==================== pcpi_nibble_sequencer
==> pcpi_nibble_sequencer/met4.png <==
Cells faint in the background.
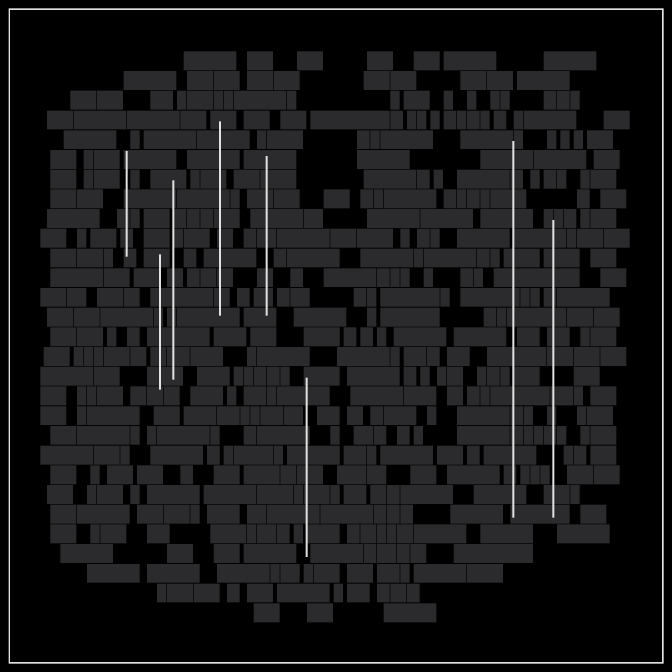
==> pcpi_nibble_sequencer/met3.png <==
Bar = 20 um.
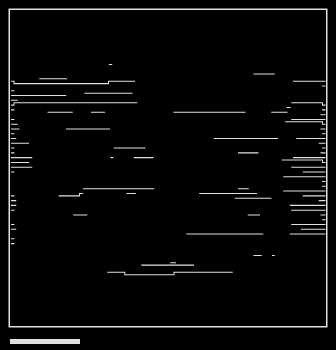
==> pcpi_nibble_sequencer/met2.png <==
Bar = 20 um. Cells faint in the background.
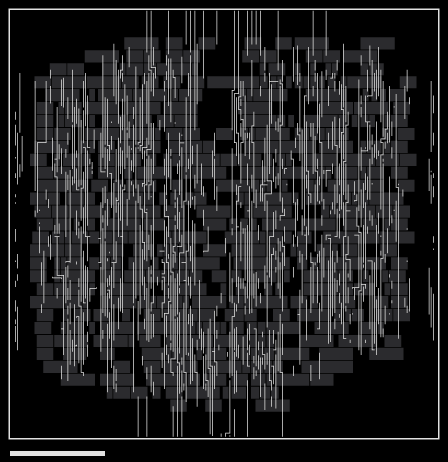
$ cat src/rtl/pcpi_nibble_sequencer_pkg.sv
// Shared constants and FSM state encoding for the PCPI nibble sequencer.
package pcpi_nibble_sequencer_pkg;

    localparam int NIBBLES_PER_WORD = 8;
    localparam int TIMEOUT_DEFAULT  = 16;

    typedef enum logic [1:0] {
        LOAD  = 2'b00,
        ISSUE = 2'b01,
        DRAIN = 2'b10
    } state_t;

endpackage

$ cat src/rtl/pcpi_nibble_sequencer_shift_reg.sv
// Word register with nibble-indexed load, whole-word capture and nibble-indexed read.
import pcpi_nibble_sequencer_pkg::*;

module nibble_shift_reg #(
    parameter int NIBBLES = NIBBLES_PER_WORD,
    parameter int IDX_W   = $clog2(NIBBLES)
) (
    input  logic                 clk,
    input  logic                 rst_n,
    input  logic                 load_en,
    input  logic [IDX_W-1:0]     load_idx,
    input  logic [3:0]           load_nib,
    input  logic                 cap_en,
    input  logic [4*NIBBLES-1:0] cap_word,
    input  logic [IDX_W-1:0]     rd_idx,
    output logic [4*NIBBLES-1:0] word,
    output logic [3:0]           rd_nib
);

    // NOTE: the storage is cleared by reset so no stale nibble of an aborted
    // instruction or undrained result can leak into the next transaction.
    always_ff @(posedge clk) begin
        if (!rst_n) begin
            word <= '0;
        end else if (cap_en) begin
            word <= cap_word;
        end else if (load_en) begin
            word[{load_idx, 2'b00} +: 4] <= load_nib;
        end
    end

    assign rd_nib = word[{rd_idx, 2'b00} +: 4];

endmodule

$ cat src/rtl/pcpi_nibble_sequencer.sv
// Assembles a PCPI instruction from host nibbles, issues it, and streams the result back.
import pcpi_nibble_sequencer_pkg::*;

module pcpi_nibble_sequencer #(
    parameter int NIBBLES = NIBBLES_PER_WORD,
    parameter int TIMEOUT = TIMEOUT_DEFAULT
) (
    input  logic                 clk,
    input  logic                 rst_n,
    input  logic [3:0]           nib_in,
    input  logic                 nib_strobe,
    output logic                 nib_ack,
    output logic                 pcpi_valid,
    output logic [4*NIBBLES-1:0] pcpi_insn,
    input  logic                 pcpi_ready,
    input  logic                 pcpi_wr,
    input  logic                 pcpi_wait,
    input  logic [4*NIBBLES-1:0] pcpi_rd,
    output logic [3:0]           res_nib,
    output logic                 res_valid,
    input  logic                 res_take,
    output logic                 busy,
    output logic                 timeout
);

    localparam int IDX_W = $clog2(NIBBLES);
    localparam logic [IDX_W-1:0] LAST_IDX = IDX_W'(NIBBLES - 1);

    state_t           state, state_nxt;
    logic [IDX_W-1:0] nib_cnt, res_cnt;
    logic [7:0]       to_cnt;
    logic             accept, issue_done, result_wr, abort, xfer;
    logic [3:0]       result_nib;
    logic [3:0]       insn_nib_unused;
    logic [4*NIBBLES-1:0] result_word_unused;

    // Acceptance needs ack low so a strobe held high counts as one nibble.
    assign accept     = (state == LOAD) && nib_strobe && !nib_ack;
    assign issue_done = (state == ISSUE) && pcpi_ready;
    assign result_wr  = issue_done && pcpi_wr;
    assign abort      = (state == ISSUE) && !pcpi_ready && !pcpi_wait &&
                        (to_cnt == 8'(TIMEOUT - 1));
    assign xfer       = res_valid && res_take;

    // NOTE: state and counters use non-blocking assignments so every register
    // samples the pre-edge values; the comb block below uses blocking ones.
    always_ff @(posedge clk) begin
        if (!rst_n) begin
            state <= LOAD;
        end else begin
            state <= state_nxt;
        end
    end

    // NOTE: next-state gets a default first so no path through the case infers a latch.
    always_comb begin
        state_nxt = state;
        case (state)
            LOAD: begin
                if (accept && nib_cnt == LAST_IDX) state_nxt = ISSUE;
            end
            ISSUE: begin
                if (issue_done)  state_nxt = pcpi_wr ? DRAIN : LOAD;
                else if (abort)  state_nxt = LOAD;
            end
            DRAIN: begin
                if (xfer && res_cnt == LAST_IDX) state_nxt = LOAD;
            end
            default: state_nxt = LOAD;
        endcase
    end

    always_ff @(posedge clk) begin
        if (!rst_n) begin
            nib_cnt <= '0;
            res_cnt <= '0;
            to_cnt  <= '0;
            nib_ack <= 1'b0;
            timeout <= 1'b0;
        end else begin
            if (accept) nib_cnt <= nib_cnt + IDX_W'(1);
            if (xfer)   res_cnt <= res_cnt + IDX_W'(1);

            // A pending ack completes its fall even after leaving LOAD.
            if (accept)           nib_ack <= 1'b1;
            else if (!nib_strobe) nib_ack <= 1'b0;

            if (state != ISSUE || pcpi_wait) to_cnt <= '0;
            else                             to_cnt <= to_cnt + 8'd1;

            if (abort)       timeout <= 1'b1;
            else if (accept) timeout <= 1'b0;
        end
    end

    nibble_shift_reg #(.NIBBLES(NIBBLES), .IDX_W(IDX_W)) u_insn_reg (
        .clk      (clk),
        .rst_n    (rst_n),
        .load_en  (accept),
        .load_idx (nib_cnt),
        .load_nib (nib_in),
        .cap_en   (1'b0),
        .cap_word ('0),
        .rd_idx   ('0),
        .word     (pcpi_insn),
        .rd_nib   (insn_nib_unused)
    );

    nibble_shift_reg #(.NIBBLES(NIBBLES), .IDX_W(IDX_W)) u_result_reg (
        .clk      (clk),
        .rst_n    (rst_n),
        .load_en  (1'b0),
        .load_idx ('0),
        .load_nib (4'h0),
        .cap_en   (result_wr),
        .cap_word (pcpi_rd),
        .rd_idx   (res_cnt),
        .word     (result_word_unused),
        .rd_nib   (result_nib)
    );

    assign pcpi_valid = (state == ISSUE);
    assign res_valid  = (state == DRAIN);
    assign busy       = (state != LOAD);
    assign res_nib    = res_valid ? result_nib : 4'h0;

endmodule

$ cat config.mk
export PLATFORM = sky130hd
export DESIGN_NAME = pcpi_nibble_sequencer
export DESIGN_NICKNAME = d
export VERILOG_FILES = /design/src/rtl/pcpi_nibble_sequencer_pkg.sv /design/src/rtl/pcpi_nibble_sequencer_shift_reg.sv /design/src/rtl/pcpi_nibble_sequencer.sv
export SDC_FILE = /design/constraint.sdc
export NUM_CORES = 1
export LEC_CHECK = 0
export CORE_MARGIN = 4
export CORE_UTILIZATION = 53
export CTS_CLUSTER_DIAMETER = 30
export DETAILED_ROUTE_END_ITERATION = 8
export GPL_TIMING_DRIVEN = 1
export MAX_ROUTING_LAYER = met4
export PLACE_DENSITY = 0.91
export SLEW_MARGIN = 20
export SYNTH_ARGS = -nofsm -noshare
export SYNTH_HDL_FRONTEND = slang
export SYNTH_SLANG_ARGS = --single-unit
$ cat constraint.sdc
create_clock -name clk -period 4.4 [get_ports clk]
set_clock_uncertainty 0.05 [all_clocks]
set_input_delay 0.88 -clock clk [delete_from_list [all_inputs] [get_ports clk]]
set_output_delay 0.88 -clock clk [all_outputs]
set_load 0.01 [all_outputs]
==> impl_metrics.env <==
# physical design summary
export IMPL_p_seq_uw=751
export IMPL_first_pass_iters=4
export IMPL_gp_congestion=0.9460
export IMPL_ant_nets=0
export IMPL_globalRouteOverflowTotal=0
export IMPL_fp_util_pct=55.46
export IMPL_swShare_pct=22.69
export IMPL_tightest_slew_ps=934.0
export IMPL_critPathCapture="res_nib[3]"
export IMPL_tns_ps=0
export IMPL_syn_area_mm2=0.003562
export IMPL_seq_cells=82
export IMPL_cts_resized=0
export IMPL_die_h_um=89.98
export IMPL_rsz0062_at_grt="no"
export IMPL_port_buffers=83
export IMPL_holdPathStages=2
export IMPL_cts_tree="yes"
export IMPL_route_detailed_drc=0
export IMPL_rr_endpoint="u_insn_reg.word[3]$_SDFFE_PN0P_"
export IMPL_adder_share_pct=3.512
export IMPL_sh_comb_area_pct=38.75
export IMPL_grt_pass1_wl_um=14700
export IMPL_holdBufCountCts=0
export IMPL_drive_above_1_share_pct=7.856
export IMPL_status="completed"
export IMPL_grt_usage_pct=22.94
export IMPL_row_count=29
export IMPL_crit_buf_inv=1
export IMPL_largestRegisters="u_insn_reg.word (32), u_result_reg.word (32), to_cnt (8)"
export IMPL_clock_sinks=82
export IMPL_final_cells=548
export IMPL_clk_share_pct=5.106
export IMPL_fin_crit_sh_pct=74.89
export IMPL_final_area_mm2=0.004656
export IMPL_numCtsBuffers=9
export IMPL_crit_chain="mux4_2 -> a22o_1 -> clkdlybuf4s50_1"
export IMPL_crit_start="res_cnt[0]$_SDFFE_PN0P_"
export IMPL_max_slew_margin_pct=37.57
export IMPL_ys_seq_share_pct=46.08
export IMPL_place_ws_ps=1377
export IMPL_power_frac_seq_pct=50.2
## Picture notes: pcpi_nibble_sequencer/met4.png
6 nets have wire on it. The longest straight run is 51.7 um. The wires run mostly vertical. The layer holds 2.5% of the routed length. The layer carries 225 um of wire.

## Picture notes: pcpi_nibble_sequencer/met3.png
The longest straight run is 35.0 um. The wires run mostly horizontal. The layer carries 557 um of wire. The layer holds 6.3% of the routed length.

## Picture notes: pcpi_nibble_sequencer/met2.png
The wires run mostly vertical. The layer holds 50% of the routed length.


==================== mem_access_unit
**src/rtl/mem_access_unit_pkg.sv**
```systemverilog
// Shared definitions for the data-memory access unit: size codes, FSM
// states, read-latency bounds and the load-result formatter.
package mem_access_unit_pkg;

    localparam logic [1:0] SZ_WORD    = 2'b00;
    localparam logic [1:0] SZ_BYTE_U  = 2'b01;
    localparam logic [1:0] SZ_BYTE_S  = 2'b10;
    localparam logic [1:0] SZ_ILLEGAL = 2'b11;

    typedef enum logic [1:0] {
        ST_IDLE  = 2'd0,
        ST_ISSUE = 2'd1,
        ST_WAIT  = 2'd2,
        ST_RESP  = 2'd3
    } state_t;

    localparam int RD_LAT_MIN = 1;
    localparam int RD_LAT_MAX = 4;
    localparam int LAT_CNT_W  = $clog2(RD_LAT_MAX + 1);

    // Assemble a load result from the two byte lanes according to size.
    function automatic logic [15:0] format_load(input logic [1:0] size,
                                                input logic [7:0] b1,
                                                input logic [7:0] b0);
        logic [15:0] res;
        case (size)
            SZ_WORD:   res = {b1, b0};
            SZ_BYTE_U: res = {8'h00, b0};
            SZ_BYTE_S: res = {{8{b0[7]}}, b0};
            default:   res = 16'h0000;
        endcase
        return res;
    endfunction

endpackage

```
**src/rtl/mem_lat_counter.sv**
```systemverilog
// Loadable down-counter timing the memory read latency. done is high during
// the last cycle of the programmed interval.
module mem_lat_counter #(
    parameter int W = 3
) (
    input  logic         clk,
    input  logic         rst_n,
    input  logic         load,
    input  logic [W-1:0] load_val,
    output logic         done
);

    logic [W-1:0] cnt_reg;

    // Load on entry to the wait interval, then count down to zero and park.
    always_ff @(posedge clk or negedge rst_n) begin
        if (!rst_n) begin
            cnt_reg <= '0;
        end else if (load) begin
            cnt_reg <= load_val;
        end else if (cnt_reg != '0) begin
            cnt_reg <= cnt_reg - W'(1);
        end
    end

    assign done = (cnt_reg == W'(1));

endmodule

```
**src/rtl/mem_access_unit.sv**
```systemverilog
// Initiator side of the byte-wide data-memory interface. Splits 16-bit
// accesses into two little-endian byte transactions, waits out the read
// latency, formats the result and returns a one-cycle response. Every output
// is registered from the next-state values, so req_* never reaches mem_*
// combinationally.
module mem_access_unit
    import mem_access_unit_pkg::*;
#(
    parameter int ADDR_W     = 16,
    parameter int RD_LATENCY = 1
) (
    input  logic              clk,
    input  logic              rst_n,
    input  logic              req_valid,
    output logic              req_ready,
    input  logic              req_write,
    input  logic [1:0]        req_size,
    input  logic [ADDR_W-1:0] req_addr,
    input  logic [15:0]       req_wdata,
    output logic              resp_valid,
    output logic [15:0]       resp_rdata,
    output logic              resp_err,
    output logic              busy,
    output logic              mem_wr_en,
    output logic              mem_rd_en,
    output logic [ADDR_W-1:0] mem_addr,
    output logic [7:0]        mem_wdata,
    input  logic [7:0]        mem_rdata
);

    // Out-of-range latencies are clamped into the supported window.
    localparam int RL_EFF = (RD_LATENCY < RD_LAT_MIN) ? RD_LAT_MIN :
                            (RD_LATENCY > RD_LAT_MAX) ? RD_LAT_MAX : RD_LATENCY;

    state_t            state_reg, state_next;
    logic              bidx_reg, bidx_next;
    logic              write_reg;
    logic [1:0]        size_reg;
    logic [ADDR_W-1:0] addr_reg;
    logic [15:0]       wdata_reg;

    logic              accept, more_bytes, lat_load, lat_done;
    logic              write_cur;
    logic [1:0]        size_cur;
    logic [ADDR_W-1:0] addr_cur;
    logic [15:0]       wdata_cur;
    logic [15:0]       lane_next;

    logic              req_ready_reg, busy_reg, resp_valid_reg, resp_err_reg;
    logic              mem_wr_en_reg, mem_rd_en_reg;
    logic [15:0]       resp_rdata_reg;
    logic [ADDR_W-1:0] mem_addr_reg;
    logic [7:0]        mem_wdata_reg;

    logic              req_ready_next, busy_next, resp_valid_next, resp_err_next;
    logic              mem_wr_en_next, mem_rd_en_next;
    logic [15:0]       resp_rdata_next;
    logic [ADDR_W-1:0] mem_addr_next;
    logic [7:0]        mem_wdata_next;

    assign accept     = (state_reg == ST_IDLE) && req_valid;
    assign more_bytes = (size_reg == SZ_WORD) && !bidx_reg;

    // The request fields seen by the output registers: fresh on the accept
    // cycle, latched copies afterwards.
    assign write_cur = accept ? req_write : write_reg;
    assign size_cur  = accept ? req_size  : size_reg;
    assign addr_cur  = accept ? req_addr  : addr_reg;
    assign wdata_cur = accept ? req_wdata : wdata_reg;

    mem_lat_counter #(
        .W(LAT_CNT_W)
    ) u_lat (
        .clk      (clk),
        .rst_n    (rst_n),
        .load     (lat_load),
        .load_val (LAT_CNT_W'(RL_EFF)),
        .done     (lat_done)
    );

    // Byte lanes: cleared on accept, lane bidx captured on the last WAIT cycle.
    for (genvar gi = 0; gi < 2; gi++) begin : g_lane
        logic [7:0] byte_reg;
        logic       cap;

        assign cap = (state_reg == ST_WAIT) && lat_done && (bidx_reg == 1'(gi));
        assign lane_next[gi*8 +: 8] = accept ? 8'h00 : (cap ? mem_rdata : byte_reg);

        // Hold the captured byte for the formatter.
        always_ff @(posedge clk or negedge rst_n) begin
            if (!rst_n) begin
                byte_reg <= 8'h00;
            end else begin
                byte_reg <= lane_next[gi*8 +: 8];
            end
        end
    end

    // Latch the request on acceptance; req_* are ignored until back in IDLE.
    always_ff @(posedge clk or negedge rst_n) begin
        if (!rst_n) begin
            write_reg <= 1'b0;
            size_reg  <= SZ_WORD;
            addr_reg  <= '0;
            wdata_reg <= 16'h0000;
        end else if (accept) begin
            write_reg <= req_write;
            size_reg  <= req_size;
            addr_reg  <= req_addr;
            wdata_reg <= req_wdata;
        end
    end

    // Next-state logic and the next values of every registered output.
    always_comb begin
        state_next = state_reg;
        bidx_next  = bidx_reg;
        lat_load   = 1'b0;

        case (state_reg)
            ST_IDLE: begin
                if (req_valid) begin
                    bidx_next  = 1'b0;
                    state_next = (req_size == SZ_ILLEGAL) ? ST_RESP : ST_ISSUE;
                end
            end
            ST_ISSUE: begin
                if (write_reg) begin
                    if (more_bytes) begin
                        bidx_next = 1'b1;
                    end else begin
                        state_next = ST_RESP;
                    end
                end else begin
                    lat_load   = 1'b1;
                    state_next = ST_WAIT;
                end
            end
            ST_WAIT: begin
                if (lat_done) begin
                    if (more_bytes) begin
                        bidx_next  = 1'b1;
                        state_next = ST_ISSUE;
                    end else begin
                        state_next = ST_RESP;
                    end
                end
            end
            default: begin
                state_next = ST_IDLE;
            end
        endcase

        req_ready_next  = (state_next == ST_IDLE);
        busy_next       = (state_next != ST_IDLE);
        mem_wr_en_next  = (state_next == ST_ISSUE) && write_cur;
        mem_rd_en_next  = (state_next == ST_ISSUE) && !write_cur;
        mem_addr_next   = (state_next == ST_ISSUE) ? addr_cur + ADDR_W'(bidx_next) : '0;
        mem_wdata_next  = 8'h00;
        if (mem_wr_en_next) begin
            mem_wdata_next = bidx_next ? wdata_cur[15:8] : wdata_cur[7:0];
        end
        resp_valid_next = (state_next == ST_RESP);
        resp_err_next   = resp_valid_next && (size_cur == SZ_ILLEGAL);
        resp_rdata_next = 16'h0000;
        if (resp_valid_next && !write_cur) begin
            resp_rdata_next = format_load(size_cur, lane_next[15:8], lane_next[7:0]);
        end
    end

    // State and output registers; reset drops every strobe immediately.
    always_ff @(posedge clk or negedge rst_n) begin
        if (!rst_n) begin
            state_reg      <= ST_IDLE;
            bidx_reg       <= 1'b0;
            req_ready_reg  <= 1'b1;
            busy_reg       <= 1'b0;
            mem_wr_en_reg  <= 1'b0;
            mem_rd_en_reg  <= 1'b0;
            mem_addr_reg   <= '0;
            mem_wdata_reg  <= 8'h00;
            resp_valid_reg <= 1'b0;
            resp_err_reg   <= 1'b0;
            resp_rdata_reg <= 16'h0000;
        end else begin
            state_reg      <= state_next;
            bidx_reg       <= bidx_next;
            req_ready_reg  <= req_ready_next;
            busy_reg       <= busy_next;
            mem_wr_en_reg  <= mem_wr_en_next;
            mem_rd_en_reg  <= mem_rd_en_next;
            mem_addr_reg   <= mem_addr_next;
            mem_wdata_reg  <= mem_wdata_next;
            resp_valid_reg <= resp_valid_next;
            resp_err_reg   <= resp_err_next;
            resp_rdata_reg <= resp_rdata_next;
        end
    end

    assign req_ready  = req_ready_reg;
    assign busy       = busy_reg;
    assign mem_wr_en  = mem_wr_en_reg;
    assign mem_rd_en  = mem_rd_en_reg;
    assign mem_addr   = mem_addr_reg;
    assign mem_wdata  = mem_wdata_reg;
    assign resp_valid = resp_valid_reg;
    assign resp_err   = resp_err_reg;
    assign resp_rdata = resp_rdata_reg;

endmodule

```
**config.mk**
```make
export PLATFORM = sky130hd
export DESIGN_NAME = mem_access_unit
export DESIGN_NICKNAME = d
export VERILOG_FILES = /design/src/rtl/mem_access_unit_pkg.sv /design/src/rtl/mem_lat_counter.sv /design/src/rtl/mem_access_unit.sv
export SDC_FILE = /design/constraint.sdc
export NUM_CORES = 1
export LEC_CHECK = 0
export CAP_MARGIN = 20
export CORE_ASPECT_RATIO = 0.7
export CORE_MARGIN = 2
export CORE_UTILIZATION = 55
export DETAILED_ROUTE_END_ITERATION = 8
export PLACE_DENSITY = 0.94
export RECOVER_POWER = 100
export SLEW_MARGIN = 20
export SYNTH_ARGS = -nofsm -noshare
export SYNTH_HDL_FRONTEND = slang
export SYNTH_SLANG_ARGS = --single-unit
```
**constraint.sdc**
```tcl
create_clock -name clk -period 4.6 [get_ports clk]
set_input_delay 0.92 -clock clk [delete_from_list [all_inputs] [get_ports clk]]
set_output_delay 0.92 -clock clk [all_outputs]
set_load 0.03 [all_outputs]
```
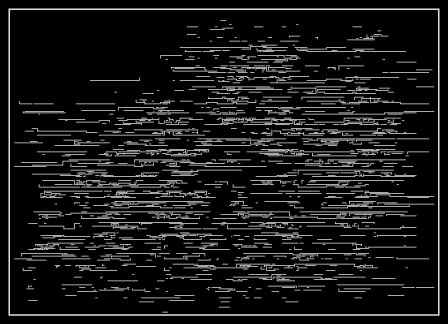
(mem_access_unit/met1.png)
The wires run mostly horizontal. The longest straight run is 28.1 um. The layer holds 41% of the routed length.

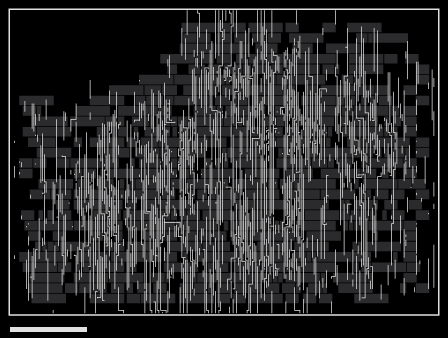
(mem_access_unit/met2.png)
Bar = 20 um. Cells faint in the background.
The wires run mostly vertical. The layer holds 50% of the routed length. The longest straight run is 29.2 um.
GR Util met2: 45.21%
WL final: 10920 um
total number of vias: 3507

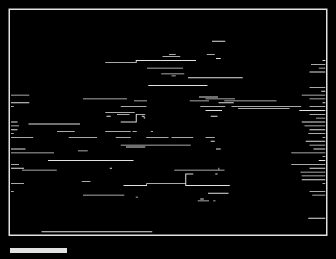
(mem_access_unit/met3.png)
Bar = 20 um.
87 nets have wire on it. The layer carries 776 um of wire. The wires run mostly horizontal. The longest straight run is 38.9 um.

==> impl_metrics.env <==
# physical design summary
export IMPL_fp_dieW_um=111.7
export IMPL_num_antenna_cells=0
export IMPL_syn_area_mm2=0.004464
export IMPL_first_pass_iters=5
export IMPL_vias_per_cell=5.749
export IMPL_clock_latency_ps=350
export IMPL_taps=101
export IMPL_clk_share_pct=5.412
export IMPL_nNetsFinal=555
export IMPL_wl_met2_um=5497
export IMPL_grt_usage_pct=25.90
export IMPL_crit_path_top_delay_cell="nor4_1"
export IMPL_hold_path_end="wdata_reg[15]$_DFF_PN0_"
export IMPL_intPower_mw=2.147
export IMPL_route_detailed_drc=0
export IMPL_status="finished, violations left"
export IMPL_yosys_area_top_type_share_pct=57.17
export IMPL_setup_violations=0
export IMPL_core_area_mm2=0.007871
export IMPL_drv_slew=106
export IMPL_min_path_type="flop to flop"
export IMPL_cap_violations=2
export IMPL_ys_cells=416
export IMPL_violations="max-capacitance violations, max-slew violations"

==================== tube_event_builder_flat
==> tube_event_builder_flat/met1.png <==
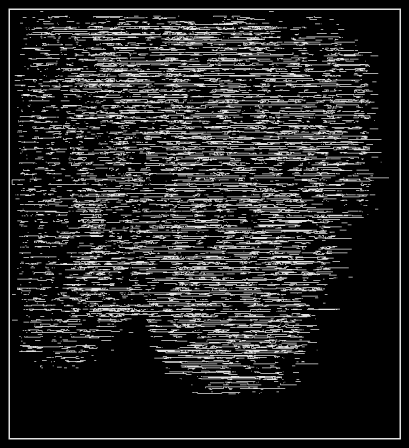
<file path="src/rtl/tube_event_builder_if.sv">
// rtl/tube_event_builder_if.sv - write-side bus between the event builder and the readout FIFO
//
// Signals:
//   WR_DATA  16-bit event word offered to the FIFO
//   WR_EN    write strobe, one word transferred per cycle it is high
//   WR_FULL  FIFO full flag; while high no word is accepted
// Modports:
//   master   event builder side (drives WR_DATA/WR_EN, observes WR_FULL)
//   slave    FIFO side (observes WR_DATA/WR_EN, drives WR_FULL)
interface tube_event_builder_if;
    logic [15:0] WR_DATA;
    logic        WR_EN;
    logic        WR_FULL;

    modport master (output WR_DATA, output WR_EN, input WR_FULL);
    modport slave  (input WR_DATA, input WR_EN, output WR_FULL);
endinterface

</file>
<file path="src/rtl/tube_event_builder.sv">
// rtl/tube_event_builder.sv - drift-tube event builder: trigger window, first-hit capture, FIFO readout
//
// Collects first-hit arrival times on 32 drift-tube channels during a fixed
// window opened by a scintillator coincidence, then writes a header word, one
// word per hit channel in ascending channel order, and a trailer word.
//
// Ports:
//   clk100         100 MHz clock, all logic on its rising edge
//   reset          synchronous active-high reset
//   SCIN_COIN      asynchronous trigger input
//   TUBE3A..TUBE4B asynchronous hit inputs, channels 0-7, 8-15, 16-23, 24-31
//   wr             FIFO write bus (WR_DATA, WR_EN out; WR_FULL in)
//   overflowLight  sticky: a trigger arrived while an event was in progress
//   busy           high whenever the builder is not idle
module tube_event_builder #(
    parameter int WINDOW_CYCLES = 400
) (
    input  logic                    clk100,
    input  logic                    reset,
    input  logic                    SCIN_COIN,
    input  logic [7:0]              TUBE3A,
    input  logic [7:0]              TUBE3B,
    input  logic [7:0]              TUBE4A,
    input  logic [7:0]              TUBE4B,
    tube_event_builder_if.master    wr,
    output logic                    overflowLight,
    output logic                    busy
);

    localparam logic [9:0] LP_LAST = 10'(WINDOW_CYCLES - 1);

    typedef enum logic [2:0] {
        S_IDLE,
        S_WINDOW,
        S_HEADER,
        S_SCAN,
        S_TRAILER
    } state_t;

    // Bit 32 carries the trigger, bits 31:0 the tube channels.
    logic [32:0] w_raw;
    logic [32:0] r_sync1;
    logic [32:0] r_sync2;
    logic [32:0] r_prev;
    logic [32:0] r_edge;

    logic        w_trig;
    logic [31:0] w_tube_edge;
    logic [31:0] w_new_hits;

    state_t      r_state;
    state_t      w_next;

    logic [9:0]  r_count;
    logic [31:0] r_flags;
    logic [9:0]  r_times [32];
    logic [5:0]  r_nhits;
    logic [4:0]  r_scan;
    logic [13:0] r_event_count;
    logic        r_overflow;

    logic        w_pending;
    logic [15:0] w_wr_data;
    logic        w_advance;

    assign w_raw       = {SCIN_COIN, TUBE4B, TUBE4A, TUBE3B, TUBE3A};
    assign w_trig      = r_edge[32];
    assign w_tube_edge = r_edge[31:0];
    assign w_new_hits  = w_tube_edge & ~r_flags;

    // Synchronizers and registered rising-edge detectors for all 33 inputs.
    always_ff @(posedge clk100) begin
        if (reset) begin
            r_sync1 <= '0;
            r_sync2 <= '0;
            r_prev  <= '0;
            r_edge  <= '0;
        end else begin
            r_sync1 <= w_raw;
            r_sync2 <= r_sync1;
            r_prev  <= r_sync2;
            r_edge  <= r_sync2 & ~r_prev;
        end
    end

    always_ff @(posedge clk100) begin
        if (reset) begin
            r_state <= S_IDLE;
        end else begin
            r_state <= w_next;
        end
    end

    // Next state and the word currently offered to the FIFO. A word is
    // presented combinationally from the state and scan position, so holding
    // the state during a stall holds WR_DATA.
    always_comb begin
        w_next    = r_state;
        w_pending = 1'b0;
        w_wr_data = 16'h0000;
        case (r_state)
            S_IDLE: begin
                if (w_trig) begin
                    w_next = S_WINDOW;
                end
            end
            S_WINDOW: begin
                if (r_count == LP_LAST) begin
                    w_next = S_HEADER;
                end
            end
            S_HEADER: begin
                w_pending = 1'b1;
                w_wr_data = {2'b10, r_event_count};
                if (!wr.WR_FULL) begin
                    w_next = S_SCAN;
                end
            end
            S_SCAN: begin
                w_pending = r_flags[r_scan];
                if (r_flags[r_scan]) begin
                    w_wr_data = {1'b0, r_scan, r_times[r_scan]};
                end
                if (!(w_pending && wr.WR_FULL) && (r_scan == 5'd31)) begin
                    w_next = S_TRAILER;
                end
            end
            S_TRAILER: begin
                w_pending = 1'b1;
                w_wr_data = {2'b11, r_nhits, 8'h00};
                if (!wr.WR_FULL) begin
                    w_next = S_IDLE;
                end
            end
            default: begin
                w_next = S_IDLE;
            end
        endcase
    end

    // Scan moves on unless a real word is waiting on a full FIFO.
    assign w_advance = !(w_pending && wr.WR_FULL);

    always_ff @(posedge clk100) begin
        if (reset) begin
            r_count       <= '0;
            r_flags       <= '0;
            r_nhits       <= '0;
            r_scan        <= '0;
            r_event_count <= '0;
            r_overflow    <= 1'b0;
            for (int i = 0; i < 32; i++) begin
                r_times[i] <= '0;
            end
        end else begin
            if (w_trig && (r_state != S_IDLE)) begin
                r_overflow <= 1'b1;
            end
            case (r_state)
                S_IDLE: begin
                    if (w_trig) begin
                        r_count <= '0;
                        r_nhits <= '0;
                        r_scan  <= '0;
                    end
                end
                S_WINDOW: begin
                    r_count <= r_count + 10'd1;
                    r_flags <= r_flags | w_new_hits;
                    r_nhits <= r_nhits + 6'($countones(w_new_hits));
                    for (int i = 0; i < 32; i++) begin
                        if (w_new_hits[i]) begin
                            r_times[i] <= r_count;
                        end
                    end
                end
                S_SCAN: begin
                    if (w_advance) begin
                        r_scan <= r_scan + 5'd1;
                    end
                end
                S_TRAILER: begin
                    if (!wr.WR_FULL) begin
                        r_flags       <= '0;
                        r_event_count <= r_event_count + 14'd1;
                    end
                end
                default: begin
                end
            endcase
        end
    end

    assign wr.WR_DATA    = w_wr_data;
    assign wr.WR_EN      = w_pending && !wr.WR_FULL;
    assign busy          = (r_state != S_IDLE);
    assign overflowLight = r_overflow;

endmodule
</file>
<file path="src/flat_wrapper.sv">
// flat-port wrapper written by rule: the top's interface ports become plain ports
module tube_event_builder_flat 
#(
    parameter int WINDOW_CYCLES = 400
)
  (clk100, reset, SCIN_COIN, TUBE3A, TUBE3B, TUBE4A, TUBE4B, overflowLight, busy, wr_WR_DATA, wr_WR_EN, wr_WR_FULL);
  tube_event_builder_if wr_i ();
  input  logic clk100;
  input  logic reset;
  input  logic SCIN_COIN;
  input  logic [7:0] TUBE3A;
  input  logic [7:0] TUBE3B;
  input  logic [7:0] TUBE4A;
  input  logic [7:0] TUBE4B;
  output logic overflowLight;
  output logic busy;
  output wire logic [$bits(wr_i.WR_DATA)-1:0] wr_WR_DATA;
  output wire logic [$bits(wr_i.WR_EN)-1:0] wr_WR_EN;
  input wire logic [$bits(wr_i.WR_FULL)-1:0] wr_WR_FULL;
  assign wr_WR_DATA = wr_i.WR_DATA;
  assign wr_WR_EN = wr_i.WR_EN;
  assign wr_i.WR_FULL = wr_WR_FULL;
  tube_event_builder #(.WINDOW_CYCLES(WINDOW_CYCLES)) u_core (.clk100(clk100), .reset(reset), .SCIN_COIN(SCIN_COIN), .TUBE3A(TUBE3A), .TUBE3B(TUBE3B), .TUBE4A(TUBE4A), .TUBE4B(TUBE4B), .wr(wr_i), .overflowLight(overflowLight), .busy(busy));
endmodule
</file>
<file path="config.mk">
export PLATFORM = sky130hd
export DESIGN_NAME = tube_event_builder_flat
export DESIGN_NICKNAME = d
export VERILOG_FILES = /design/src/rtl/tube_event_builder_if.sv /design/src/rtl/tube_event_builder.sv /design/src/flat_wrapper.sv
export SDC_FILE = /design/constraint.sdc
export NUM_CORES = 1
export LEC_CHECK = 0
export ABC_AREA = 1
export CAP_MARGIN = 10
export CORE_ASPECT_RATIO = 1.1
export CORE_UTILIZATION = 50
export CTS_CLUSTER_DIAMETER = 30
export DETAILED_ROUTE_END_ITERATION = 10
export GPL_ROUTABILITY_DRIVEN = 0
export PLACE_DENSITY = 0.75
export SYNTH_ARGS = -nofsm -noshare
export SYNTH_HDL_FRONTEND = slang
export SYNTH_SLANG_ARGS = --single-unit
</file>
<file path="constraint.sdc">
create_clock -name clk100 -period 10.2 [get_ports clk100]
set_input_delay 2.04 -clock clk100 [delete_from_list [all_inputs] [get_ports clk100]]
set_output_delay 2.04 -clock clk100 [all_outputs]
set_load 0.01 [all_outputs]
</file>
==> impl_metrics.env <==
# physical design summary
export IMPL_fp_util_pct=50.97
export IMPL_use_met2_pct=41.20
export IMPL_worst_path_stages=11
export IMPL_grtUsageMet1_pct=30.58
export IMPL_numCtsBuffers=95
export IMPL_grtUsageMet3_pct=4.806
export IMPL_final_seq_area_mm2=0.01378
export IMPL_cts_root_buf="clkbuf_16"
export IMPL_layout_top_cell="nor2_1"
export IMPL_antenna_found_initial=0
export IMPL_synth_flops=528
export IMPL_io_pins=55
export IMPL_areaGrowthSynthToFinish_pct=18.78
export IMPL_taps=574
export IMPL_inverters=282
export IMPL_pwr_share_comb_pct=9.9
export IMPL_p_seq_mw=2.41
export IMPL_vias=16790
export IMPL_setup_ws_ps=3720
export IMPL_largest_register="u_core.r_times"
export IMPL_hold_start="u_core.r_prev[32]$_SDFF_PP0_"
export IMPL_status="completed"
export IMPL_leakage_nw=10.24
export IMPL_edf_count=320
export IMPL_crit_chain="inv_4 -> buf_4 -> o21ai_0 -> o221ai_1 -> o21ai_1 -> nand2_1 -> nand3_1 -> nand2_1 -> nand2_1 -> o21ai_0 -> clkdlybuf4s50_1"
About tube_event_builder_flat/met1.png:
The layer carries 21.1 mm of wire. 2325 nets have wire on it. The layer holds 38% of the routed length.


==================== cgra_config_loader
==> cgra_config_loader/met1.png <==
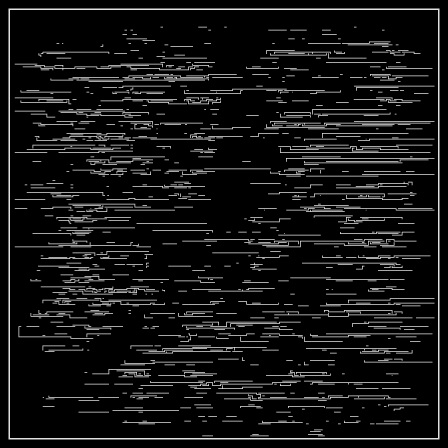
==> cgra_config_loader/met2.png <==
Bar = 20 um. Cells faint in the background.
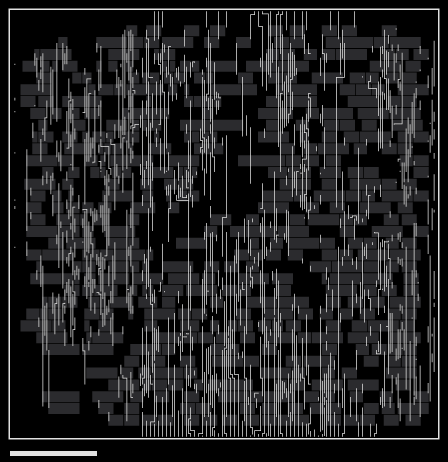
**src/rtl/cgra_config_loader.sv**
```systemverilog
// Configuration sequencer ahead of the CGRA: streams (addr,data) words onto the config bus, then releases CGRA reset.
// Optional build macro CFG_CHECKSUM_EN adds checksum_out, a running sum of (addr ^ data) over the delivered words.
module cgra_config_loader #(
  parameter int                ADDR_W        = 32,
  parameter int                DATA_W        = 32,
  parameter int                HOLD_CYCLES   = 2,
  parameter int                SETTLE_CYCLES = 4,
  parameter logic [ADDR_W-1:0] END_ADDR      = '1
) (
  input  logic              clk_in,
  input  logic              reset_in,
  input  logic              start_in,
  input  logic              word_valid_in,
  input  logic [ADDR_W-1:0] word_addr_in,
  input  logic [DATA_W-1:0] word_data_in,
  output logic              word_ready_out,
  output logic [ADDR_W-1:0] config_addr_out,
  output logic [DATA_W-1:0] config_data_out,
  output logic              cgra_reset_out,
  output logic              config_done_out,
  output logic [15:0]       word_count_out,
  output logic              error_out
`ifdef CFG_CHECKSUM_EN
  ,
  output logic [DATA_W-1:0] checksum_out
`endif
);

  // state  | meaning
  // IDLE   | waiting for start_in
  // WAIT   | ready for the next word
  // HOLD   | driving an accepted word to the CGRA
  // SETTLE | end marker seen, CGRA still held in reset
  // DONE   | CGRA released and running
  typedef enum logic [2:0] {S_IDLE, S_WAIT, S_HOLD, S_SETTLE, S_DONE} state_t;

  state_t            state_q, state_d;
  logic [7:0]        cnt_q, cnt_d;
  logic              ready_q, ready_d;
  logic [ADDR_W-1:0] addr_q, addr_d;
  logic [DATA_W-1:0] data_q, data_d;
  logic              crst_q, crst_d;
  logic              done_q, done_d;
  logic [15:0]       count_q, count_d;
  logic              err_q, err_d;
  logic              accept, is_end, start_ok;

  assign accept   = (state_q == S_WAIT) && ready_q && word_valid_in;
  assign is_end   = (word_addr_in == END_ADDR);
  assign start_ok = (state_q == S_IDLE) && start_in;

  always_ff @(posedge clk_in) begin
    if (!reset_in) begin
      state_q <= S_IDLE;
      cnt_q   <= '0;
      ready_q <= 1'b0;
      addr_q  <= '0;
      data_q  <= '0;
      crst_q  <= 1'b1;
      done_q  <= 1'b0;
      count_q <= '0;
      err_q   <= 1'b0;
    end else begin
      state_q <= state_d;
      cnt_q   <= cnt_d;
      ready_q <= ready_d;
      addr_q  <= addr_d;
      data_q  <= data_d;
      crst_q  <= crst_d;
      done_q  <= done_d;
      count_q <= count_d;
      err_q   <= err_d;
    end
  end

  // The counter is loaded so that HOLD/SETTLE exit on the edge the timing requires.
  always_comb begin
    state_d = state_q;
    cnt_d   = cnt_q;
    case (state_q)
      S_IDLE: if (start_in) state_d = S_WAIT;
      S_WAIT: begin
        if (accept) begin
          if (is_end) begin
            state_d = S_SETTLE;
            cnt_d   = 8'(SETTLE_CYCLES);
          end else begin
            state_d = S_HOLD;
            cnt_d   = 8'(HOLD_CYCLES - 1);
          end
        end
      end
      S_HOLD: begin
        if (cnt_q == 8'd0) state_d = S_WAIT;
        else               cnt_d   = cnt_q - 8'd1;
      end
      S_SETTLE: begin
        if (cnt_q == 8'd0) state_d = S_DONE;
        else               cnt_d   = cnt_q - 8'd1;
      end
      S_DONE:  state_d = S_DONE;
      default: state_d = S_IDLE;
    endcase
  end

  // Ready stays low on the start edge itself, so the first word is taken one cycle later.
  always_comb begin
    ready_d = (state_d == S_WAIT) && (state_q != S_IDLE);
    addr_d  = addr_q;
    data_d  = data_q;
    if (accept && !is_end) begin
      addr_d = word_addr_in;
      data_d = word_data_in;
    end else if (state_d != S_HOLD) begin
      addr_d = '0;
      data_d = '0;
    end
    crst_d  = (state_d != S_DONE);
    done_d  = (state_d == S_DONE);
    count_d = count_q;
    if (start_ok)
      count_d = '0;
    else if (accept && !is_end && (count_q != 16'hFFFF))
      count_d = count_q + 16'd1;
    err_d = err_q | (start_in && (state_q != S_IDLE));
  end

  assign word_ready_out  = ready_q;
  assign config_addr_out = addr_q;
  assign config_data_out = data_q;
  assign cgra_reset_out  = crst_q;
  assign config_done_out = done_q;
  assign word_count_out  = count_q;
  assign error_out       = err_q;

`ifdef CFG_CHECKSUM_EN
  logic [DATA_W-1:0] sum_q, sum_d;

  always_comb begin
    sum_d = sum_q;
    if (start_ok)
      sum_d = '0;
    else if (accept && !is_end)
      sum_d = sum_q + (DATA_W'(word_addr_in) ^ word_data_in);
  end

  always_ff @(posedge clk_in) begin
    if (!reset_in) sum_q <= '0;
    else           sum_q <= sum_d;
  end

  assign checksum_out = sum_q;
`endif

endmodule

```
**config.mk**
```make
export PLATFORM = sky130hd
export DESIGN_NAME = cgra_config_loader
export DESIGN_NICKNAME = d
export VERILOG_FILES = /design/src/rtl/cgra_config_loader.sv
export SDC_FILE = /design/constraint.sdc
export NUM_CORES = 1
export LEC_CHECK = 0
export ABC_CLOCK_PERIOD_IN_PS = 3500
export CAP_MARGIN = 40
export CORE_MARGIN = 2
export CORE_UTILIZATION = 40
export DETAILED_ROUTE_END_ITERATION = 10
export PLACE_DENSITY_LB_ADDON = 0.08
export SLEW_MARGIN = 20
export SYNTH_ARGS = -nofsm -noshare
export SYNTH_HDL_FRONTEND = slang
export SYNTH_SLANG_ARGS = --single-unit
```
**constraint.sdc**
```tcl
create_clock -name clk_in -period 3.5 [get_ports clk_in]
set_clock_uncertainty 0.05 [all_clocks]
set_input_delay 0.35 -clock clk_in [delete_from_list [all_inputs] [get_ports clk_in]]
set_output_delay 0.35 -clock clk_in [all_outputs]
set_load 0.02 [all_outputs]
```
==> impl_metrics.env <==
# physical design summary
export IMPL_status="completed"
export IMPL_logic_family="AND-OR/OR-AND gates"
export IMPL_hold_slack_ps=431.4
export IMPL_hold_start="config_addr_out[28]$_SDFFE_PN0P_"
export IMPL_drive_above_1_share_pct=6.352
export IMPL_comb_power_uw=151
export IMPL_critPathMaxStageDelay_ps=530
export IMPL_power_top_consumer="registers"
export IMPL_path_class="flop to flop"
export IMPL_crit_fanout=64
export IMPL_fp_util_pct=41.08
export IMPL_dpl_instance_area_mm2=0.005184
export IMPL_ys_sh_mux_pct=2.270
export IMPL_setup_violations=0
export IMPL_warnings=26
export IMPL_synth_most_common_cell="dfxtp_1"
export IMPL_use_met2_pct=32.71
export IMPL_dr_wl_met3_um=620
export IMPL_fin_util_pct=61.81
export IMPL_timing_fmax_ghz=0.3961
export IMPL_wl_met1_um=4421
export IMPL_largestClassByArea="registers"
export IMPL_place_ws_ps=814.3
export IMPL_yosys_area_mm2=0.003582
export IMPL_routed_top_layer="met4"
export IMPL_logic_gates=210
export IMPL_critPathCaptureType="flop"
export IMPL_powerDensity_mw_per_mm2=369.1
export IMPL_xor_area_share_pct=1.222
export IMPL_cts_root_buf="clkbuf_8"
export IMPL_syn_area_per_cell_um2=10.66
export IMPL_dp_cells=580
export IMPL_p_seq_mw=1.10
export IMPL_drv_slew=0
export IMPL_taps=108
export IMPL_intPower_mw=1.541
export IMPL_start_kind="flop"
export IMPL_fp_dieW_um=98.64
export IMPL_die_h_um=98.64
export IMPL_min_path_type="flop to flop"
export IMPL_route_detailed_drc=0
export IMPL_clk_share_pct=3.830
export IMPL_dieArea_mm2=0.009729
export IMPL_gp_congestion=0.8139
About cgra_config_loader/met1.png:
The longest straight run is 34.5 um. 499 nets have wire on it. The layer holds 45% of the routed length.

About cgra_config_loader/met2.png:
The wires run mostly vertical. The longest straight run is 39.6 um. The layer carries 4590 um of wire. The layer holds 47% of the routed length.


==================== ex_mem_stage_flat
==> ex_mem_stage_flat/met1.png <==
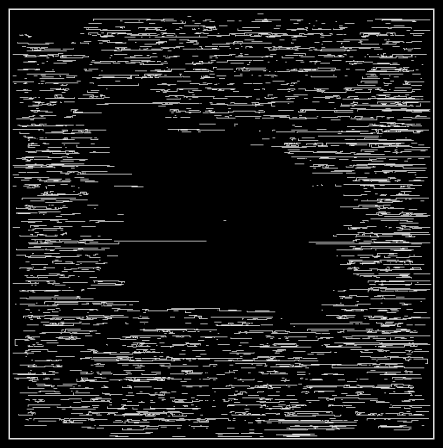
==> ex_mem_stage_flat/met2.png <==
Bar = 50 um. Cells faint in the background.
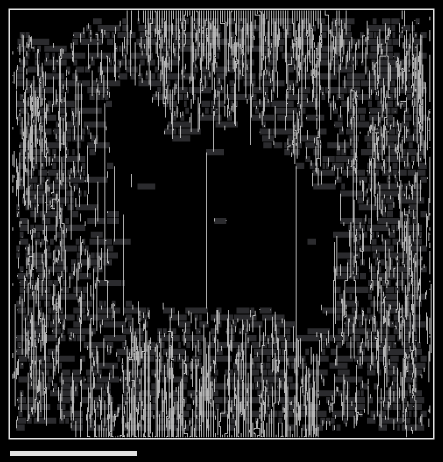
--- src/rtl/ex_mem_pkg.sv ---
// Shared types for the EX/MEM pipeline stage: branch kinds, condition codes
// and the packed EX/MEM payload register.
package ex_mem_pkg;

  localparam int EM_XLEN = 64;
  localparam int EM_REGW = 5;

  typedef enum logic [1:0] {
    BR_NONE = 2'd0,
    BR_B    = 2'd1,
    BR_CBZ  = 2'd2,
    BR_COND = 2'd3
  } br_kind_e;

  typedef enum logic [3:0] {
    COND_EQ = 4'd0,  COND_NE = 4'd1,  COND_HS = 4'd2,  COND_LO = 4'd3,
    COND_MI = 4'd4,  COND_PL = 4'd5,  COND_VS = 4'd6,  COND_VC = 4'd7,
    COND_HI = 4'd8,  COND_LS = 4'd9,  COND_GE = 4'd10, COND_LT = 4'd11,
    COND_GT = 4'd12, COND_LE = 4'd13, COND_AL = 4'd14, COND_NV = 4'd15
  } cond_e;

  typedef struct packed {
    logic               valid;
    logic [EM_XLEN-1:0] result;
    logic [EM_XLEN-1:0] store_data;
    logic [EM_REGW-1:0] rd;
    logic               mem_read;
    logic               mem_write;
    logic               reg_write;
    logic               mem_to_reg;
    logic               br_taken;
    logic [EM_XLEN-1:0] br_target;
  } ex_mem_t;

endpackage

--- src/rtl/ex_mem_if.sv ---
// EX-side inputs, hazard controls and registered MEM-side outputs of the
// EX/MEM stage. master = upstream/hazard driver, slave = the stage.
interface ex_mem_if
  import ex_mem_pkg::*;
#(
  parameter int XLEN = EM_XLEN,
  parameter int REGW = EM_REGW
) ();

  logic            ex_valid;
  logic [XLEN-1:0] alu_result;
  logic            alu_zero;
  logic            alu_negative;
  logic            alu_carry;
  logic            alu_overflow;
  logic            ex_set_flags;
  logic [1:0]      ex_br_kind;
  logic            ex_cbnz;
  logic [3:0]      ex_cond;
  logic [XLEN-1:0] ex_br_target;
  logic [XLEN-1:0] ex_store_data;
  logic [REGW-1:0] ex_rd;
  logic            ex_mem_read;
  logic            ex_mem_write;
  logic            ex_reg_write;
  logic            ex_mem_to_reg;
  logic            stall;
  logic            flush;

  logic            mem_valid;
  logic [XLEN-1:0] mem_result;
  logic [XLEN-1:0] mem_store_data;
  logic [REGW-1:0] mem_rd;
  logic            mem_mem_read;
  logic            mem_mem_write;
  logic            mem_reg_write;
  logic            mem_mem_to_reg;
  logic            mem_br_taken;
  logic [XLEN-1:0] mem_br_target;
  logic [3:0]      nzcv;

  modport master (
    output ex_valid, alu_result, alu_zero, alu_negative, alu_carry, alu_overflow,
           ex_set_flags, ex_br_kind, ex_cbnz, ex_cond, ex_br_target, ex_store_data,
           ex_rd, ex_mem_read, ex_mem_write, ex_reg_write, ex_mem_to_reg, stall, flush,
    input  mem_valid, mem_result, mem_store_data, mem_rd, mem_mem_read, mem_mem_write,
           mem_reg_write, mem_mem_to_reg, mem_br_taken, mem_br_target, nzcv
  );

  modport slave (
    input  ex_valid, alu_result, alu_zero, alu_negative, alu_carry, alu_overflow,
           ex_set_flags, ex_br_kind, ex_cbnz, ex_cond, ex_br_target, ex_store_data,
           ex_rd, ex_mem_read, ex_mem_write, ex_reg_write, ex_mem_to_reg, stall, flush,
    output mem_valid, mem_result, mem_store_data, mem_rd, mem_mem_read, mem_mem_write,
           mem_reg_write, mem_mem_to_reg, mem_br_taken, mem_br_target, nzcv
  );

endinterface

--- src/rtl/ex_mem_cond_eval.sv ---
// Combinational B.cond evaluator over {N,Z,C,V}; only built when the flag
// register exists (EXMEM_NZCV_EN).
`ifdef EXMEM_NZCV_EN
module cond_eval
  import ex_mem_pkg::*;
(
  input  cond_e      cond,
  input  logic [3:0] nzcv,
  output logic       pass
);

  logic n_s, z_s, c_s, v_s;
  assign {n_s, z_s, c_s, v_s} = nzcv;

  // Condition-code truth table
  always_comb begin
    pass = 1'b0;
    case (cond)
      COND_EQ: pass = z_s;
      COND_NE: pass = ~z_s;
      COND_HS: pass = c_s;
      COND_LO: pass = ~c_s;
      COND_MI: pass = n_s;
      COND_PL: pass = ~n_s;
      COND_VS: pass = v_s;
      COND_VC: pass = ~v_s;
      COND_HI: pass = c_s & ~z_s;
      COND_LS: pass = ~c_s | z_s;
      COND_GE: pass = (n_s == v_s);
      COND_LT: pass = (n_s != v_s);
      COND_GT: pass = ~z_s & (n_s == v_s);
      COND_LE: pass = z_s | (n_s != v_s);
      COND_AL: pass = 1'b1;
      COND_NV: pass = 1'b1;
      default: pass = 1'b0;
    endcase
  end

endmodule
`endif

--- src/rtl/ex_mem_stage.sv ---
// EX/MEM pipeline register with branch resolution and the NZCV flag register.
// Optional feature: EXMEM_NZCV_EN (flag register and B.cond evaluation).
module ex_mem_stage
  import ex_mem_pkg::*;
#(
  parameter int XLEN = EM_XLEN,
  parameter int REGW = EM_REGW
) (
  input  logic       clk,
  input  logic       rst_n,
  ex_mem_if.slave    bus
);

  ex_mem_t  ex_mem_r;
  ex_mem_t  next_s;
  br_kind_e br_kind_s;
  logic     br_raw_s;
  logic     cond_pass_s;

  assign br_kind_s = br_kind_e'(bus.ex_br_kind);

`ifdef EXMEM_NZCV_EN
  logic [3:0] nzcv_r;
  logic       flag_we_s;

  cond_eval u_cond_eval (
    .cond (cond_e'(bus.ex_cond)),
    .nzcv (nzcv_r),
    .pass (cond_pass_s)
  );

  // B.cond consumes flags rather than producing them, so it never writes NZCV
  assign flag_we_s = bus.ex_valid & bus.ex_set_flags & ~bus.stall & ~bus.flush
                   & (br_kind_s != BR_COND);

  // Architectural flag register
  always_ff @(posedge clk or negedge rst_n) begin
    if (!rst_n) begin
      nzcv_r <= 4'b0000;
    end else if (flag_we_s) begin
      nzcv_r <= {bus.alu_negative, bus.alu_zero, bus.alu_carry, bus.alu_overflow};
    end
  end

  assign bus.nzcv = nzcv_r;
`else
  logic unused_s;
  assign unused_s    = ^{bus.ex_cond, bus.ex_set_flags, bus.alu_negative,
                         bus.alu_carry, bus.alu_overflow};
  assign cond_pass_s = 1'b0;
  assign bus.nzcv    = 4'b0000;
`endif

  // Raw branch outcome; CBZ/CBNZ sees Rt through the ALU in pass-B mode
  always_comb begin
    br_raw_s = 1'b0;
    case (br_kind_s)
      BR_NONE: br_raw_s = 1'b0;
      BR_B:    br_raw_s = 1'b1;
      BR_CBZ:  br_raw_s = bus.alu_zero ^ bus.ex_cbnz;
      BR_COND: br_raw_s = cond_pass_s;
      default: br_raw_s = 1'b0;
    endcase
  end

  // Assemble the payload presented by the EX slot
  always_comb begin
    next_s            = '0;
    next_s.valid      = bus.ex_valid;
    next_s.result     = bus.alu_result[XLEN-1:0];
    next_s.store_data = bus.ex_store_data[XLEN-1:0];
    next_s.rd         = bus.ex_rd[REGW-1:0];
    next_s.mem_read   = bus.ex_mem_read;
    next_s.mem_write  = bus.ex_mem_write;
    next_s.reg_write  = bus.ex_reg_write;
    next_s.mem_to_reg = bus.ex_mem_to_reg;
    next_s.br_taken   = bus.ex_valid & br_raw_s;
    next_s.br_target  = bus.ex_br_target[XLEN-1:0];
  end

  // Payload register: stall holds (and masks flush), flush loads an all-zero bubble
  always_ff @(posedge clk or negedge rst_n) begin
    if (!rst_n) begin
      ex_mem_r <= '0;
    end else if (bus.stall) begin
      ex_mem_r <= ex_mem_r;
    end else if (bus.flush) begin
      ex_mem_r <= '0;
    end else begin
      ex_mem_r <= next_s;
    end
  end

  assign bus.mem_valid      = ex_mem_r.valid;
  assign bus.mem_result     = ex_mem_r.result;
  assign bus.mem_store_data = ex_mem_r.store_data;
  assign bus.mem_rd         = ex_mem_r.rd;
  assign bus.mem_mem_read   = ex_mem_r.mem_read;
  assign bus.mem_mem_write  = ex_mem_r.mem_write;
  assign bus.mem_reg_write  = ex_mem_r.reg_write;
  assign bus.mem_mem_to_reg = ex_mem_r.mem_to_reg;
  assign bus.mem_br_taken   = ex_mem_r.br_taken;
  assign bus.mem_br_target  = ex_mem_r.br_target;

endmodule

--- src/flat_wrapper.sv ---
// flat-port wrapper written by rule: the top's interface ports become plain ports
module ex_mem_stage_flat import ex_mem_pkg::*;
#(
  parameter int XLEN = EM_XLEN,
  parameter int REGW = EM_REGW
)
  (clk, rst_n, bus_ex_valid, bus_alu_result, bus_alu_zero, bus_alu_negative, bus_alu_carry, bus_alu_overflow, bus_ex_set_flags, bus_ex_br_kind, bus_ex_cbnz, bus_ex_cond, bus_ex_br_target, bus_ex_store_data, bus_ex_rd, bus_ex_mem_read, bus_ex_mem_write, bus_ex_reg_write, bus_ex_mem_to_reg, bus_stall, bus_flush, bus_mem_valid, bus_mem_result, bus_mem_store_data, bus_mem_rd, bus_mem_mem_read, bus_mem_mem_write, bus_mem_reg_write, bus_mem_mem_to_reg, bus_mem_br_taken, bus_mem_br_target, bus_nzcv);
  ex_mem_if #(.XLEN(XLEN), .REGW(REGW)) bus_i ();
  input  logic clk;
  input  logic rst_n;
  input wire logic [$bits(bus_i.ex_valid)-1:0] bus_ex_valid;
  input wire logic [$bits(bus_i.alu_result)-1:0] bus_alu_result;
  input wire logic [$bits(bus_i.alu_zero)-1:0] bus_alu_zero;
  input wire logic [$bits(bus_i.alu_negative)-1:0] bus_alu_negative;
  input wire logic [$bits(bus_i.alu_carry)-1:0] bus_alu_carry;
  input wire logic [$bits(bus_i.alu_overflow)-1:0] bus_alu_overflow;
  input wire logic [$bits(bus_i.ex_set_flags)-1:0] bus_ex_set_flags;
  input wire logic [$bits(bus_i.ex_br_kind)-1:0] bus_ex_br_kind;
  input wire logic [$bits(bus_i.ex_cbnz)-1:0] bus_ex_cbnz;
  input wire logic [$bits(bus_i.ex_cond)-1:0] bus_ex_cond;
  input wire logic [$bits(bus_i.ex_br_target)-1:0] bus_ex_br_target;
  input wire logic [$bits(bus_i.ex_store_data)-1:0] bus_ex_store_data;
  input wire logic [$bits(bus_i.ex_rd)-1:0] bus_ex_rd;
  input wire logic [$bits(bus_i.ex_mem_read)-1:0] bus_ex_mem_read;
  input wire logic [$bits(bus_i.ex_mem_write)-1:0] bus_ex_mem_write;
  input wire logic [$bits(bus_i.ex_reg_write)-1:0] bus_ex_reg_write;
  input wire logic [$bits(bus_i.ex_mem_to_reg)-1:0] bus_ex_mem_to_reg;
  input wire logic [$bits(bus_i.stall)-1:0] bus_stall;
  input wire logic [$bits(bus_i.flush)-1:0] bus_flush;
  output wire logic [$bits(bus_i.mem_valid)-1:0] bus_mem_valid;
  output wire logic [$bits(bus_i.mem_result)-1:0] bus_mem_result;
  output wire logic [$bits(bus_i.mem_store_data)-1:0] bus_mem_store_data;
  output wire logic [$bits(bus_i.mem_rd)-1:0] bus_mem_rd;
  output wire logic [$bits(bus_i.mem_mem_read)-1:0] bus_mem_mem_read;
  output wire logic [$bits(bus_i.mem_mem_write)-1:0] bus_mem_mem_write;
  output wire logic [$bits(bus_i.mem_reg_write)-1:0] bus_mem_reg_write;
  output wire logic [$bits(bus_i.mem_mem_to_reg)-1:0] bus_mem_mem_to_reg;
  output wire logic [$bits(bus_i.mem_br_taken)-1:0] bus_mem_br_taken;
  output wire logic [$bits(bus_i.mem_br_target)-1:0] bus_mem_br_target;
  output wire logic [$bits(bus_i.nzcv)-1:0] bus_nzcv;
  assign bus_i.ex_valid = bus_ex_valid;
  assign bus_i.alu_result = bus_alu_result;
  assign bus_i.alu_zero = bus_alu_zero;
  assign bus_i.alu_negative = bus_alu_negative;
  assign bus_i.alu_carry = bus_alu_carry;
  assign bus_i.alu_overflow = bus_alu_overflow;
  assign bus_i.ex_set_flags = bus_ex_set_flags;
  assign bus_i.ex_br_kind = bus_ex_br_kind;
  assign bus_i.ex_cbnz = bus_ex_cbnz;
  assign bus_i.ex_cond = bus_ex_cond;
  assign bus_i.ex_br_target = bus_ex_br_target;
  assign bus_i.ex_store_data = bus_ex_store_data;
  assign bus_i.ex_rd = bus_ex_rd;
  assign bus_i.ex_mem_read = bus_ex_mem_read;
  assign bus_i.ex_mem_write = bus_ex_mem_write;
  assign bus_i.ex_reg_write = bus_ex_reg_write;
  assign bus_i.ex_mem_to_reg = bus_ex_mem_to_reg;
  assign bus_i.stall = bus_stall;
  assign bus_i.flush = bus_flush;
  assign bus_mem_valid = bus_i.mem_valid;
  assign bus_mem_result = bus_i.mem_result;
  assign bus_mem_store_data = bus_i.mem_store_data;
  assign bus_mem_rd = bus_i.mem_rd;
  assign bus_mem_mem_read = bus_i.mem_mem_read;
  assign bus_mem_mem_write = bus_i.mem_mem_write;
  assign bus_mem_reg_write = bus_i.mem_reg_write;
  assign bus_mem_mem_to_reg = bus_i.mem_mem_to_reg;
  assign bus_mem_br_taken = bus_i.mem_br_taken;
  assign bus_mem_br_target = bus_i.mem_br_target;
  assign bus_nzcv = bus_i.nzcv;
  ex_mem_stage #(.XLEN(XLEN), .REGW(REGW)) u_core (.clk(clk), .rst_n(rst_n), .bus(bus_i));
endmodule
--- config.mk ---
export PLATFORM = sky130hd
export DESIGN_NAME = ex_mem_stage_flat
export DESIGN_NICKNAME = d
export VERILOG_FILES = /design/src/rtl/ex_mem_pkg.sv /design/src/rtl/ex_mem_if.sv /design/src/rtl/ex_mem_cond_eval.sv /design/src/rtl/ex_mem_stage.sv /design/src/flat_wrapper.sv
export SDC_FILE = /design/constraint.sdc
export NUM_CORES = 1
export LEC_CHECK = 0
export ABC_CLOCK_PERIOD_IN_PS = 800
export CAP_MARGIN = 40
export CORE_AREA = 2 2 165 167
export CTS_BUF_LIST = sky130_fd_sc_hd__clkbuf_8
export DETAILED_ROUTE_END_ITERATION = 16
export DIE_AREA = 0 0 167 169
export GPL_ROUTABILITY_DRIVEN = 0
export PLACE_DENSITY = 0.69
export SYNTH_ARGS = -nofsm -noshare
export SYNTH_HDL_FRONTEND = slang
export SYNTH_SLANG_ARGS = --single-unit
--- constraint.sdc ---
create_clock -name clk -period 0.8 [get_ports clk]
set_input_delay 0.16 -clock clk [delete_from_list [all_inputs] [get_ports clk]]
set_output_delay 0.16 -clock clk [all_outputs]
set_load 0.005 [all_outputs]
==> impl_metrics.env <==
# physical design summary
export IMPL_violations="negative setup slack"
export IMPL_dr_wl_met3_um=2579
export IMPL_cts_tree="yes"
export IMPL_setup_violations=216
export IMPL_cp_data_arrival_time_ps=1060
export IMPL_simple_gate_share_pct=23.48
export IMPL_io_pins=425
export IMPL_critPathCaptureType="output pin"
export IMPL_post_cts_buffers=44
export IMPL_nonClkBufAreaFrac_pct=31.66
export IMPL_setup_ws_ps=-416.7
export IMPL_yosys_area_top_type="dfrtp_1"
export IMPL_pwr_share_comb_pct=17.6
export IMPL_rr_endpoint="u_core.bus.mem_br_target[44]$_DFFE_PN0N_"
export IMPL_path_class="flop to output pin"
export IMPL_cts_resized=813
export IMPL_dpl_instance_area_mm2=0.01327
export IMPL_synthFlopType="dfrtp_1"
export IMPL_first_pass_iters=5
export IMPL_worst_path_stages=1
export IMPL_rsz0062_at_grt="yes"
export IMPL_rr_startpoint="u_core.bus.mem_br_target[44]$_DFFE_PN0N_"
export IMPL_synth_cell_types=19
export IMPL_die_h_um=169
export IMPL_drv_slew=0
export IMPL_start_kind="flop"
export IMPL_ys_seq_share_pct=59.38
export IMPL_crit_start="u_core.bus.mem_result[13]$_DFFE_PN0N_"
export IMPL_status="finished, violations left"
## Picture notes: ex_mem_stage_flat/met1.png
The layer holds 41% of the routed length. The layer carries 11200 um of wire. The longest straight run is 54.7 um.

## Picture notes: ex_mem_stage_flat/met2.png
1298 nets have wire on it. The wires run mostly vertical. The layer carries 12500 um of wire.
WL final: 27320 um
GR Util met2: 29.83%
total number of vias: 7829


==================== mips_muldiv_unit
### config.mk
export PLATFORM = sky130hd
export DESIGN_NAME = mips_muldiv_unit
export DESIGN_NICKNAME = d
export VERILOG_FILES = /design/src/rtl/mips_muldiv_unit.sv
export SDC_FILE = /design/constraint.sdc
export NUM_CORES = 1
export LEC_CHECK = 0
export CORE_MARGIN = 10
export CORE_UTILIZATION = 45
export CTS_CLUSTER_SIZE = 12
export DETAILED_ROUTE_END_ITERATION = 16
export PLACE_DENSITY = 0.65
export SYNTH_ARGS = -nofsm -noshare
export SYNTH_HDL_FRONTEND = slang
export SYNTH_SLANG_ARGS = --single-unit
### constraint.sdc
create_clock -name i_clk -period 3 [get_ports i_clk]
set_clock_uncertainty 0.15 [all_clocks]
set_input_delay 0.9 -clock i_clk [delete_from_list [all_inputs] [get_ports i_clk]]
set_output_delay 0.9 -clock i_clk [all_outputs]
set_load 0.01 [all_outputs]
### src/rtl/mips_muldiv_unit.sv
// Iterative MIPS HI/LO unit: MULT/MULTU/DIV/DIVU plus MFHI/MFLO/MTHI/MTLO.
// Latency: mul/div 33 cycles, divide-by-zero 1 cycle, MFHI/MFLO write 1 cycle, MTHI/MTLO 1 cycle.
// Backpressure: o_busy high while an operation runs; i_start is ignored entirely while busy.
module mips_muldiv_unit #(
   parameter int N_BIT = 31,
   parameter int N_REG = 4
) (
   input  logic             i_clk,
   input  logic             arst_n,
   input  logic             i_start,
   input  logic [2:0]       i_op,
   input  logic [N_BIT:0]   i_rs_data,
   input  logic [N_BIT:0]   i_rt_data,
   input  logic [N_REG:0]   i_rd_addr,
   output logic             o_busy,
   output logic             o_done,
   output logic             o_dz,
   output logic [N_BIT:0]   o_hi,
   output logic [N_BIT:0]   o_lo,
   output logic             o_w_en,
   output logic [N_REG:0]   o_addr_w,
   output logic [N_BIT:0]   o_w_data
);

   localparam int W = N_BIT + 1;

   localparam logic [2:0] OP_MULT  = 3'd0;
   localparam logic [2:0] OP_MULTU = 3'd1;
   localparam logic [2:0] OP_DIV   = 3'd2;
   localparam logic [2:0] OP_DIVU  = 3'd3;
   localparam logic [2:0] OP_MFHI  = 3'd4;
   localparam logic [2:0] OP_MFLO  = 3'd5;
   localparam logic [2:0] OP_MTHI  = 3'd6;
   localparam logic [2:0] OP_MTLO  = 3'd7;

   localparam logic [5:0] LAST_ITER = 6'(N_BIT);

   typedef enum logic [1:0] {
      S_IDLE = 2'd0,
      S_MUL  = 2'd1,
      S_DIV  = 2'd2,
      S_FIX  = 2'd3
   } state_t;

   state_t          r_state;
   state_t          w_state_nxt;
   logic [5:0]      r_cnt;
   logic [2*W-1:0]  r_acc;      // mul: {partial product, multiplier}; div: [W-1:0] dividend/quotient
   logic [W:0]      r_rem;      // div partial remainder
   logic [W-1:0]    r_b;        // multiplicand or divisor magnitude
   logic            r_neg_res;  // operand signs differ on a signed op
   logic            r_neg_rem;  // signed dividend was negative
   logic            r_is_div;
   logic            r_dz;
   logic [W-1:0]    r_hi;
   logic [W-1:0]    r_lo;
   logic            r_done;
   logic            r_dz_out;
   logic            r_w_en;
   logic [N_REG:0]  r_addr_w;
   logic [W-1:0]    r_w_data;

   logic            w_signed;
   logic            w_rs_neg;
   logic            w_rt_neg;
   logic [W-1:0]    w_rs_mag;
   logic [W-1:0]    w_rt_mag;
   logic            w_rt_zero;
   logic [W:0]      w_mul_sum;
   logic [2*W-1:0]  w_mul_nxt;
   logic [W:0]      w_rem_sh;
   logic [W+1:0]    w_diff;
   logic            w_ge;
   logic [2*W-1:0]  w_prod;
   logic [W-1:0]    w_quo;
   logic [W-1:0]    w_remd;

   // Operand conditioning and one iteration step of the multiplier and divider
   always_comb begin
      w_signed  = (i_op == OP_MULT) || (i_op == OP_DIV);
      w_rs_neg  = w_signed & i_rs_data[N_BIT];
      w_rt_neg  = w_signed & i_rt_data[N_BIT];
      w_rs_mag  = w_rs_neg ? (~i_rs_data + 1'b1) : i_rs_data;
      w_rt_mag  = w_rt_neg ? (~i_rt_data + 1'b1) : i_rt_data;
      w_rt_zero = (i_rt_data == '0);

      // shift-add: conditionally add multiplicand to the upper half, then shift right with carry
      w_mul_sum = {1'b0, r_acc[2*W-1:W]} + (r_acc[0] ? {1'b0, r_b} : {(W+1){1'b0}});
      w_mul_nxt = {w_mul_sum, r_acc[W-1:1]};

      // restoring division: shift next dividend bit in, subtract if it fits
      w_rem_sh  = {r_rem[W-1:0], r_acc[W-1]};
      w_diff    = {1'b0, w_rem_sh} - {2'b00, r_b};
      w_ge      = ~w_diff[W+1];

      // final sign correction applied in FIX
      w_prod    = r_neg_res ? (~r_acc + 1'b1) : r_acc;
      w_quo     = r_neg_res ? (~r_acc[W-1:0] + 1'b1) : r_acc[W-1:0];
      w_remd    = r_neg_rem ? (~r_rem[W-1:0] + 1'b1) : r_rem[W-1:0];
   end

   // State register
   always_ff @(posedge i_clk or negedge arst_n) begin
      if (!arst_n) r_state <= S_IDLE;
      else         r_state <= w_state_nxt;
   end

   // Next-state logic; divide by zero skips the iterations and goes straight to FIX
   always_comb begin
      w_state_nxt = r_state;
      case (r_state)
         S_IDLE: begin
            if (i_start) begin
               if ((i_op == OP_MULT) || (i_op == OP_MULTU))
                  w_state_nxt = S_MUL;
               else if ((i_op == OP_DIV) || (i_op == OP_DIVU))
                  w_state_nxt = w_rt_zero ? S_FIX : S_DIV;
            end
         end
         S_MUL:   if (r_cnt == LAST_ITER) w_state_nxt = S_FIX;
         S_DIV:   if (r_cnt == LAST_ITER) w_state_nxt = S_FIX;
         S_FIX:   w_state_nxt = S_IDLE;
         default: w_state_nxt = S_IDLE;
      endcase
   end

   // Datapath: operand latch, iteration, HI/LO commit and register-file write port
   always_ff @(posedge i_clk or negedge arst_n) begin
      if (!arst_n) begin
         r_cnt     <= '0;
         r_acc     <= '0;
         r_rem     <= '0;
         r_b       <= '0;
         r_neg_res <= 1'b0;
         r_neg_rem <= 1'b0;
         r_is_div  <= 1'b0;
         r_dz      <= 1'b0;
         r_hi      <= '0;
         r_lo      <= '0;
         r_done    <= 1'b0;
         r_dz_out  <= 1'b0;
         r_w_en    <= 1'b0;
         r_addr_w  <= '0;
         r_w_data  <= '0;
      end else begin
         r_done   <= 1'b0;
         r_dz_out <= 1'b0;
         r_w_en   <= 1'b0;
         case (r_state)
            S_IDLE: begin
               if (i_start) begin
                  case (i_op)
                     OP_MULT, OP_MULTU: begin
                        r_acc     <= {{W{1'b0}}, w_rt_mag};
                        r_b       <= w_rs_mag;
                        r_rem     <= '0;
                        r_cnt     <= '0;
                        r_neg_res <= w_rs_neg ^ w_rt_neg;
                        r_neg_rem <= 1'b0;
                        r_is_div  <= 1'b0;
                        r_dz      <= 1'b0;
                     end
                     OP_DIV, OP_DIVU: begin
                        // on divide by zero the raw dividend is kept for HI
                        r_acc     <= {{W{1'b0}}, (w_rt_zero ? i_rs_data : w_rs_mag)};
                        r_b       <= w_rt_mag;
                        r_rem     <= '0;
                        r_cnt     <= '0;
                        r_neg_res <= w_rs_neg ^ w_rt_neg;
                        r_neg_rem <= w_rs_neg;
                        r_is_div  <= 1'b1;
                        r_dz      <= w_rt_zero;
                     end
                     OP_MFHI, OP_MFLO: begin
                        r_w_en   <= (i_rd_addr != '0);
                        r_addr_w <= i_rd_addr;
                        r_w_data <= (i_op == OP_MFHI) ? r_hi : r_lo;
                     end
                     OP_MTHI: r_hi <= i_rs_data;
                     OP_MTLO: r_lo <= i_rs_data;
                     default: ;
                  endcase
               end
            end
            S_MUL: begin
               r_acc <= w_mul_nxt;
               r_cnt <= r_cnt + 6'd1;
            end
            S_DIV: begin
               r_acc[W-1:0] <= {r_acc[W-2:0], w_ge};
               r_rem        <= w_ge ? w_diff[W:0] : w_rem_sh;
               r_cnt        <= r_cnt + 6'd1;
            end
            S_FIX: begin
               if (r_dz) begin
                  r_hi <= r_acc[W-1:0];
                  r_lo <= '1;
               end else if (r_is_div) begin
                  r_hi <= w_remd;
                  r_lo <= w_quo;
               end else begin
                  r_hi <= w_prod[2*W-1:W];
                  r_lo <= w_prod[W-1:0];
               end
               r_done   <= 1'b1;
               r_dz_out <= r_dz;
            end
            default: ;
         endcase
      end
   end

   // Output mapping
   always_comb begin
      o_busy   = (r_state != S_IDLE);
      o_done   = r_done;
      o_dz     = r_dz_out;
      o_hi     = r_hi;
      o_lo     = r_lo;
      o_w_en   = r_w_en;
      o_addr_w = r_addr_w;
      o_w_data = r_w_data;
   end

endmodule

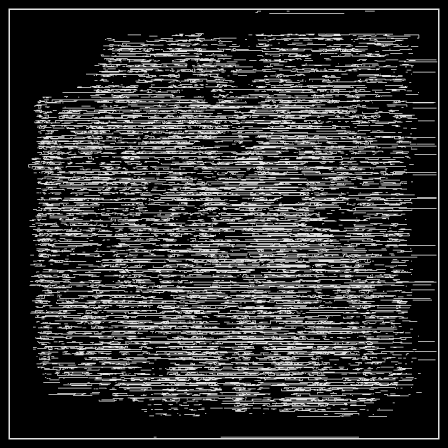
(mips_muldiv_unit/met1.png)
The longest straight run is 79.6 um. 3006 nets have wire on it. The layer holds 39% of the routed length. The wires run mostly horizontal.

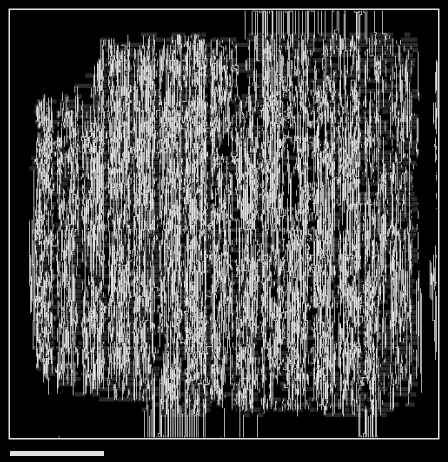
(mips_muldiv_unit/met2.png)
Bar = 50 um. Cells faint in the background.
The layer carries 40.7 mm of wire. 2761 nets have wire on it. The wires run mostly vertical. The layer holds 47% of the routed length. The longest straight run is 61.5 um.
WL final: 86120 um
total number of vias: 21970
GR Util met2: 54.69%

==> impl_metrics.env <==
# physical design summary
export IMPL_clockPowerShare_pct=12.3
export IMPL_fp_nets=2584
export IMPL_n_all_buffers=765
export IMPL_drv_slew=0
export IMPL_area_leaders="dfrtp_1 32%, o21ai_0 7.5%, nand2_1 6.1%, xnor2_1 6.1%, ha_1 4.8%"
export IMPL_crit_fanout=6
export IMPL_clkbuf_count=36
export IMPL_nonClkBufAreaFrac_pct=23.14
export IMPL_fp_dieW_um=226.5
export IMPL_fin_crit_sh_pct=109.6
export IMPL_setup_violations=64
export IMPL_top_usage_layer="met2"
export IMPL_irDropWorstVdd_mv=0.6984
export IMPL_core_area_mm2=0.04204
export IMPL_final_area_mm2=0.02924
export IMPL_tightest_slew_ps=1085
export IMPL_rr_startpoint="r_acc[0]$_DFFE_PN0P_"
export IMPL_violations="negative setup slack"
export IMPL_crit_chain="inv_4 -> buf_8 -> buf_6 -> buf_4 -> nor2_2 -> ha_1 -> buf_4 -> o21ai_0 -> nand2b_1 -> o2111ai_4 -> and2_4 -> a2111oi_4 -> or3_1 -> a32o_1"
export IMPL_status="finished, violations left"
export IMPL_synth_flops=244
export IMPL_setup_ws_ps=-288.0
export IMPL_switchingPower_mw=15.12
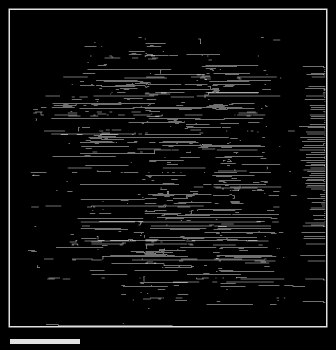
(mips_muldiv_unit/met3.png)
Bar = 50 um.
The layer carries 7390 um of wire. The longest straight run is 100 um. 460 nets have wire on it. The wires run mostly horizontal. The layer holds 8.6% of the routed length.
M3 GR Usage: 5.362%


==================== program_loader
==> program_loader/met1.png <==
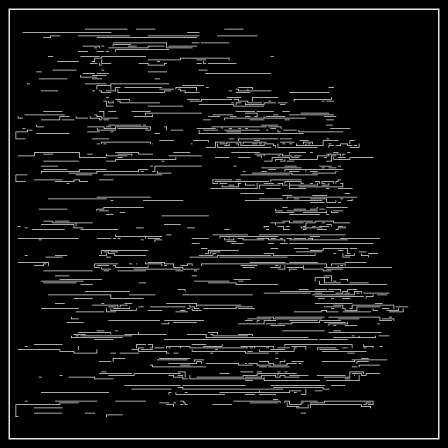
$ cat src/rtl/program_loader.sv
// program_loader: streams host bytes into program RAM, one write every two cycles,
// and releases the CPU reset only once a whole number of 3-byte records has landed.
module program_loader #(
    parameter int ADDR_W = 6,
    parameter int DATA_W = 8
) (
    input  logic              clk,
    input  logic              rst_n,
    input  logic              start,
    input  logic [DATA_W-1:0] in_data,
    input  logic              in_valid,
    input  logic              in_last,
    output logic              in_ready,
    output logic [DATA_W-1:0] ram_data,
    output logic [ADDR_W-1:0] ram_addr,
    output logic              ram_we,
    output logic              cpu_rst,
    output logic              busy,
    output logic              done,
    output logic              err,
    output logic [ADDR_W:0]   byte_count
);
    typedef enum logic [2:0] {IDLE, RECV, WRITE, DONE, ERR} state_t;
    localparam logic [ADDR_W:0] REC = 3;
    state_t state;
    logic [ADDR_W-1:0] addr;
    logic last_r;
    logic [ADDR_W:0] next_count;
    logic records_ok;
    logic at_top;
    assign next_count = byte_count + 1'b1;
    assign records_ok = (next_count % REC) == '0;
    assign at_top = addr == '1;
    always_ff @(posedge clk or negedge rst_n) begin
        if (!rst_n) begin
            state      <= IDLE;
            addr       <= '0;
            last_r     <= 1'b0;
            in_ready   <= 1'b0;
            ram_data   <= '0;
            ram_addr   <= '0;
            ram_we     <= 1'b0;
            cpu_rst    <= 1'b1;
            busy       <= 1'b0;
            done       <= 1'b0;
            err        <= 1'b0;
            byte_count <= '0;
        end else begin
            case (state)
                IDLE, DONE, ERR: if (start) begin
                    state      <= RECV;
                    addr       <= '0;
                    byte_count <= '0;
                    in_ready   <= 1'b1;
                    busy       <= 1'b1;
                    done       <= 1'b0;
                    err        <= 1'b0;
                    cpu_rst    <= 1'b1;
                end
                RECV: if (in_valid) begin
                    state    <= WRITE;
                    in_ready <= 1'b0;
                    ram_we   <= 1'b1;
                    ram_data <= in_data;
                    ram_addr <= addr;
                    last_r   <= in_last;
                end
                WRITE: begin
                    ram_we     <= 1'b0;
                    addr       <= addr + 1'b1;
                    byte_count <= next_count;
                    // last byte decides the outcome; overflow only matters mid-stream
                    if (last_r && records_ok) begin
                        state   <= DONE;
                        busy    <= 1'b0;
                        done    <= 1'b1;
                        cpu_rst <= 1'b0;
                    end else if (last_r || at_top) begin
                        state <= ERR;
                        busy  <= 1'b0;
                        err   <= 1'b1;
                    end else begin
                        state    <= RECV;
                        in_ready <= 1'b1;
                    end
                end
                default: state <= IDLE;
            endcase
        end
    end
endmodule

$ cat config.mk
export PLATFORM = sky130hd
export DESIGN_NAME = program_loader
export DESIGN_NICKNAME = d
export VERILOG_FILES = /design/src/rtl/program_loader.sv
export SDC_FILE = /design/constraint.sdc
export NUM_CORES = 1
export LEC_CHECK = 0
export CAP_MARGIN = 20
export CORE_UTILIZATION = 38
export CTS_CLUSTER_DIAMETER = 40
export DETAILED_ROUTE_END_ITERATION = 12
export DONT_BUFFER_PORTS = 1
export PLACE_DENSITY_LB_ADDON = 0.1
export REMOVE_ABC_BUFFERS = 1
export SKIP_CTS_REPAIR_TIMING = 1
export SLEW_MARGIN = 40
export SYNTH_ARGS = -nofsm -noshare
export SYNTH_HDL_FRONTEND = slang
export SYNTH_SLANG_ARGS = --single-unit
$ cat constraint.sdc
create_clock -name clk -period 5.7 [get_ports clk]
set_input_delay 1.425 -clock clk [delete_from_list [all_inputs] [get_ports clk]]
set_output_delay 1.425 -clock clk [all_outputs]
set_load 0.02 [all_outputs]
==> impl_metrics.env <==
# physical design summary
export IMPL_status="completed"
export IMPL_dpl_instance_area_mm2=0.002748
export IMPL_syn_area_per_cell_um2=8.671
export IMPL_synth_flops=37
export IMPL_clk_share_pct=4.176
export IMPL_final_cells=385
export IMPL_seq_share_pct=32.23
export IMPL_cp_data_arrival_time_ps=5460
export IMPL_antenna_found_initial=0
export IMPL_io_pins=40
export IMPL_adder_share_pct=2.876
export IMPL_fp_util_pct=40.18
export IMPL_rsz0062_at_grt="no"
export IMPL_tightest_slew_ps=745.2
export IMPL_first_pass_iters=4
export IMPL_clock_latency_ps=290
export IMPL_nNetsFinal=326
export IMPL_h_tree_depth=2
export IMPL_area_leaders="dfrtp_1 35%, mux2_2 6.5%, o21ai_0 4.4%, nand2_1 3.9%, nor2_1 3.9%"
Notes on program_loader/met1.png above:
The layer holds 47% of the routed length. The wires run mostly horizontal. The layer carries 3060 um of wire. The longest straight run is 30.4 um.
total number of vias: 2293
WL final: 6499 um


==================== shift_arbiter
**config.mk**
```make
export PLATFORM = sky130hd
export DESIGN_NAME = shift_arbiter
export DESIGN_NICKNAME = d
export VERILOG_FILES = /design/src/rtl/shift_arbiter_pkg.sv /design/src/rtl/shift_arbiter_barrel_shifter.sv /design/src/rtl/shift_arbiter.sv
export SDC_FILE = /design/constraint.sdc
export NUM_CORES = 1
export LEC_CHECK = 0
export CAP_MARGIN = 20
export CORE_MARGIN = 3
export CORE_UTILIZATION = 49
export CTS_CLUSTER_DIAMETER = 40
export DETAILED_ROUTE_END_ITERATION = 16
export PLACE_DENSITY = 0.78
export SLEW_MARGIN = 20
export SYNTH_ARGS = -nofsm -noshare
export SYNTH_HDL_FRONTEND = slang
export SYNTH_SLANG_ARGS = --single-unit
```
**constraint.sdc**
```tcl
create_clock -name clk -period 2.3 [get_ports clk]
set_clock_uncertainty 0.1 [all_clocks]
set_input_delay 0.46 -clock clk [delete_from_list [all_inputs] [get_ports clk]]
set_output_delay 0.46 -clock clk [all_outputs]
set_load 0.02 [all_outputs]
```
**src/rtl/shift_arbiter_pkg.sv**
```systemverilog
// rtl/shift_arbiter_pkg.sv - shared types and widths for the two-requester shift arbiter
package shift_arbiter_pkg;

    localparam int DATA_W = 32;
    localparam int AMT_W  = 5;
    localparam int TAG_W  = 4;

    localparam logic SHIFT_LEFT  = 1'b0;
    localparam logic SHIFT_RIGHT = 1'b1;

    typedef enum logic [1:0] {
        ST_IDLE  = 2'd0,
        ST_SHIFT = 2'd1,
        ST_RESP  = 2'd2
    } arb_state_t;

endpackage

```
**src/rtl/shift_arbiter_barrel_shifter.sv**
```systemverilog
// rtl/shift_arbiter_barrel_shifter.sv - combinational 32-bit left/right logical/arithmetic barrel shifter
module barrel_shifter
    import shift_arbiter_pkg::*;
(
    input  logic [DATA_W-1:0] data,
    input  logic [AMT_W-1:0]  amt,
    input  logic              dir,
    input  logic              arith,
    output logic [DATA_W-1:0] result
);

    always_comb begin
        result = data;
        if (dir == SHIFT_LEFT) begin
            result = data << amt;
        end else if (arith) begin
            result = $unsigned($signed(data) >>> amt);
        end else begin
            result = data >> amt;
        end
    end

endmodule

```
**src/rtl/shift_arbiter.sv**
```systemverilog
// rtl/shift_arbiter.sv - round-robin two-requester front end to a registered barrel shifter
// Optional conflict counter enabled by defining SHIFT_ARB_PERF_EN.
module shift_arbiter
    import shift_arbiter_pkg::*;
#(
    parameter int PRIO_INIT = 0
) (
    input  logic              clk,
    input  logic              rst_n,
    input  logic              req0_valid,
    output logic              req0_ready,
    input  logic [DATA_W-1:0] req0_data,
    input  logic [AMT_W-1:0]  req0_amt,
    input  logic              req0_dir,
    input  logic              req0_arith,
    input  logic [TAG_W-1:0]  req0_tag,
    input  logic              req1_valid,
    output logic              req1_ready,
    input  logic [DATA_W-1:0] req1_data,
    input  logic [AMT_W-1:0]  req1_amt,
    input  logic              req1_dir,
    input  logic              req1_arith,
    input  logic [TAG_W-1:0]  req1_tag,
    output logic              rsp_valid,
    input  logic              rsp_ready,
    output logic [DATA_W-1:0] rsp_data,
    output logic              rsp_id,
    output logic [TAG_W-1:0]  rsp_tag
`ifdef SHIFT_ARB_PERF_EN
    ,
    output logic [15:0]       conflict_cnt
`endif
);

    localparam logic PRIO_INIT_BIT = (PRIO_INIT != 0);

    arb_state_t        state, state_nxt;
    logic              favour;
    logic              can_accept;
    logic              grant0, grant1;
    logic [DATA_W-1:0] op_data;
    logic [AMT_W-1:0]  op_amt;
    logic              op_dir;
    logic              op_arith;
    logic [TAG_W-1:0]  op_tag;
    logic              op_id;
    logic [DATA_W-1:0] shift_result;

    // A new operation can only be taken while idle or while the current result is being consumed.
    always_comb begin
        state_nxt  = state;
        can_accept = 1'b0;
        grant0     = 1'b0;
        grant1     = 1'b0;
        case (state)
            ST_IDLE:  can_accept = 1'b1;
            ST_SHIFT: state_nxt = ST_RESP;
            ST_RESP: begin
                if (rsp_ready) begin
                    can_accept = 1'b1;
                    state_nxt  = ST_IDLE;
                end
            end
            default:  state_nxt = ST_IDLE;
        endcase
        if (can_accept && rst_n) begin
            grant0 = req0_valid && (!req1_valid || !favour);
            grant1 = req1_valid && !grant0;
            if (grant0 || grant1) begin
                state_nxt = ST_SHIFT;
            end
        end
    end

    assign req0_ready = grant0;
    assign req1_ready = grant1;

    always_ff @(posedge clk or negedge rst_n) begin
        if (!rst_n) begin
            state    <= ST_IDLE;
            favour   <= PRIO_INIT_BIT;
            op_data  <= '0;
            op_amt   <= '0;
            op_dir   <= SHIFT_LEFT;
            op_arith <= 1'b0;
            op_tag   <= '0;
            op_id    <= 1'b0;
        end else begin
            state <= state_nxt;
            if (grant0) begin
                favour   <= 1'b1;
                op_data  <= req0_data;
                op_amt   <= req0_amt;
                op_dir   <= req0_dir;
                op_arith <= req0_arith;
                op_tag   <= req0_tag;
                op_id    <= 1'b0;
            end else if (grant1) begin
                favour   <= 1'b0;
                op_data  <= req1_data;
                op_amt   <= req1_amt;
                op_dir   <= req1_dir;
                op_arith <= req1_arith;
                op_tag   <= req1_tag;
                op_id    <= 1'b1;
            end
        end
    end

    barrel_shifter u_shifter (
        .data   (op_data),
        .amt    (op_amt),
        .dir    (op_dir),
        .arith  (op_arith),
        .result (shift_result)
    );

    always_ff @(posedge clk or negedge rst_n) begin
        if (!rst_n) begin
            rsp_valid <= 1'b0;
            rsp_data  <= '0;
            rsp_id    <= 1'b0;
            rsp_tag   <= '0;
        end else if (state == ST_SHIFT) begin
            rsp_valid <= 1'b1;
            rsp_data  <= shift_result;
            rsp_id    <= op_id;
            rsp_tag   <= op_tag;
        end else if (state == ST_RESP && rsp_ready) begin
            rsp_valid <= 1'b0;
        end
    end

`ifdef SHIFT_ARB_PERF_EN
    // At most one requester is granted per cycle, so both-valid always implies a loser.
    always_ff @(posedge clk or negedge rst_n) begin
        if (!rst_n) begin
            conflict_cnt <= '0;
        end else if (req0_valid && req1_valid && !(grant0 && grant1)
                     && conflict_cnt != 16'hFFFF) begin
            conflict_cnt <= conflict_cnt + 16'd1;
        end
    end
`endif

endmodule

```
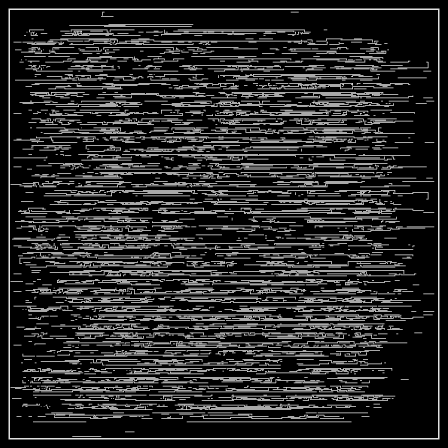
(shift_arbiter/met1.png)
The wires run mostly horizontal. 1168 nets have wire on it.
M1 GR Usage: 53.41%
WL final: 40320 um
total number of vias: 9811

==> impl_metrics.env <==
# physical design summary
export IMPL_setup_violations=32
export IMPL_cts_tree="yes"
export IMPL_warnings=30
export IMPL_sh_comb_area_pct=46.09
export IMPL_core_area_mm2=0.01486
export IMPL_setup_ws_ps=-389.2
export IMPL_synthFlopType="dfrtp_1"
export IMPL_final_seq_area_mm2=0.002135
export IMPL_largestRegisters="op_data (32), rsp_data (32), op_amt (5)"
export IMPL_adder_share_pct=0
export IMPL_logic_family="AND-OR/OR-AND gates"
export IMPL_synth_most_common_cell="nand2_1"
export IMPL_n_all_buffers=379
export IMPL_grt_pass1_wl_um=53720
export IMPL_seq_cells=85
export IMPL_h_tree_depth=3
export IMPL_violations="negative setup slack"
export IMPL_path_class="flop to flop"
export IMPL_ys_sh_mux_pct=24.77
export IMPL_tns_ps=-3369
export IMPL_synthTopCellsByCount="94 x nand2_1, 85 x dfrtp_1, 71 x nor2_1"
export IMPL_power_frac_seq_pct=17.2
export IMPL_fin_util_pct=78.54
export IMPL_largestClassByArea="combinational gates"
export IMPL_switchingPower_mw=7.527
export IMPL_area_leaders="dfrtp_1 28%, mux4_2 10%, mux2i_1 8.7%, nand2_1 4.6%, a222oi_1 4.5%"
export IMPL_comb_power_mw=11.4
export IMPL_swShare_pct=47.43
export IMPL_nNetsFinal=1245
export IMPL_critPathCaptureType="flop"
export IMPL_status="finished, violations left"
export IMPL_cts_root_buf="clkbuf_16"
export IMPL_start_kind="flop"
export IMPL_fin_crit_sh_pct=116.9
export IMPL_vias_per_cell=7.300
export IMPL_async_flop_share_pct=100.0
export IMPL_nFillCells=891
export IMPL_crit_fanout=6
export IMPL_edf_count=0
export IMPL_clkbuf_count=9
export IMPL_intPower_mw=8.343
export IMPL_yosys_area_top_type="dfrtp_1"
export IMPL_cap_violations=0
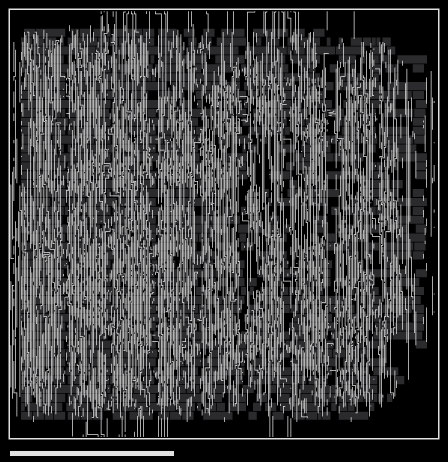
(shift_arbiter/met2.png)
Bar = 50 um. Cells faint in the background.
The longest straight run is 85.0 um. The layer holds 43% of the routed length. The layer carries 17500 um of wire.
GR Util met2: 65.75%


==================== pc_unit_flat
==> pc_unit_flat/met1.png <==
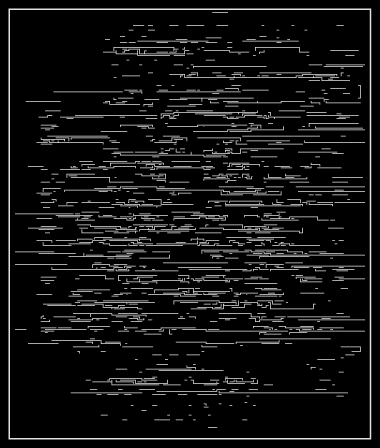
==> pc_unit_flat/met2.png <==
Bar = 20 um. Cells faint in the background.
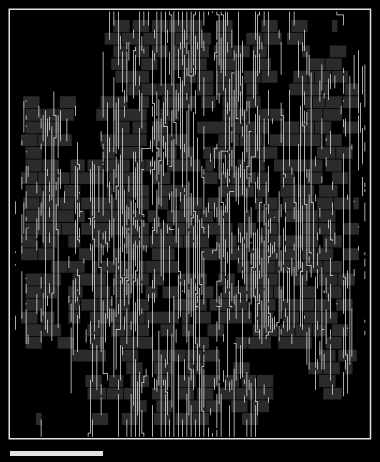
==> pc_unit_flat/met3.png <==
Bar = 20 um.
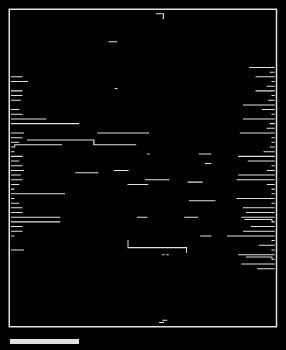
`src/rtl/pc_unit_if.sv`:
```
// Fetch handshake and execute-stage redirect bus for pc_unit.
// The execute/fetch side drives the master modport; pc_unit uses the slave modport.
interface pc_unit_if #(
  parameter int ADDR_W = 32
);
  logic              fetch_ready;
  logic              fetch_valid;
  logic [ADDR_W-1:0] current_pc;
  logic              redirect_valid;
  logic [1:0]        pc_sel;
  logic              alu_branch_result;
  logic [ADDR_W-1:0] branch_addr;
  logic [ADDR_W-1:0] abs_addr;
  logic [ADDR_W-1:0] reg_addr;
  logic              link;
  logic [ADDR_W-1:0] link_pc;
  logic              addr_err;
  logic              ras_empty;

  modport master (
    output fetch_ready, redirect_valid, pc_sel, alu_branch_result,
           branch_addr, abs_addr, reg_addr, link, link_pc,
    input  fetch_valid, current_pc, addr_err, ras_empty
  );

  modport slave (
    input  fetch_ready, redirect_valid, pc_sel, alu_branch_result,
           branch_addr, abs_addr, reg_addr, link, link_pc,
    output fetch_valid, current_pc, addr_err, ras_empty
  );
endinterface

```
`src/rtl/pc_unit.sv`:
```
// Program-counter unit: registered PC, fetch handshake, execute redirects.
// Define PC_RAS_EN to add a circular return-address stack predicting pc_sel==3 targets.
module pc_unit #(
  parameter int                ADDR_W    = 32,
  parameter logic [ADDR_W-1:0] RESET_PC  = {ADDR_W{1'b0}},
  parameter int                PC_STEP   = 4,
  parameter int                RAS_DEPTH = 4
) (
  input  logic      clk,
  input  logic      clr,
  pc_unit_if.slave  bus
);

  localparam logic [ADDR_W-1:0] STEP       = ADDR_W'(PC_STEP);
  localparam logic [ADDR_W-1:0] ALIGN_MASK = {{(ADDR_W-2){1'b1}}, 2'b00};

  logic [ADDR_W-1:0] pc_r;
  logic              valid_r;
  logic              err_r;

  logic              taken_s;
  logic [ADDR_W-1:0] target_s;
  logic              ras_avail_s;
  logic [ADDR_W-1:0] ras_top_s;

  assign bus.current_pc  = pc_r;
  assign bus.fetch_valid = valid_r;
  assign bus.addr_err    = err_r;

`ifdef PC_RAS_EN
  localparam int IDX_W = (RAS_DEPTH > 1) ? $clog2(RAS_DEPTH) : 1;
  localparam int CNT_W = $clog2(RAS_DEPTH + 1);

  logic [ADDR_W-1:0] ras_mem_r [RAS_DEPTH];
  logic [IDX_W-1:0]  ras_ptr_r;
  logic [CNT_W-1:0]  ras_cnt_r;
  logic              ras_pop_s;
  logic              ras_push_s;
  logic [ADDR_W-1:0] ras_push_val_s;

  function automatic logic [IDX_W-1:0] idx_inc(input logic [IDX_W-1:0] idx);
    if (idx == IDX_W'(RAS_DEPTH - 1)) return {IDX_W{1'b0}};
    else return idx + IDX_W'(1);
  endfunction

  function automatic logic [IDX_W-1:0] idx_dec(input logic [IDX_W-1:0] idx);
    if (idx == {IDX_W{1'b0}}) return IDX_W'(RAS_DEPTH - 1);
    else return idx - IDX_W'(1);
  endfunction

  assign ras_avail_s    = (ras_cnt_r != {CNT_W{1'b0}});
  assign ras_top_s      = ras_mem_r[ras_ptr_r];
  assign ras_pop_s      = taken_s & (bus.pc_sel == 2'd3) & ras_avail_s;
  assign ras_push_s     = taken_s & bus.link;
  assign ras_push_val_s = bus.link_pc + STEP;
  assign bus.ras_empty  = ~ras_avail_s;

  // Stack update: pop+push overwrites the top in place; a push when full reuses the oldest slot.
  always_ff @(posedge clk) begin
    if (clr) begin
      ras_ptr_r <= {IDX_W{1'b0}};
      ras_cnt_r <= {CNT_W{1'b0}};
    end else if (ras_pop_s && ras_push_s) begin
      ras_mem_r[ras_ptr_r] <= ras_push_val_s;
    end else if (ras_pop_s) begin
      ras_ptr_r <= idx_dec(ras_ptr_r);
      ras_cnt_r <= ras_cnt_r - CNT_W'(1);
    end else if (ras_push_s) begin
      ras_ptr_r                     <= idx_inc(ras_ptr_r);
      ras_mem_r[idx_inc(ras_ptr_r)] <= ras_push_val_s;
      if (ras_cnt_r != CNT_W'(RAS_DEPTH)) begin
        ras_cnt_r <= ras_cnt_r + CNT_W'(1);
      end
    end
  end
`else
  logic unused_s;

  assign ras_avail_s   = 1'b0;
  assign ras_top_s     = {ADDR_W{1'b0}};
  assign bus.ras_empty = 1'b1;
  assign unused_s      = ^{bus.link, bus.link_pc};
`endif

  // Redirect decode: a redirect is taken only for a real jump or a satisfied branch.
  always_comb begin
    taken_s  = 1'b0;
    target_s = {ADDR_W{1'b0}};
    if (bus.redirect_valid) begin
      case (bus.pc_sel)
        2'd1: begin
          taken_s  = bus.alu_branch_result;
          target_s = bus.branch_addr;
        end
        2'd2: begin
          taken_s  = 1'b1;
          target_s = bus.abs_addr;
        end
        2'd3: begin
          taken_s = 1'b1;
          if (ras_avail_s) begin
            target_s = ras_top_s;
          end else begin
            target_s = bus.reg_addr;
          end
        end
        default: begin
          taken_s  = 1'b0;
          target_s = {ADDR_W{1'b0}};
        end
      endcase
    end else begin
      taken_s  = 1'b0;
      target_s = {ADDR_W{1'b0}};
    end
  end

  // PC register: redirect flushes regardless of fetch_ready; otherwise advance on accept.
  always_ff @(posedge clk) begin
    if (clr) begin
      pc_r    <= RESET_PC;
      valid_r <= 1'b0;
      err_r   <= 1'b0;
    end else begin
      valid_r <= 1'b1;
      if (taken_s) begin
        pc_r <= target_s & ALIGN_MASK;
        if (target_s[1:0] != 2'b00) begin
          err_r <= 1'b1;
        end
      end else if (valid_r && bus.fetch_ready) begin
        pc_r <= pc_r + STEP;
      end
    end
  end

endmodule
```
`src/flat_wrapper.sv`:
```
// flat-port wrapper written by rule: the top's interface ports become plain ports
module pc_unit_flat 
#(
  parameter int                ADDR_W    = 32,
  parameter logic [ADDR_W-1:0] RESET_PC  = {ADDR_W{1'b0}},
  parameter int                PC_STEP   = 4,
  parameter int                RAS_DEPTH = 4
)
  (clk, clr, bus_fetch_ready, bus_redirect_valid, bus_pc_sel, bus_alu_branch_result, bus_branch_addr, bus_abs_addr, bus_reg_addr, bus_link, bus_link_pc, bus_fetch_valid, bus_current_pc, bus_addr_err, bus_ras_empty);
  pc_unit_if #(.ADDR_W(ADDR_W)) bus_i ();
  input  logic clk;
  input  logic clr;
  input wire logic [$bits(bus_i.fetch_ready)-1:0] bus_fetch_ready;
  input wire logic [$bits(bus_i.redirect_valid)-1:0] bus_redirect_valid;
  input wire logic [$bits(bus_i.pc_sel)-1:0] bus_pc_sel;
  input wire logic [$bits(bus_i.alu_branch_result)-1:0] bus_alu_branch_result;
  input wire logic [$bits(bus_i.branch_addr)-1:0] bus_branch_addr;
  input wire logic [$bits(bus_i.abs_addr)-1:0] bus_abs_addr;
  input wire logic [$bits(bus_i.reg_addr)-1:0] bus_reg_addr;
  input wire logic [$bits(bus_i.link)-1:0] bus_link;
  input wire logic [$bits(bus_i.link_pc)-1:0] bus_link_pc;
  output wire logic [$bits(bus_i.fetch_valid)-1:0] bus_fetch_valid;
  output wire logic [$bits(bus_i.current_pc)-1:0] bus_current_pc;
  output wire logic [$bits(bus_i.addr_err)-1:0] bus_addr_err;
  output wire logic [$bits(bus_i.ras_empty)-1:0] bus_ras_empty;
  assign bus_i.fetch_ready = bus_fetch_ready;
  assign bus_i.redirect_valid = bus_redirect_valid;
  assign bus_i.pc_sel = bus_pc_sel;
  assign bus_i.alu_branch_result = bus_alu_branch_result;
  assign bus_i.branch_addr = bus_branch_addr;
  assign bus_i.abs_addr = bus_abs_addr;
  assign bus_i.reg_addr = bus_reg_addr;
  assign bus_i.link = bus_link;
  assign bus_i.link_pc = bus_link_pc;
  assign bus_fetch_valid = bus_i.fetch_valid;
  assign bus_current_pc = bus_i.current_pc;
  assign bus_addr_err = bus_i.addr_err;
  assign bus_ras_empty = bus_i.ras_empty;
  pc_unit #(.ADDR_W(ADDR_W), .RESET_PC(RESET_PC), .PC_STEP(PC_STEP), .RAS_DEPTH(RAS_DEPTH)) u_core (.clk(clk), .clr(clr), .bus(bus_i));
endmodule
```
`config.mk`:
```
export PLATFORM = sky130hd
export DESIGN_NAME = pc_unit_flat
export DESIGN_NICKNAME = d
export VERILOG_FILES = /design/src/rtl/pc_unit_if.sv /design/src/rtl/pc_unit.sv /design/src/flat_wrapper.sv
export SDC_FILE = /design/constraint.sdc
export NUM_CORES = 1
export LEC_CHECK = 0
export CAP_MARGIN = 20
export CORE_ASPECT_RATIO = 1.2
export CORE_MARGIN = 2
export CORE_UTILIZATION = 38
export CTS_CLUSTER_DIAMETER = 40
export CTS_CLUSTER_SIZE = 12
export DETAILED_ROUTE_END_ITERATION = 7
export PLACE_DENSITY = 0.84
export REMOVE_ABC_BUFFERS = 1
export SLEW_MARGIN = 10
export SYNTH_ARGS = -nofsm -noshare
export SYNTH_HDL_FRONTEND = slang
export SYNTH_SLANG_ARGS = --single-unit
```
`constraint.sdc`:
```
create_clock -name clk -period 4.7 [get_ports clk]
set_input_delay 0.705 -clock clk [delete_from_list [all_inputs] [get_ports clk]]
set_output_delay 0.705 -clock clk [all_outputs]
set_load 0.02 [all_outputs]
```
==> impl_metrics.env <==
# physical design summary
export IMPL_path_class="input port to flop"
export IMPL_clock_sinks=32
export IMPL_numCtsBuffers=5
export IMPL_layout_top_cell="clkdlybuf4s50_1"
export IMPL_route_detailed_drc=0
export IMPL_routed_top_layer="met4"
export IMPL_inverters=4
export IMPL_dpl_instance_area_mm2=0.003826
export IMPL_yosys_area_mm2=0.002444
export IMPL_num_antenna_cells=0
export IMPL_intPower_uw=569.5
export IMPL_logic_family="AND-OR/OR-AND gates"
export IMPL_tns_ps=0
export IMPL_tightest_slew_ps=698.2
export IMPL_comb_area_mm2=0.001683
export IMPL_reg2reg_setup_slack_ps=2400
export IMPL_critPathCapture="u_core.bus.current_pc[24]$_SDFFE_PP0P_"
export IMPL_nFillCells=579
export IMPL_switchingPower_uw=241.5
export IMPL_power_top_consumer="registers"
export IMPL_status="completed"
export IMPL_wl_met1_um=3231
export IMPL_yosysWarnings=0
export IMPL_top_usage_layer="met2"
export IMPL_powerClk_uw=224
export IMPL_crit_fanout=8
## Picture notes: pc_unit_flat/met1.png
The longest straight run is 27.6 um. 436 nets have wire on it. The layer carries 3230 um of wire.

## Picture notes: pc_unit_flat/met2.png
The wires run mostly vertical. 464 nets have wire on it. The layer holds 53% of the routed length. The longest straight run is 61.9 um.
total number of vias: 2917
WL final: 8215 um
GR Util met2: 41.74%

## Picture notes: pc_unit_flat/met3.png
The layer holds 6.2% of the routed length. The layer carries 508 um of wire. The longest straight run is 19.6 um. 90 nets have wire on it.
M3 GR Usage: 6.693%


==================== fill_rect
==> fill_rect/final_congestion.png <==
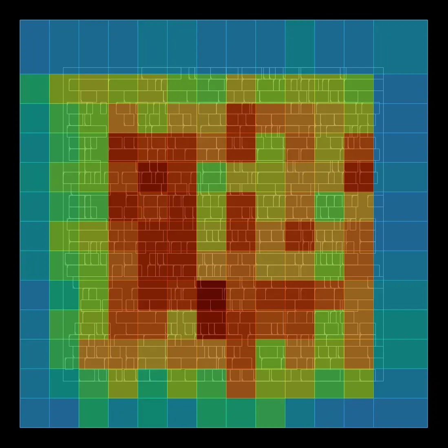
--- config.mk ---
export PLATFORM = sky130hd
export DESIGN_NAME = fill_rect
export DESIGN_NICKNAME = d
export VERILOG_FILES = /design/src/rtl/fill_rect.sv
export SDC_FILE = /design/constraint.sdc
export NUM_CORES = 1
export LEC_CHECK = 0
export CAP_MARGIN = 10
export CORE_MARGIN = 10
export CORE_UTILIZATION = 52
export CTS_CLUSTER_SIZE = 25
export DETAILED_ROUTE_END_ITERATION = 10
export GPL_TIMING_DRIVEN = 0
export HOLD_SLACK_MARGIN = 0.15
export PLACE_DENSITY_LB_ADDON = 0.08
export SYNTH_ARGS = -nofsm -noshare
export SYNTH_HDL_FRONTEND = slang
export SYNTH_SLANG_ARGS = --single-unit
--- constraint.sdc ---
create_clock -name clk -period 2.2 [get_ports clk]
set_clock_uncertainty 0.1 [all_clocks]
set_input_delay 0.33 -clock clk [delete_from_list [all_inputs] [get_ports clk]]
set_output_delay 0.33 -clock clk [all_outputs]
set_load 0.005 [all_outputs]
--- src/rtl/fill_rect.sv ---
// Rectangle filler: scans a clipped region column-major and streams one pixel
// per accepted handshake to the VGA adapter, in solid, gradient or checker modes.
module fill_rect #(
  parameter int SCR_W = 160,
  parameter int SCR_H = 120,
  parameter int XW    = 8,
  parameter int YW    = 7,
  parameter int CW    = 3
) (
  input  logic          clk,
  input  logic          rst,
  input  logic          start,
  input  logic [XW-1:0] x0,
  input  logic [YW-1:0] y0,
  input  logic [XW-1:0] x1,
  input  logic [YW-1:0] y1,
  input  logic [CW-1:0] colour,
  input  logic [1:0]    mode,
  input  logic          plot_ready,
  output logic          busy,
  output logic          done,
  output logic [XW-1:0] vga_x,
  output logic [YW-1:0] vga_y,
  output logic [CW-1:0] vga_colour,
  output logic          vga_plot
);

  typedef enum logic [1:0] {IDLE = 2'd0, FILL = 2'd1, DONE = 2'd2} state_t;

  localparam logic [XW-1:0] X_MAX = XW'(SCR_W - 1);
  localparam logic [YW-1:0] Y_MAX = YW'(SCR_H - 1);

  state_t        state, state_nxt;
  logic [XW-1:0] x_q, x0_q, x1_q;
  logic [YW-1:0] y_q, y0_q, y1_q;
  logic [CW-1:0] colour_q;
  logic [1:0]    mode_q;

  logic [XW-1:0] x1_clip;
  logic [YW-1:0] y1_clip;
  logic          region_empty;
  logic          accept;
  logic          last_pix;
  logic [CW-1:0] pix_colour;

  assign x1_clip      = (x1 > X_MAX) ? X_MAX : x1;
  assign y1_clip      = (y1 > Y_MAX) ? Y_MAX : y1;
  // Off-screen origins always exceed the clipped corner, so this also covers them.
  assign region_empty = (x0 > x1_clip) || (y0 > y1_clip) || (x0 > X_MAX) || (y0 > Y_MAX);

  // Handshake: vga_plot is the valid; a pixel transfers on a clk edge where
  // vga_plot && plot_ready. While plot_ready is low, x/y/colour are held.
  assign accept   = (state == FILL) && plot_ready;
  assign last_pix = (x_q == x1_q) && (y_q == y1_q);

  always_ff @(posedge clk or posedge rst) begin
    if (rst) state <= IDLE;
    else     state <= state_nxt;
  end

  always_comb begin
    state_nxt = state;
    case (state)
      IDLE: if (start) state_nxt = region_empty ? DONE : FILL;
      FILL: if (accept && last_pix) state_nxt = DONE;
      DONE: if (!start) state_nxt = IDLE;
      default: state_nxt = IDLE;
    endcase
  end

  always_comb begin
    pix_colour = colour_q;
    case (mode_q)
      2'd1:    pix_colour = colour_q + x_q[CW-1:0];
      2'd2:    pix_colour = (x_q[0] ^ y_q[0]) ? ~colour_q : colour_q;
      default: pix_colour = colour_q;
    endcase
  end

  always_comb begin
    busy       = (state == FILL);
    done       = (state == DONE);
    vga_plot   = (state == FILL);
    vga_x      = x_q;
    vga_y      = y_q;
    vga_colour = (state == FILL) ? pix_colour : '0;
  end

  always_ff @(posedge clk or posedge rst) begin
    if (rst) begin
      x_q      <= '0;
      y_q      <= '0;
      x0_q     <= '0;
      y0_q     <= '0;
      x1_q     <= '0;
      y1_q     <= '0;
      colour_q <= '0;
      mode_q   <= '0;
    end else begin
      if (state == IDLE && start) begin
        x0_q     <= x0;
        y0_q     <= y0;
        x1_q     <= x1_clip;
        y1_q     <= y1_clip;
        colour_q <= colour;
        mode_q   <= mode;
        x_q      <= region_empty ? '0 : x0;
        y_q      <= region_empty ? '0 : y0;
      end else if (accept && !last_pix) begin
        // Column-major: y runs fastest, x steps when a column completes.
        if (y_q == y1_q) begin
          y_q <= y0_q;
          x_q <= x_q + 1'b1;
        end else begin
          y_q <= y_q + 1'b1;
        end
      end
    end
  end

endmodule
==> impl_metrics.env <==
# physical design summary
export IMPL_ys_sh_mux_pct=1.860
export IMPL_intPower_mw=2.701
export IMPL_final_layout_top_logic_cells="53 x nand2_1, 40 x dfrtp_1, 38 x clkdlybuf4s50_1, 16 x inv_1"
export IMPL_setup_violations=9
export IMPL_cts_resized=68
export IMPL_leakage_nw=1.910
export IMPL_status="finished, violations left"
export IMPL_ys_cells=336
export IMPL_sh_comb_area_pct=49.11
export IMPL_final_cells=493
export IMPL_nFillCells=373
export IMPL_layout_top_cell="nand2_1"
export IMPL_violations="negative setup slack"
export IMPL_setup_ws_ps=-217.9
export IMPL_start_kind="flop"
export IMPL_path_class="flop to output pin"
export IMPL_first_pass_iters=5
export IMPL_simple_gate_share_pct=23.16
export IMPL_synth_flops=44
export IMPL_critPathMaxStageDelay_ps=430
export IMPL_fp_nets=395
export IMPL_grt_usage_pct=19.88
About fill_rect/final_congestion.png:
final core occ: 77.87%
M3 GR Usage: 3.849%
DR WL/cell: 19.96 um
M1 GR Usage: 23.59%
gr busiest metal: met2


==================== pwm_duty_ramp
--- src/rtl/pwm_duty_ramp_pkg.sv ---
// pwm_duty_ramp_pkg
//   Types and constants shared by the duty-ramp sequencer, its period
//   counter and the downstream PWM generator.
//   - PWM_WIDTH  : default duty / period-counter width (period = 2^PWM_WIDTH)
//   - PWM_STEP_W : default width of the per-period step-size input
//   - ramp_state_t : sequencer FSM encoding
package pwm_duty_ramp_pkg;

  localparam int PWM_WIDTH  = 8;
  localparam int PWM_STEP_W = 4;

  typedef enum logic [1:0] {
    IDLE   = 2'd0,
    RAMP   = 2'd1,
    FINISH = 2'd2
  } ramp_state_t;

endpackage

--- src/rtl/pwm_duty_ramp_period_counter.sv ---
// pwm_period_counter
//   Free-running WIDTH-bit period counter. The PWM generator instantiates the
//   same module, so both counters restart together from reset and stay in phase.
//   Ports:
//     CLK        : clock, rising edge
//     RST        : synchronous active-high reset, clears the count
//     COUNT      : current position inside the PWM period
//     PERIOD_END : high while COUNT is at its last value (2^WIDTH-1)
module pwm_period_counter
  import pwm_duty_ramp_pkg::*;
#(
  parameter int WIDTH = PWM_WIDTH
) (
  input  logic             CLK,
  input  logic             RST,
  output logic [WIDTH-1:0] COUNT,
  output logic             PERIOD_END
);

  logic [WIDTH-1:0] count_reg;

  // Natural wrap from all-ones back to zero closes each period.
  always_ff @(posedge CLK) begin
    if (RST) begin
      count_reg <= '0;
    end else begin
      count_reg <= count_reg + WIDTH'(1);
    end
  end

  assign COUNT      = count_reg;
  assign PERIOD_END = &count_reg;

endmodule

--- src/rtl/pwm_duty_ramp.sv ---
// pwm_duty_ramp
//   Soft-start duty sequencer feeding the PWM generator. A new target duty is
//   taken over a valid/ready handshake, then DUTY_OUT is slewed toward it by at
//   most one step per PWM period. Changes are applied only on the edge that
//   closes a period, so the generator never sees a duty change mid-period.
//   Ports:
//     CLK          : clock, rising edge
//     RST          : synchronous active-high reset; aborts any ramp
//     TARGET_IN    : requested duty
//     TARGET_VALID : TARGET_IN / STEP_IN are valid
//     TARGET_READY : sequencer idle and able to take a new target
//     STEP_IN      : max duty change per period (0 behaves as 1), sampled on handshake
//     DUTY_OUT     : current duty, drives the generator's PWM_IN
//     PERIOD_END   : high on the last cycle of each PWM period
//     BUSY         : ramp in progress
//     DONE         : one-cycle pulse once DUTY_OUT has reached the target
module pwm_duty_ramp
  import pwm_duty_ramp_pkg::*;
#(
  parameter int WIDTH  = PWM_WIDTH,
  parameter int STEP_W = PWM_STEP_W
) (
  input  logic              CLK,
  input  logic              RST,
  input  logic [WIDTH-1:0]  TARGET_IN,
  input  logic              TARGET_VALID,
  output logic              TARGET_READY,
  input  logic [STEP_W-1:0] STEP_IN,
  output logic [WIDTH-1:0]  DUTY_OUT,
  output logic              PERIOD_END,
  output logic              BUSY,
  output logic              DONE
);

  ramp_state_t       state_reg;
  logic [WIDTH-1:0]  duty_reg;
  logic [WIDTH-1:0]  target_reg;
  logic [STEP_W-1:0] step_reg;
  logic              busy_reg;
  logic              done_reg;

  logic [WIDTH-1:0]  period_count;
  logic              period_end;

  pwm_period_counter #(
    .WIDTH (WIDTH)
  ) u_period_counter (
    .CLK        (CLK),
    .RST        (RST),
    .COUNT      (period_count),
    .PERIOD_END (period_end)
  );

  // The count itself is only needed by the PWM generator's copy of the
  // counter; the sequencer works purely from the boundary decode.
  logic unused_period_count;
  assign unused_period_count = ^period_count;

  // Signed distance to the target at one extra bit, so the sign bit tells the
  // ramp direction and the magnitude can never alias.
  logic [WIDTH:0]    diff_signed;
  logic              ramp_down;
  logic [WIDTH:0]    diff_mag;
  logic [WIDTH:0]    step_ext;
  logic              last_step;
  logic [WIDTH-1:0]  duty_stepped;
  logic [STEP_W-1:0] step_eff;

  assign diff_signed  = {1'b0, target_reg} - {1'b0, duty_reg};
  assign ramp_down    = diff_signed[WIDTH];
  assign diff_mag     = ramp_down ? (~diff_signed + (WIDTH+1)'(1)) : diff_signed;
  assign step_ext     = (WIDTH+1)'(step_reg);
  // Landing exactly on the target whenever it is within one step is what
  // keeps DUTY_OUT from overshooting or wrapping past 0 / full scale.
  assign last_step    = (diff_mag <= step_ext);
  assign duty_stepped = ramp_down ? (duty_reg - WIDTH'(step_reg))
                                  : (duty_reg + WIDTH'(step_reg));

  assign step_eff     = (STEP_IN == '0) ? STEP_W'(1) : STEP_IN;

  always_ff @(posedge CLK) begin
    if (RST) begin
      state_reg  <= IDLE;
      duty_reg   <= '0;
      target_reg <= '0;
      step_reg   <= STEP_W'(1);
      busy_reg   <= 1'b0;
      done_reg   <= 1'b0;
    end else begin
      case (state_reg)
        IDLE: begin
          done_reg <= 1'b0;
          // Ready is asserted whenever this branch runs, so VALID alone
          // completes the handshake here.
          if (TARGET_VALID) begin
            target_reg <= TARGET_IN;
            step_reg   <= step_eff;
            if (TARGET_IN == duty_reg) begin
              state_reg <= FINISH;
              done_reg  <= 1'b1;
              busy_reg  <= 1'b0;
            end else begin
              state_reg <= RAMP;
              busy_reg  <= 1'b1;
            end
          end
        end

        RAMP: begin
          // A handshake that lands on a period end enters RAMP one cycle
          // later, so that boundary is naturally skipped.
          if (period_end) begin
            if (last_step) begin
              duty_reg  <= target_reg;
              state_reg <= FINISH;
              done_reg  <= 1'b1;
              busy_reg  <= 1'b0;
            end else begin
              duty_reg <= duty_stepped;
            end
          end
        end

        FINISH: begin
          done_reg  <= 1'b0;
          busy_reg  <= 1'b0;
          state_reg <= IDLE;
        end

        default: begin
          state_reg <= IDLE;
          done_reg  <= 1'b0;
          busy_reg  <= 1'b0;
        end
      endcase
    end
  end

  // Ready is a decode of the state register, held low while reset is applied.
  assign TARGET_READY = (state_reg == IDLE) && !RST;
  assign DUTY_OUT     = duty_reg;
  assign PERIOD_END   = period_end;
  assign BUSY         = busy_reg;
  assign DONE         = done_reg;

endmodule
--- config.mk ---
export PLATFORM = sky130hd
export DESIGN_NAME = pwm_duty_ramp
export DESIGN_NICKNAME = d
export VERILOG_FILES = /design/src/rtl/pwm_duty_ramp_pkg.sv /design/src/rtl/pwm_duty_ramp_period_counter.sv /design/src/rtl/pwm_duty_ramp.sv
export SDC_FILE = /design/constraint.sdc
export NUM_CORES = 1
export LEC_CHECK = 0
export CORE_MARGIN = 1.5
export CORE_UTILIZATION = 51
export DETAILED_ROUTE_END_ITERATION = 10
export PLACE_DENSITY = 0.77
export SYNTH_ARGS = -nofsm -noshare
export SYNTH_HDL_FRONTEND = slang
export SYNTH_SLANG_ARGS = --single-unit
--- constraint.sdc ---
create_clock -name CLK -period 3.9 [get_ports CLK]
set_clock_uncertainty 0.05 [all_clocks]
set_input_delay 0.39 -clock CLK [delete_from_list [all_inputs] [get_ports CLK]]
set_output_delay 0.39 -clock CLK [all_outputs]
set_load 0.05 [all_outputs]
==> impl_metrics.env <==
# physical design summary
export IMPL_nonClkBufAreaFrac_pct=11.11
export IMPL_async_flop_share_pct=0
export IMPL_worst_path_stages=18
export IMPL_route_detailed_drc=0
export IMPL_avgRoutedWirePerCell_um=14.71
export IMPL_reg2reg_setup_slack_ps=250
export IMPL_wl_met1_um=2597
export IMPL_grt_usage_pct=22.54
export IMPL_syn_inst=283
export IMPL_dp_final_hpwl_um=4227
export IMPL_intPower_uw=663.6
export IMPL_globalRouteOverflowTotal=0
export IMPL_edf_count=0
export IMPL_areaGrowthSynthToFinish_pct=20.44
export IMPL_r2r_cells=18
export IMPL_seq_share_pct=22.08
export IMPL_syn_area_mm2=0.002338
export IMPL_dpl_instance_area_mm2=0.002660
export IMPL_clock_sinks=31
export IMPL_tns_ps=0
export IMPL_status="completed"
export IMPL_final_cells=366
export IMPL_yosysWarnings=0
export IMPL_logic_gates=223
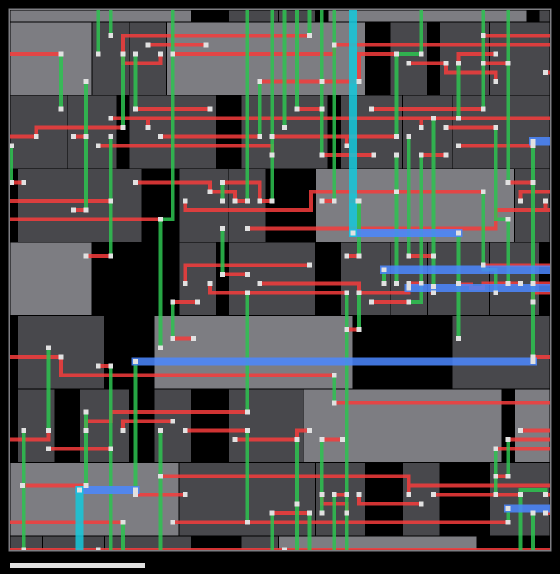
(pwm_duty_ramp/zoom.png)
Bar = 5 um. Region (8, 43) to (28, 63) um. Cells in grey, sequential cells in the stronger grey; small squares are vias.
Red shows met1. Blue shows met3. Cyan shows met4. Green shows met2.
Sequential cells in the window: 5. Netlist names of flops here include `u_period_counter.COUNT` (3), `target_reg` (2). Most frequent: nand2_1 (6), dfxtp_1 (5), nor2_1 (4). 37 logic cells have their middle in the window.


==================== echo_ranger
==> echo_ranger/met1.png <==
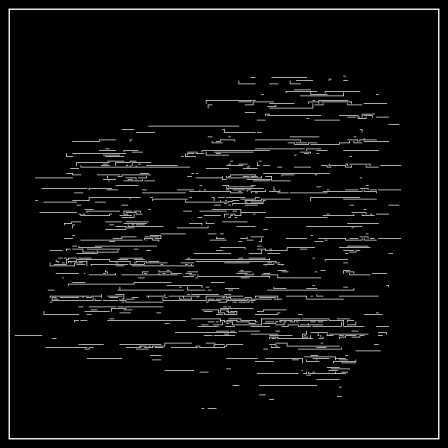
==> echo_ranger/met2.png <==
Bar = 20 um. Cells faint in the background.
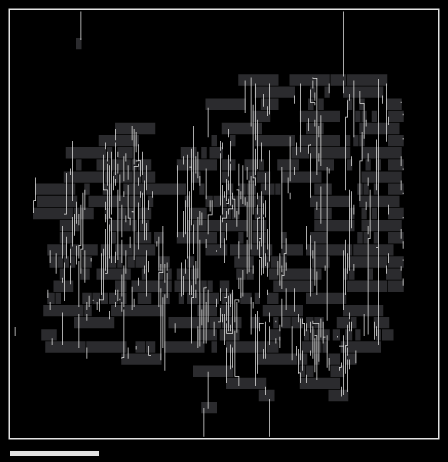
File: config.mk
export PLATFORM = sky130hd
export DESIGN_NAME = echo_ranger
export DESIGN_NICKNAME = d
export VERILOG_FILES = /design/src/rtl/echo_ranger.sv
export SDC_FILE = /design/constraint.sdc
export NUM_CORES = 1
export LEC_CHECK = 0
export CAP_MARGIN = 20
export CORE_MARGIN = 5
export CORE_UTILIZATION = 36
export DETAILED_ROUTE_END_ITERATION = 10
export PLACE_DENSITY = 0.63
export SYNTH_ARGS = -nofsm -noshare
export SYNTH_HDL_FRONTEND = slang
export SYNTH_SLANG_ARGS = --single-unit
File: constraint.sdc
create_clock -name system_clk -period 4.85 [get_ports system_clk]
set_input_delay 0.97 -clock system_clk [delete_from_list [all_inputs] [get_ports system_clk]]
set_output_delay 0.97 -clock system_clk [all_outputs]
set_load 0.05 [all_outputs]
File: src/rtl/echo_ranger.sv
// Ultrasonic echo ranger: measures time-of-flight from each burst-window rise to the
// first qualified echo, reported in 1 cm range ticks with a valid or timeout strobe.
module echo_ranger #(
  parameter int unsigned CM_DIV   = 5882,
  parameter int unsigned BLANK_CM = 5,
  parameter int unsigned MAX_CM   = 400,
  parameter int unsigned ECHO_MIN = 8,
  parameter int unsigned DIST_W   = 10
) (
  input  logic              system_clk,
  input  logic              reset,
  input  logic              burst_gate,
  input  logic              echo_in,
  output logic [DIST_W-1:0] distance_cm,
  output logic              dist_valid,
  output logic              timeout,
  output logic              busy
);

  localparam int unsigned PRE_W = (CM_DIV > 1) ? $clog2(CM_DIV) : 1;
  localparam int unsigned CM_W  = $clog2(MAX_CM + 1);
  localparam int unsigned RUN_W = $clog2(ECHO_MIN + 1);

  typedef enum logic [1:0] {
    S_IDLE   = 2'd0,
    S_BLANK  = 2'd1,
    S_LISTEN = 2'd2
  } state_t;

  logic              r_burst_s1, r_burst_s2, r_burst_h;
  logic              r_echo_s1, r_echo_s2, r_echo_h;
  state_t            r_state, w_state_nxt;
  logic [PRE_W-1:0]  r_pre, w_pre_nxt, w_pre_inc;
  logic [CM_W-1:0]   r_cm, w_cm_nxt, w_cm_inc;
  logic [CM_W-1:0]   r_cand, w_cand_nxt;
  logic [RUN_W-1:0]  r_run, w_run_nxt;
  logic [DIST_W-1:0] r_distance, w_distance_nxt;
  logic              r_dist_valid, w_dist_valid_nxt;
  logic              r_timeout, w_timeout_nxt;
  logic              r_busy;
  logic              w_burst_rise, w_echo_start, w_tick;

  // Both inputs see identical synchronizer latency, so offsets are preserved
  always_ff @(posedge system_clk or posedge reset) begin
    if (reset) begin
      r_burst_s1 <= 1'b0;
      r_burst_s2 <= 1'b0;
      r_burst_h  <= 1'b0;
      r_echo_s1  <= 1'b0;
      r_echo_s2  <= 1'b0;
      r_echo_h   <= 1'b0;
    end else begin
      r_burst_s1 <= burst_gate;
      r_burst_s2 <= r_burst_s1;
      r_burst_h  <= r_burst_s2;
      r_echo_s1  <= echo_in;
      r_echo_s2  <= r_echo_s1;
      r_echo_h   <= r_echo_s2;
    end
  end

  assign w_burst_rise = r_burst_s2 & ~r_burst_h;
  // run == 0 with echo high also catches an echo already present on LISTEN entry
  assign w_echo_start = r_echo_s2 & (~r_echo_h | (r_run == '0));
  assign w_tick       = (r_pre == PRE_W'(CM_DIV - 1));
  assign w_pre_inc    = w_tick ? '0 : PRE_W'(r_pre + 1'b1);
  assign w_cm_inc     = (w_tick && (r_cm != CM_W'(MAX_CM))) ? CM_W'(r_cm + 1'b1) : r_cm;

  always_ff @(posedge system_clk or posedge reset) begin
    if (reset) begin
      r_state      <= S_IDLE;
      r_pre        <= '0;
      r_cm         <= '0;
      r_cand       <= '0;
      r_run        <= '0;
      r_distance   <= '0;
      r_dist_valid <= 1'b0;
      r_timeout    <= 1'b0;
      r_busy       <= 1'b0;
    end else begin
      r_state      <= w_state_nxt;
      r_pre        <= w_pre_nxt;
      r_cm         <= w_cm_nxt;
      r_cand       <= w_cand_nxt;
      r_run        <= w_run_nxt;
      r_distance   <= w_distance_nxt;
      r_dist_valid <= w_dist_valid_nxt;
      r_timeout    <= w_timeout_nxt;
      r_busy       <= (w_state_nxt != S_IDLE);
    end
  end

  always_comb begin
    w_state_nxt      = r_state;
    w_pre_nxt        = r_pre;
    w_cm_nxt         = r_cm;
    w_cand_nxt       = r_cand;
    w_run_nxt        = r_run;
    w_distance_nxt   = r_distance;
    w_dist_valid_nxt = 1'b0;
    w_timeout_nxt    = 1'b0;

    case (r_state)
      S_IDLE: begin
        w_pre_nxt = '0;
        w_cm_nxt  = '0;
        w_run_nxt = '0;
      end
      S_BLANK: begin
        w_pre_nxt = w_pre_inc;
        w_cm_nxt  = w_cm_inc;
        w_run_nxt = '0;
        if (r_cm == CM_W'(BLANK_CM)) begin
          w_state_nxt = S_LISTEN;
        end
      end
      S_LISTEN: begin
        w_pre_nxt = w_pre_inc;
        w_cm_nxt  = w_cm_inc;
        if (w_echo_start) begin
          w_cand_nxt = r_cm;
          w_run_nxt  = RUN_W'(1);
        end else if (r_echo_s2) begin
          w_run_nxt = RUN_W'(r_run + 1'b1);
        end else begin
          w_run_nxt = '0;
        end
        // Qualification outranks a simultaneous MAX_CM timeout
        if (r_run == RUN_W'(ECHO_MIN)) begin
          w_distance_nxt   = DIST_W'(r_cand);
          w_dist_valid_nxt = 1'b1;
          w_state_nxt      = S_IDLE;
        end else if (r_cm == CM_W'(MAX_CM)) begin
          w_timeout_nxt = 1'b1;
          w_state_nxt   = S_IDLE;
        end
      end
      default: begin
        w_state_nxt = S_IDLE;
      end
    endcase

    // A new burst restarts timing; the edge cycle itself counts as the first tick
    if (w_burst_rise) begin
      w_state_nxt   = S_BLANK;
      w_pre_nxt     = PRE_W'(1);
      w_cm_nxt      = '0;
      w_run_nxt     = '0;
      w_timeout_nxt = 1'b0;
    end
  end

  assign distance_cm = r_distance;
  assign dist_valid  = r_dist_valid;
  assign timeout     = r_timeout;
  assign busy        = r_busy;

endmodule
==> impl_metrics.env <==
# physical design summary
export IMPL_status="completed"
export IMPL_vias_per_cell=4.859
export IMPL_clock_latency_ps=300
export IMPL_path_class="flop to output pin"
export IMPL_clk_pin_slew_worst_paths_ps=100
export IMPL_inverters=15
export IMPL_yosys_area_mm2=0.002658
export IMPL_nNetsFinal=292
export IMPL_holdBufCountCts=0
export IMPL_yosysWarnings=0
export IMPL_holdPathStages=0
export IMPL_comb_area_mm2=0.001202
export IMPL_worst_path_stages=1
export IMPL_leakage_nw=1.365
export IMPL_layout_top_cell="dfrtp_1"
export IMPL_worst_ep_required_time_ps=3880
export IMPL_clk_share_pct=2.956
export IMPL_power_frac_seq_pct=51.1
export IMPL_grtUsageMet3_pct=2.658
export IMPL_grt_usage_pct=11.12
export IMPL_ys_seq_share_pct=51.79
export IMPL_final_seq_area_mm2=0.001376
export IMPL_simple_gate_share_pct=22.27
export IMPL_largest_reg_flops=13
About echo_ranger/met1.png:
The longest straight run is 24.4 um. The wires run mostly horizontal.
WL final: 4644 um
total number of vias: 1832
M1 GR Usage: 15.37%

About echo_ranger/met2.png:
The layer carries 2140 um of wire. The layer holds 46% of the routed length. The wires run mostly vertical. 228 nets have wire on it. The longest straight run is 59.5 um.



==> notes/layouts.md <==
Pictures saved along the way, in no particular order.

Metal 4.
Cells faint in the background.
(a)
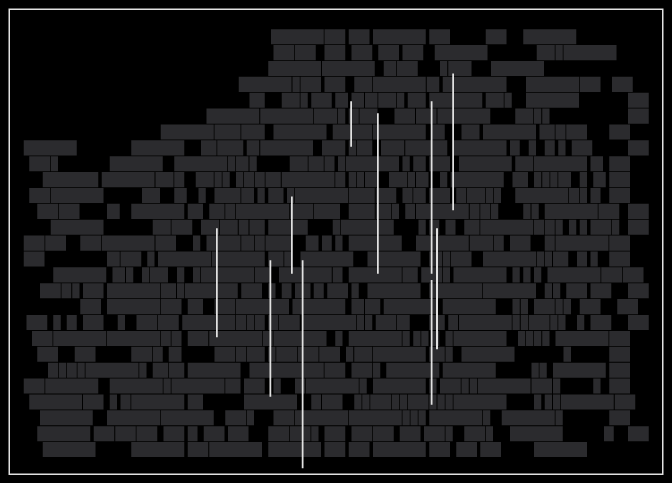
(b)
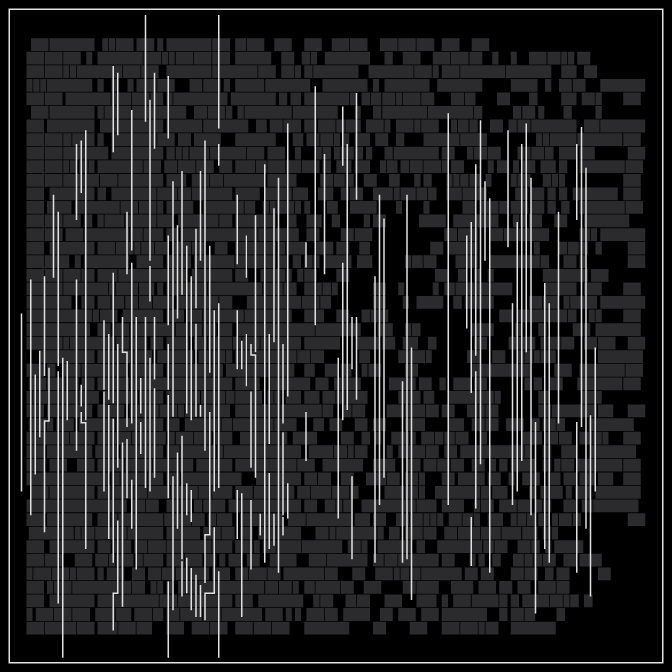
(c)
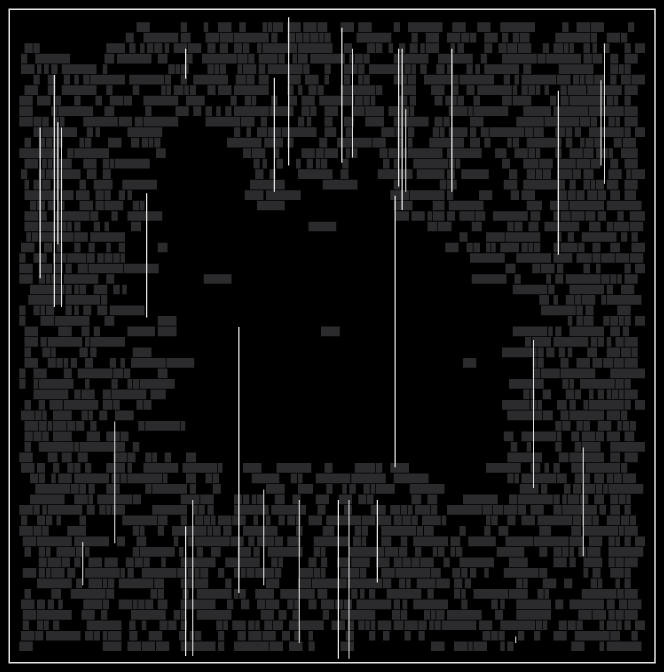
(d)
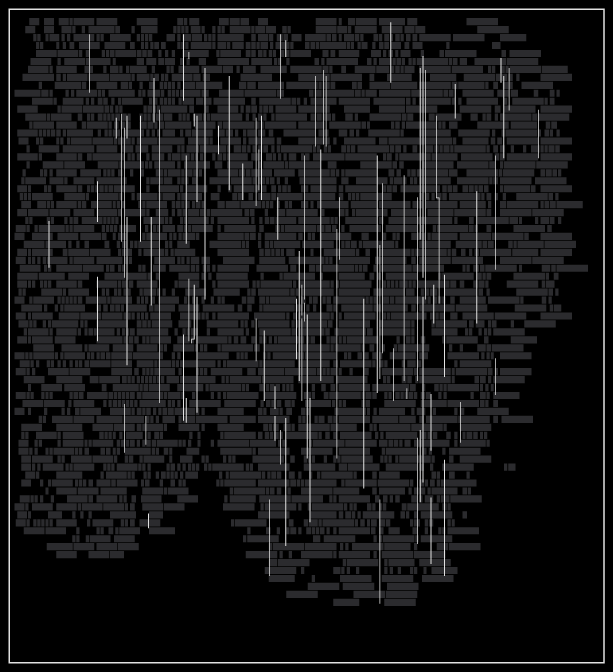
(e)
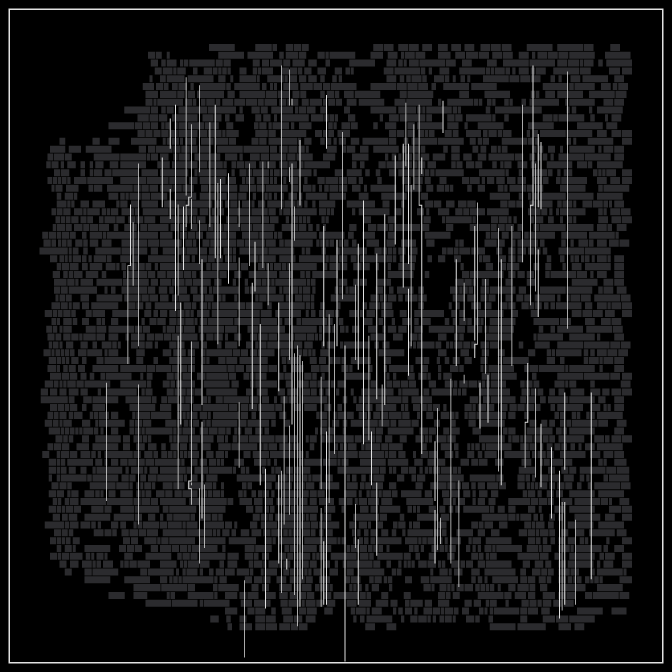
(f)
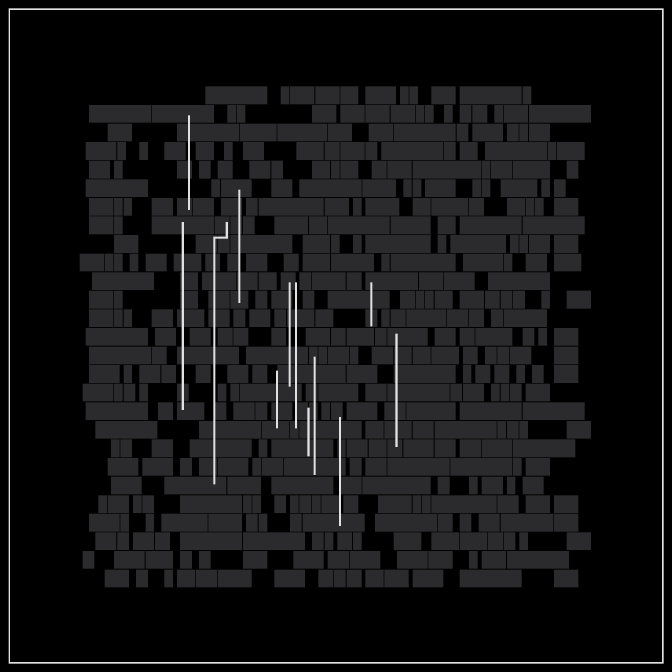
mem_access_unit: (a)
shift_arbiter: (b)
ex_mem_stage_flat: (c)
mips_muldiv_unit: (e)
tube_event_builder_flat: (d)
fill_rect: (f)


==> gallery <==
Congestion heat map.
Plate I
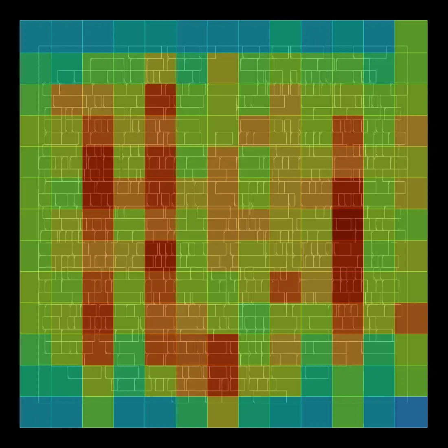
Plate II
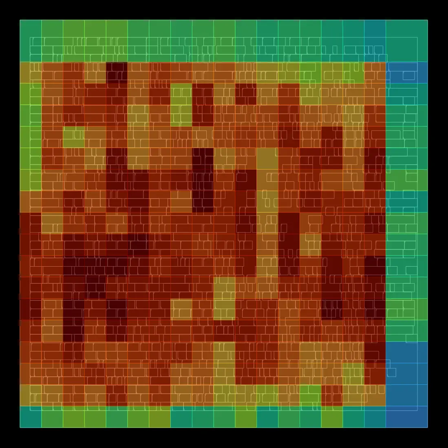
Plate III
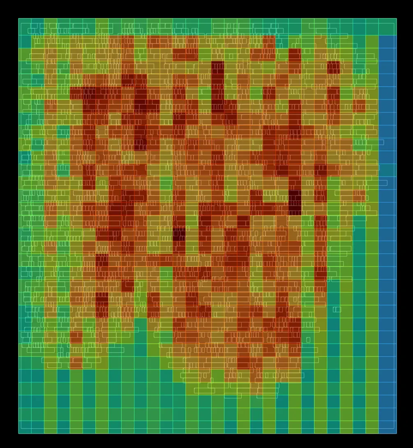
Plate IV
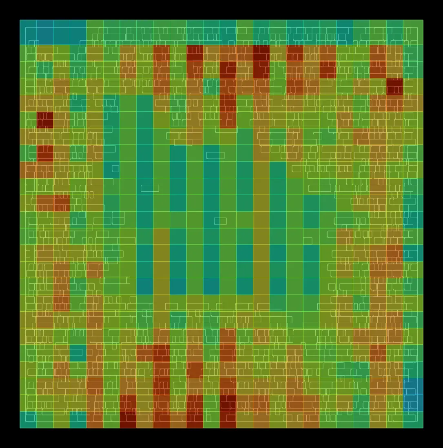
Plate V
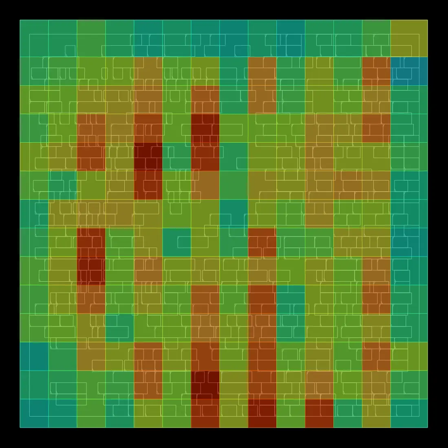
cgra_config_loader: Plate V
ex_mem_stage_flat: Plate IV
shift_arbiter: Plate II
pcpi_nibble_sequencer: Plate I
tube_event_builder_flat: Plate III
The one with the most wire per cell is Plate II.
The one with the highest track usage is Plate II.

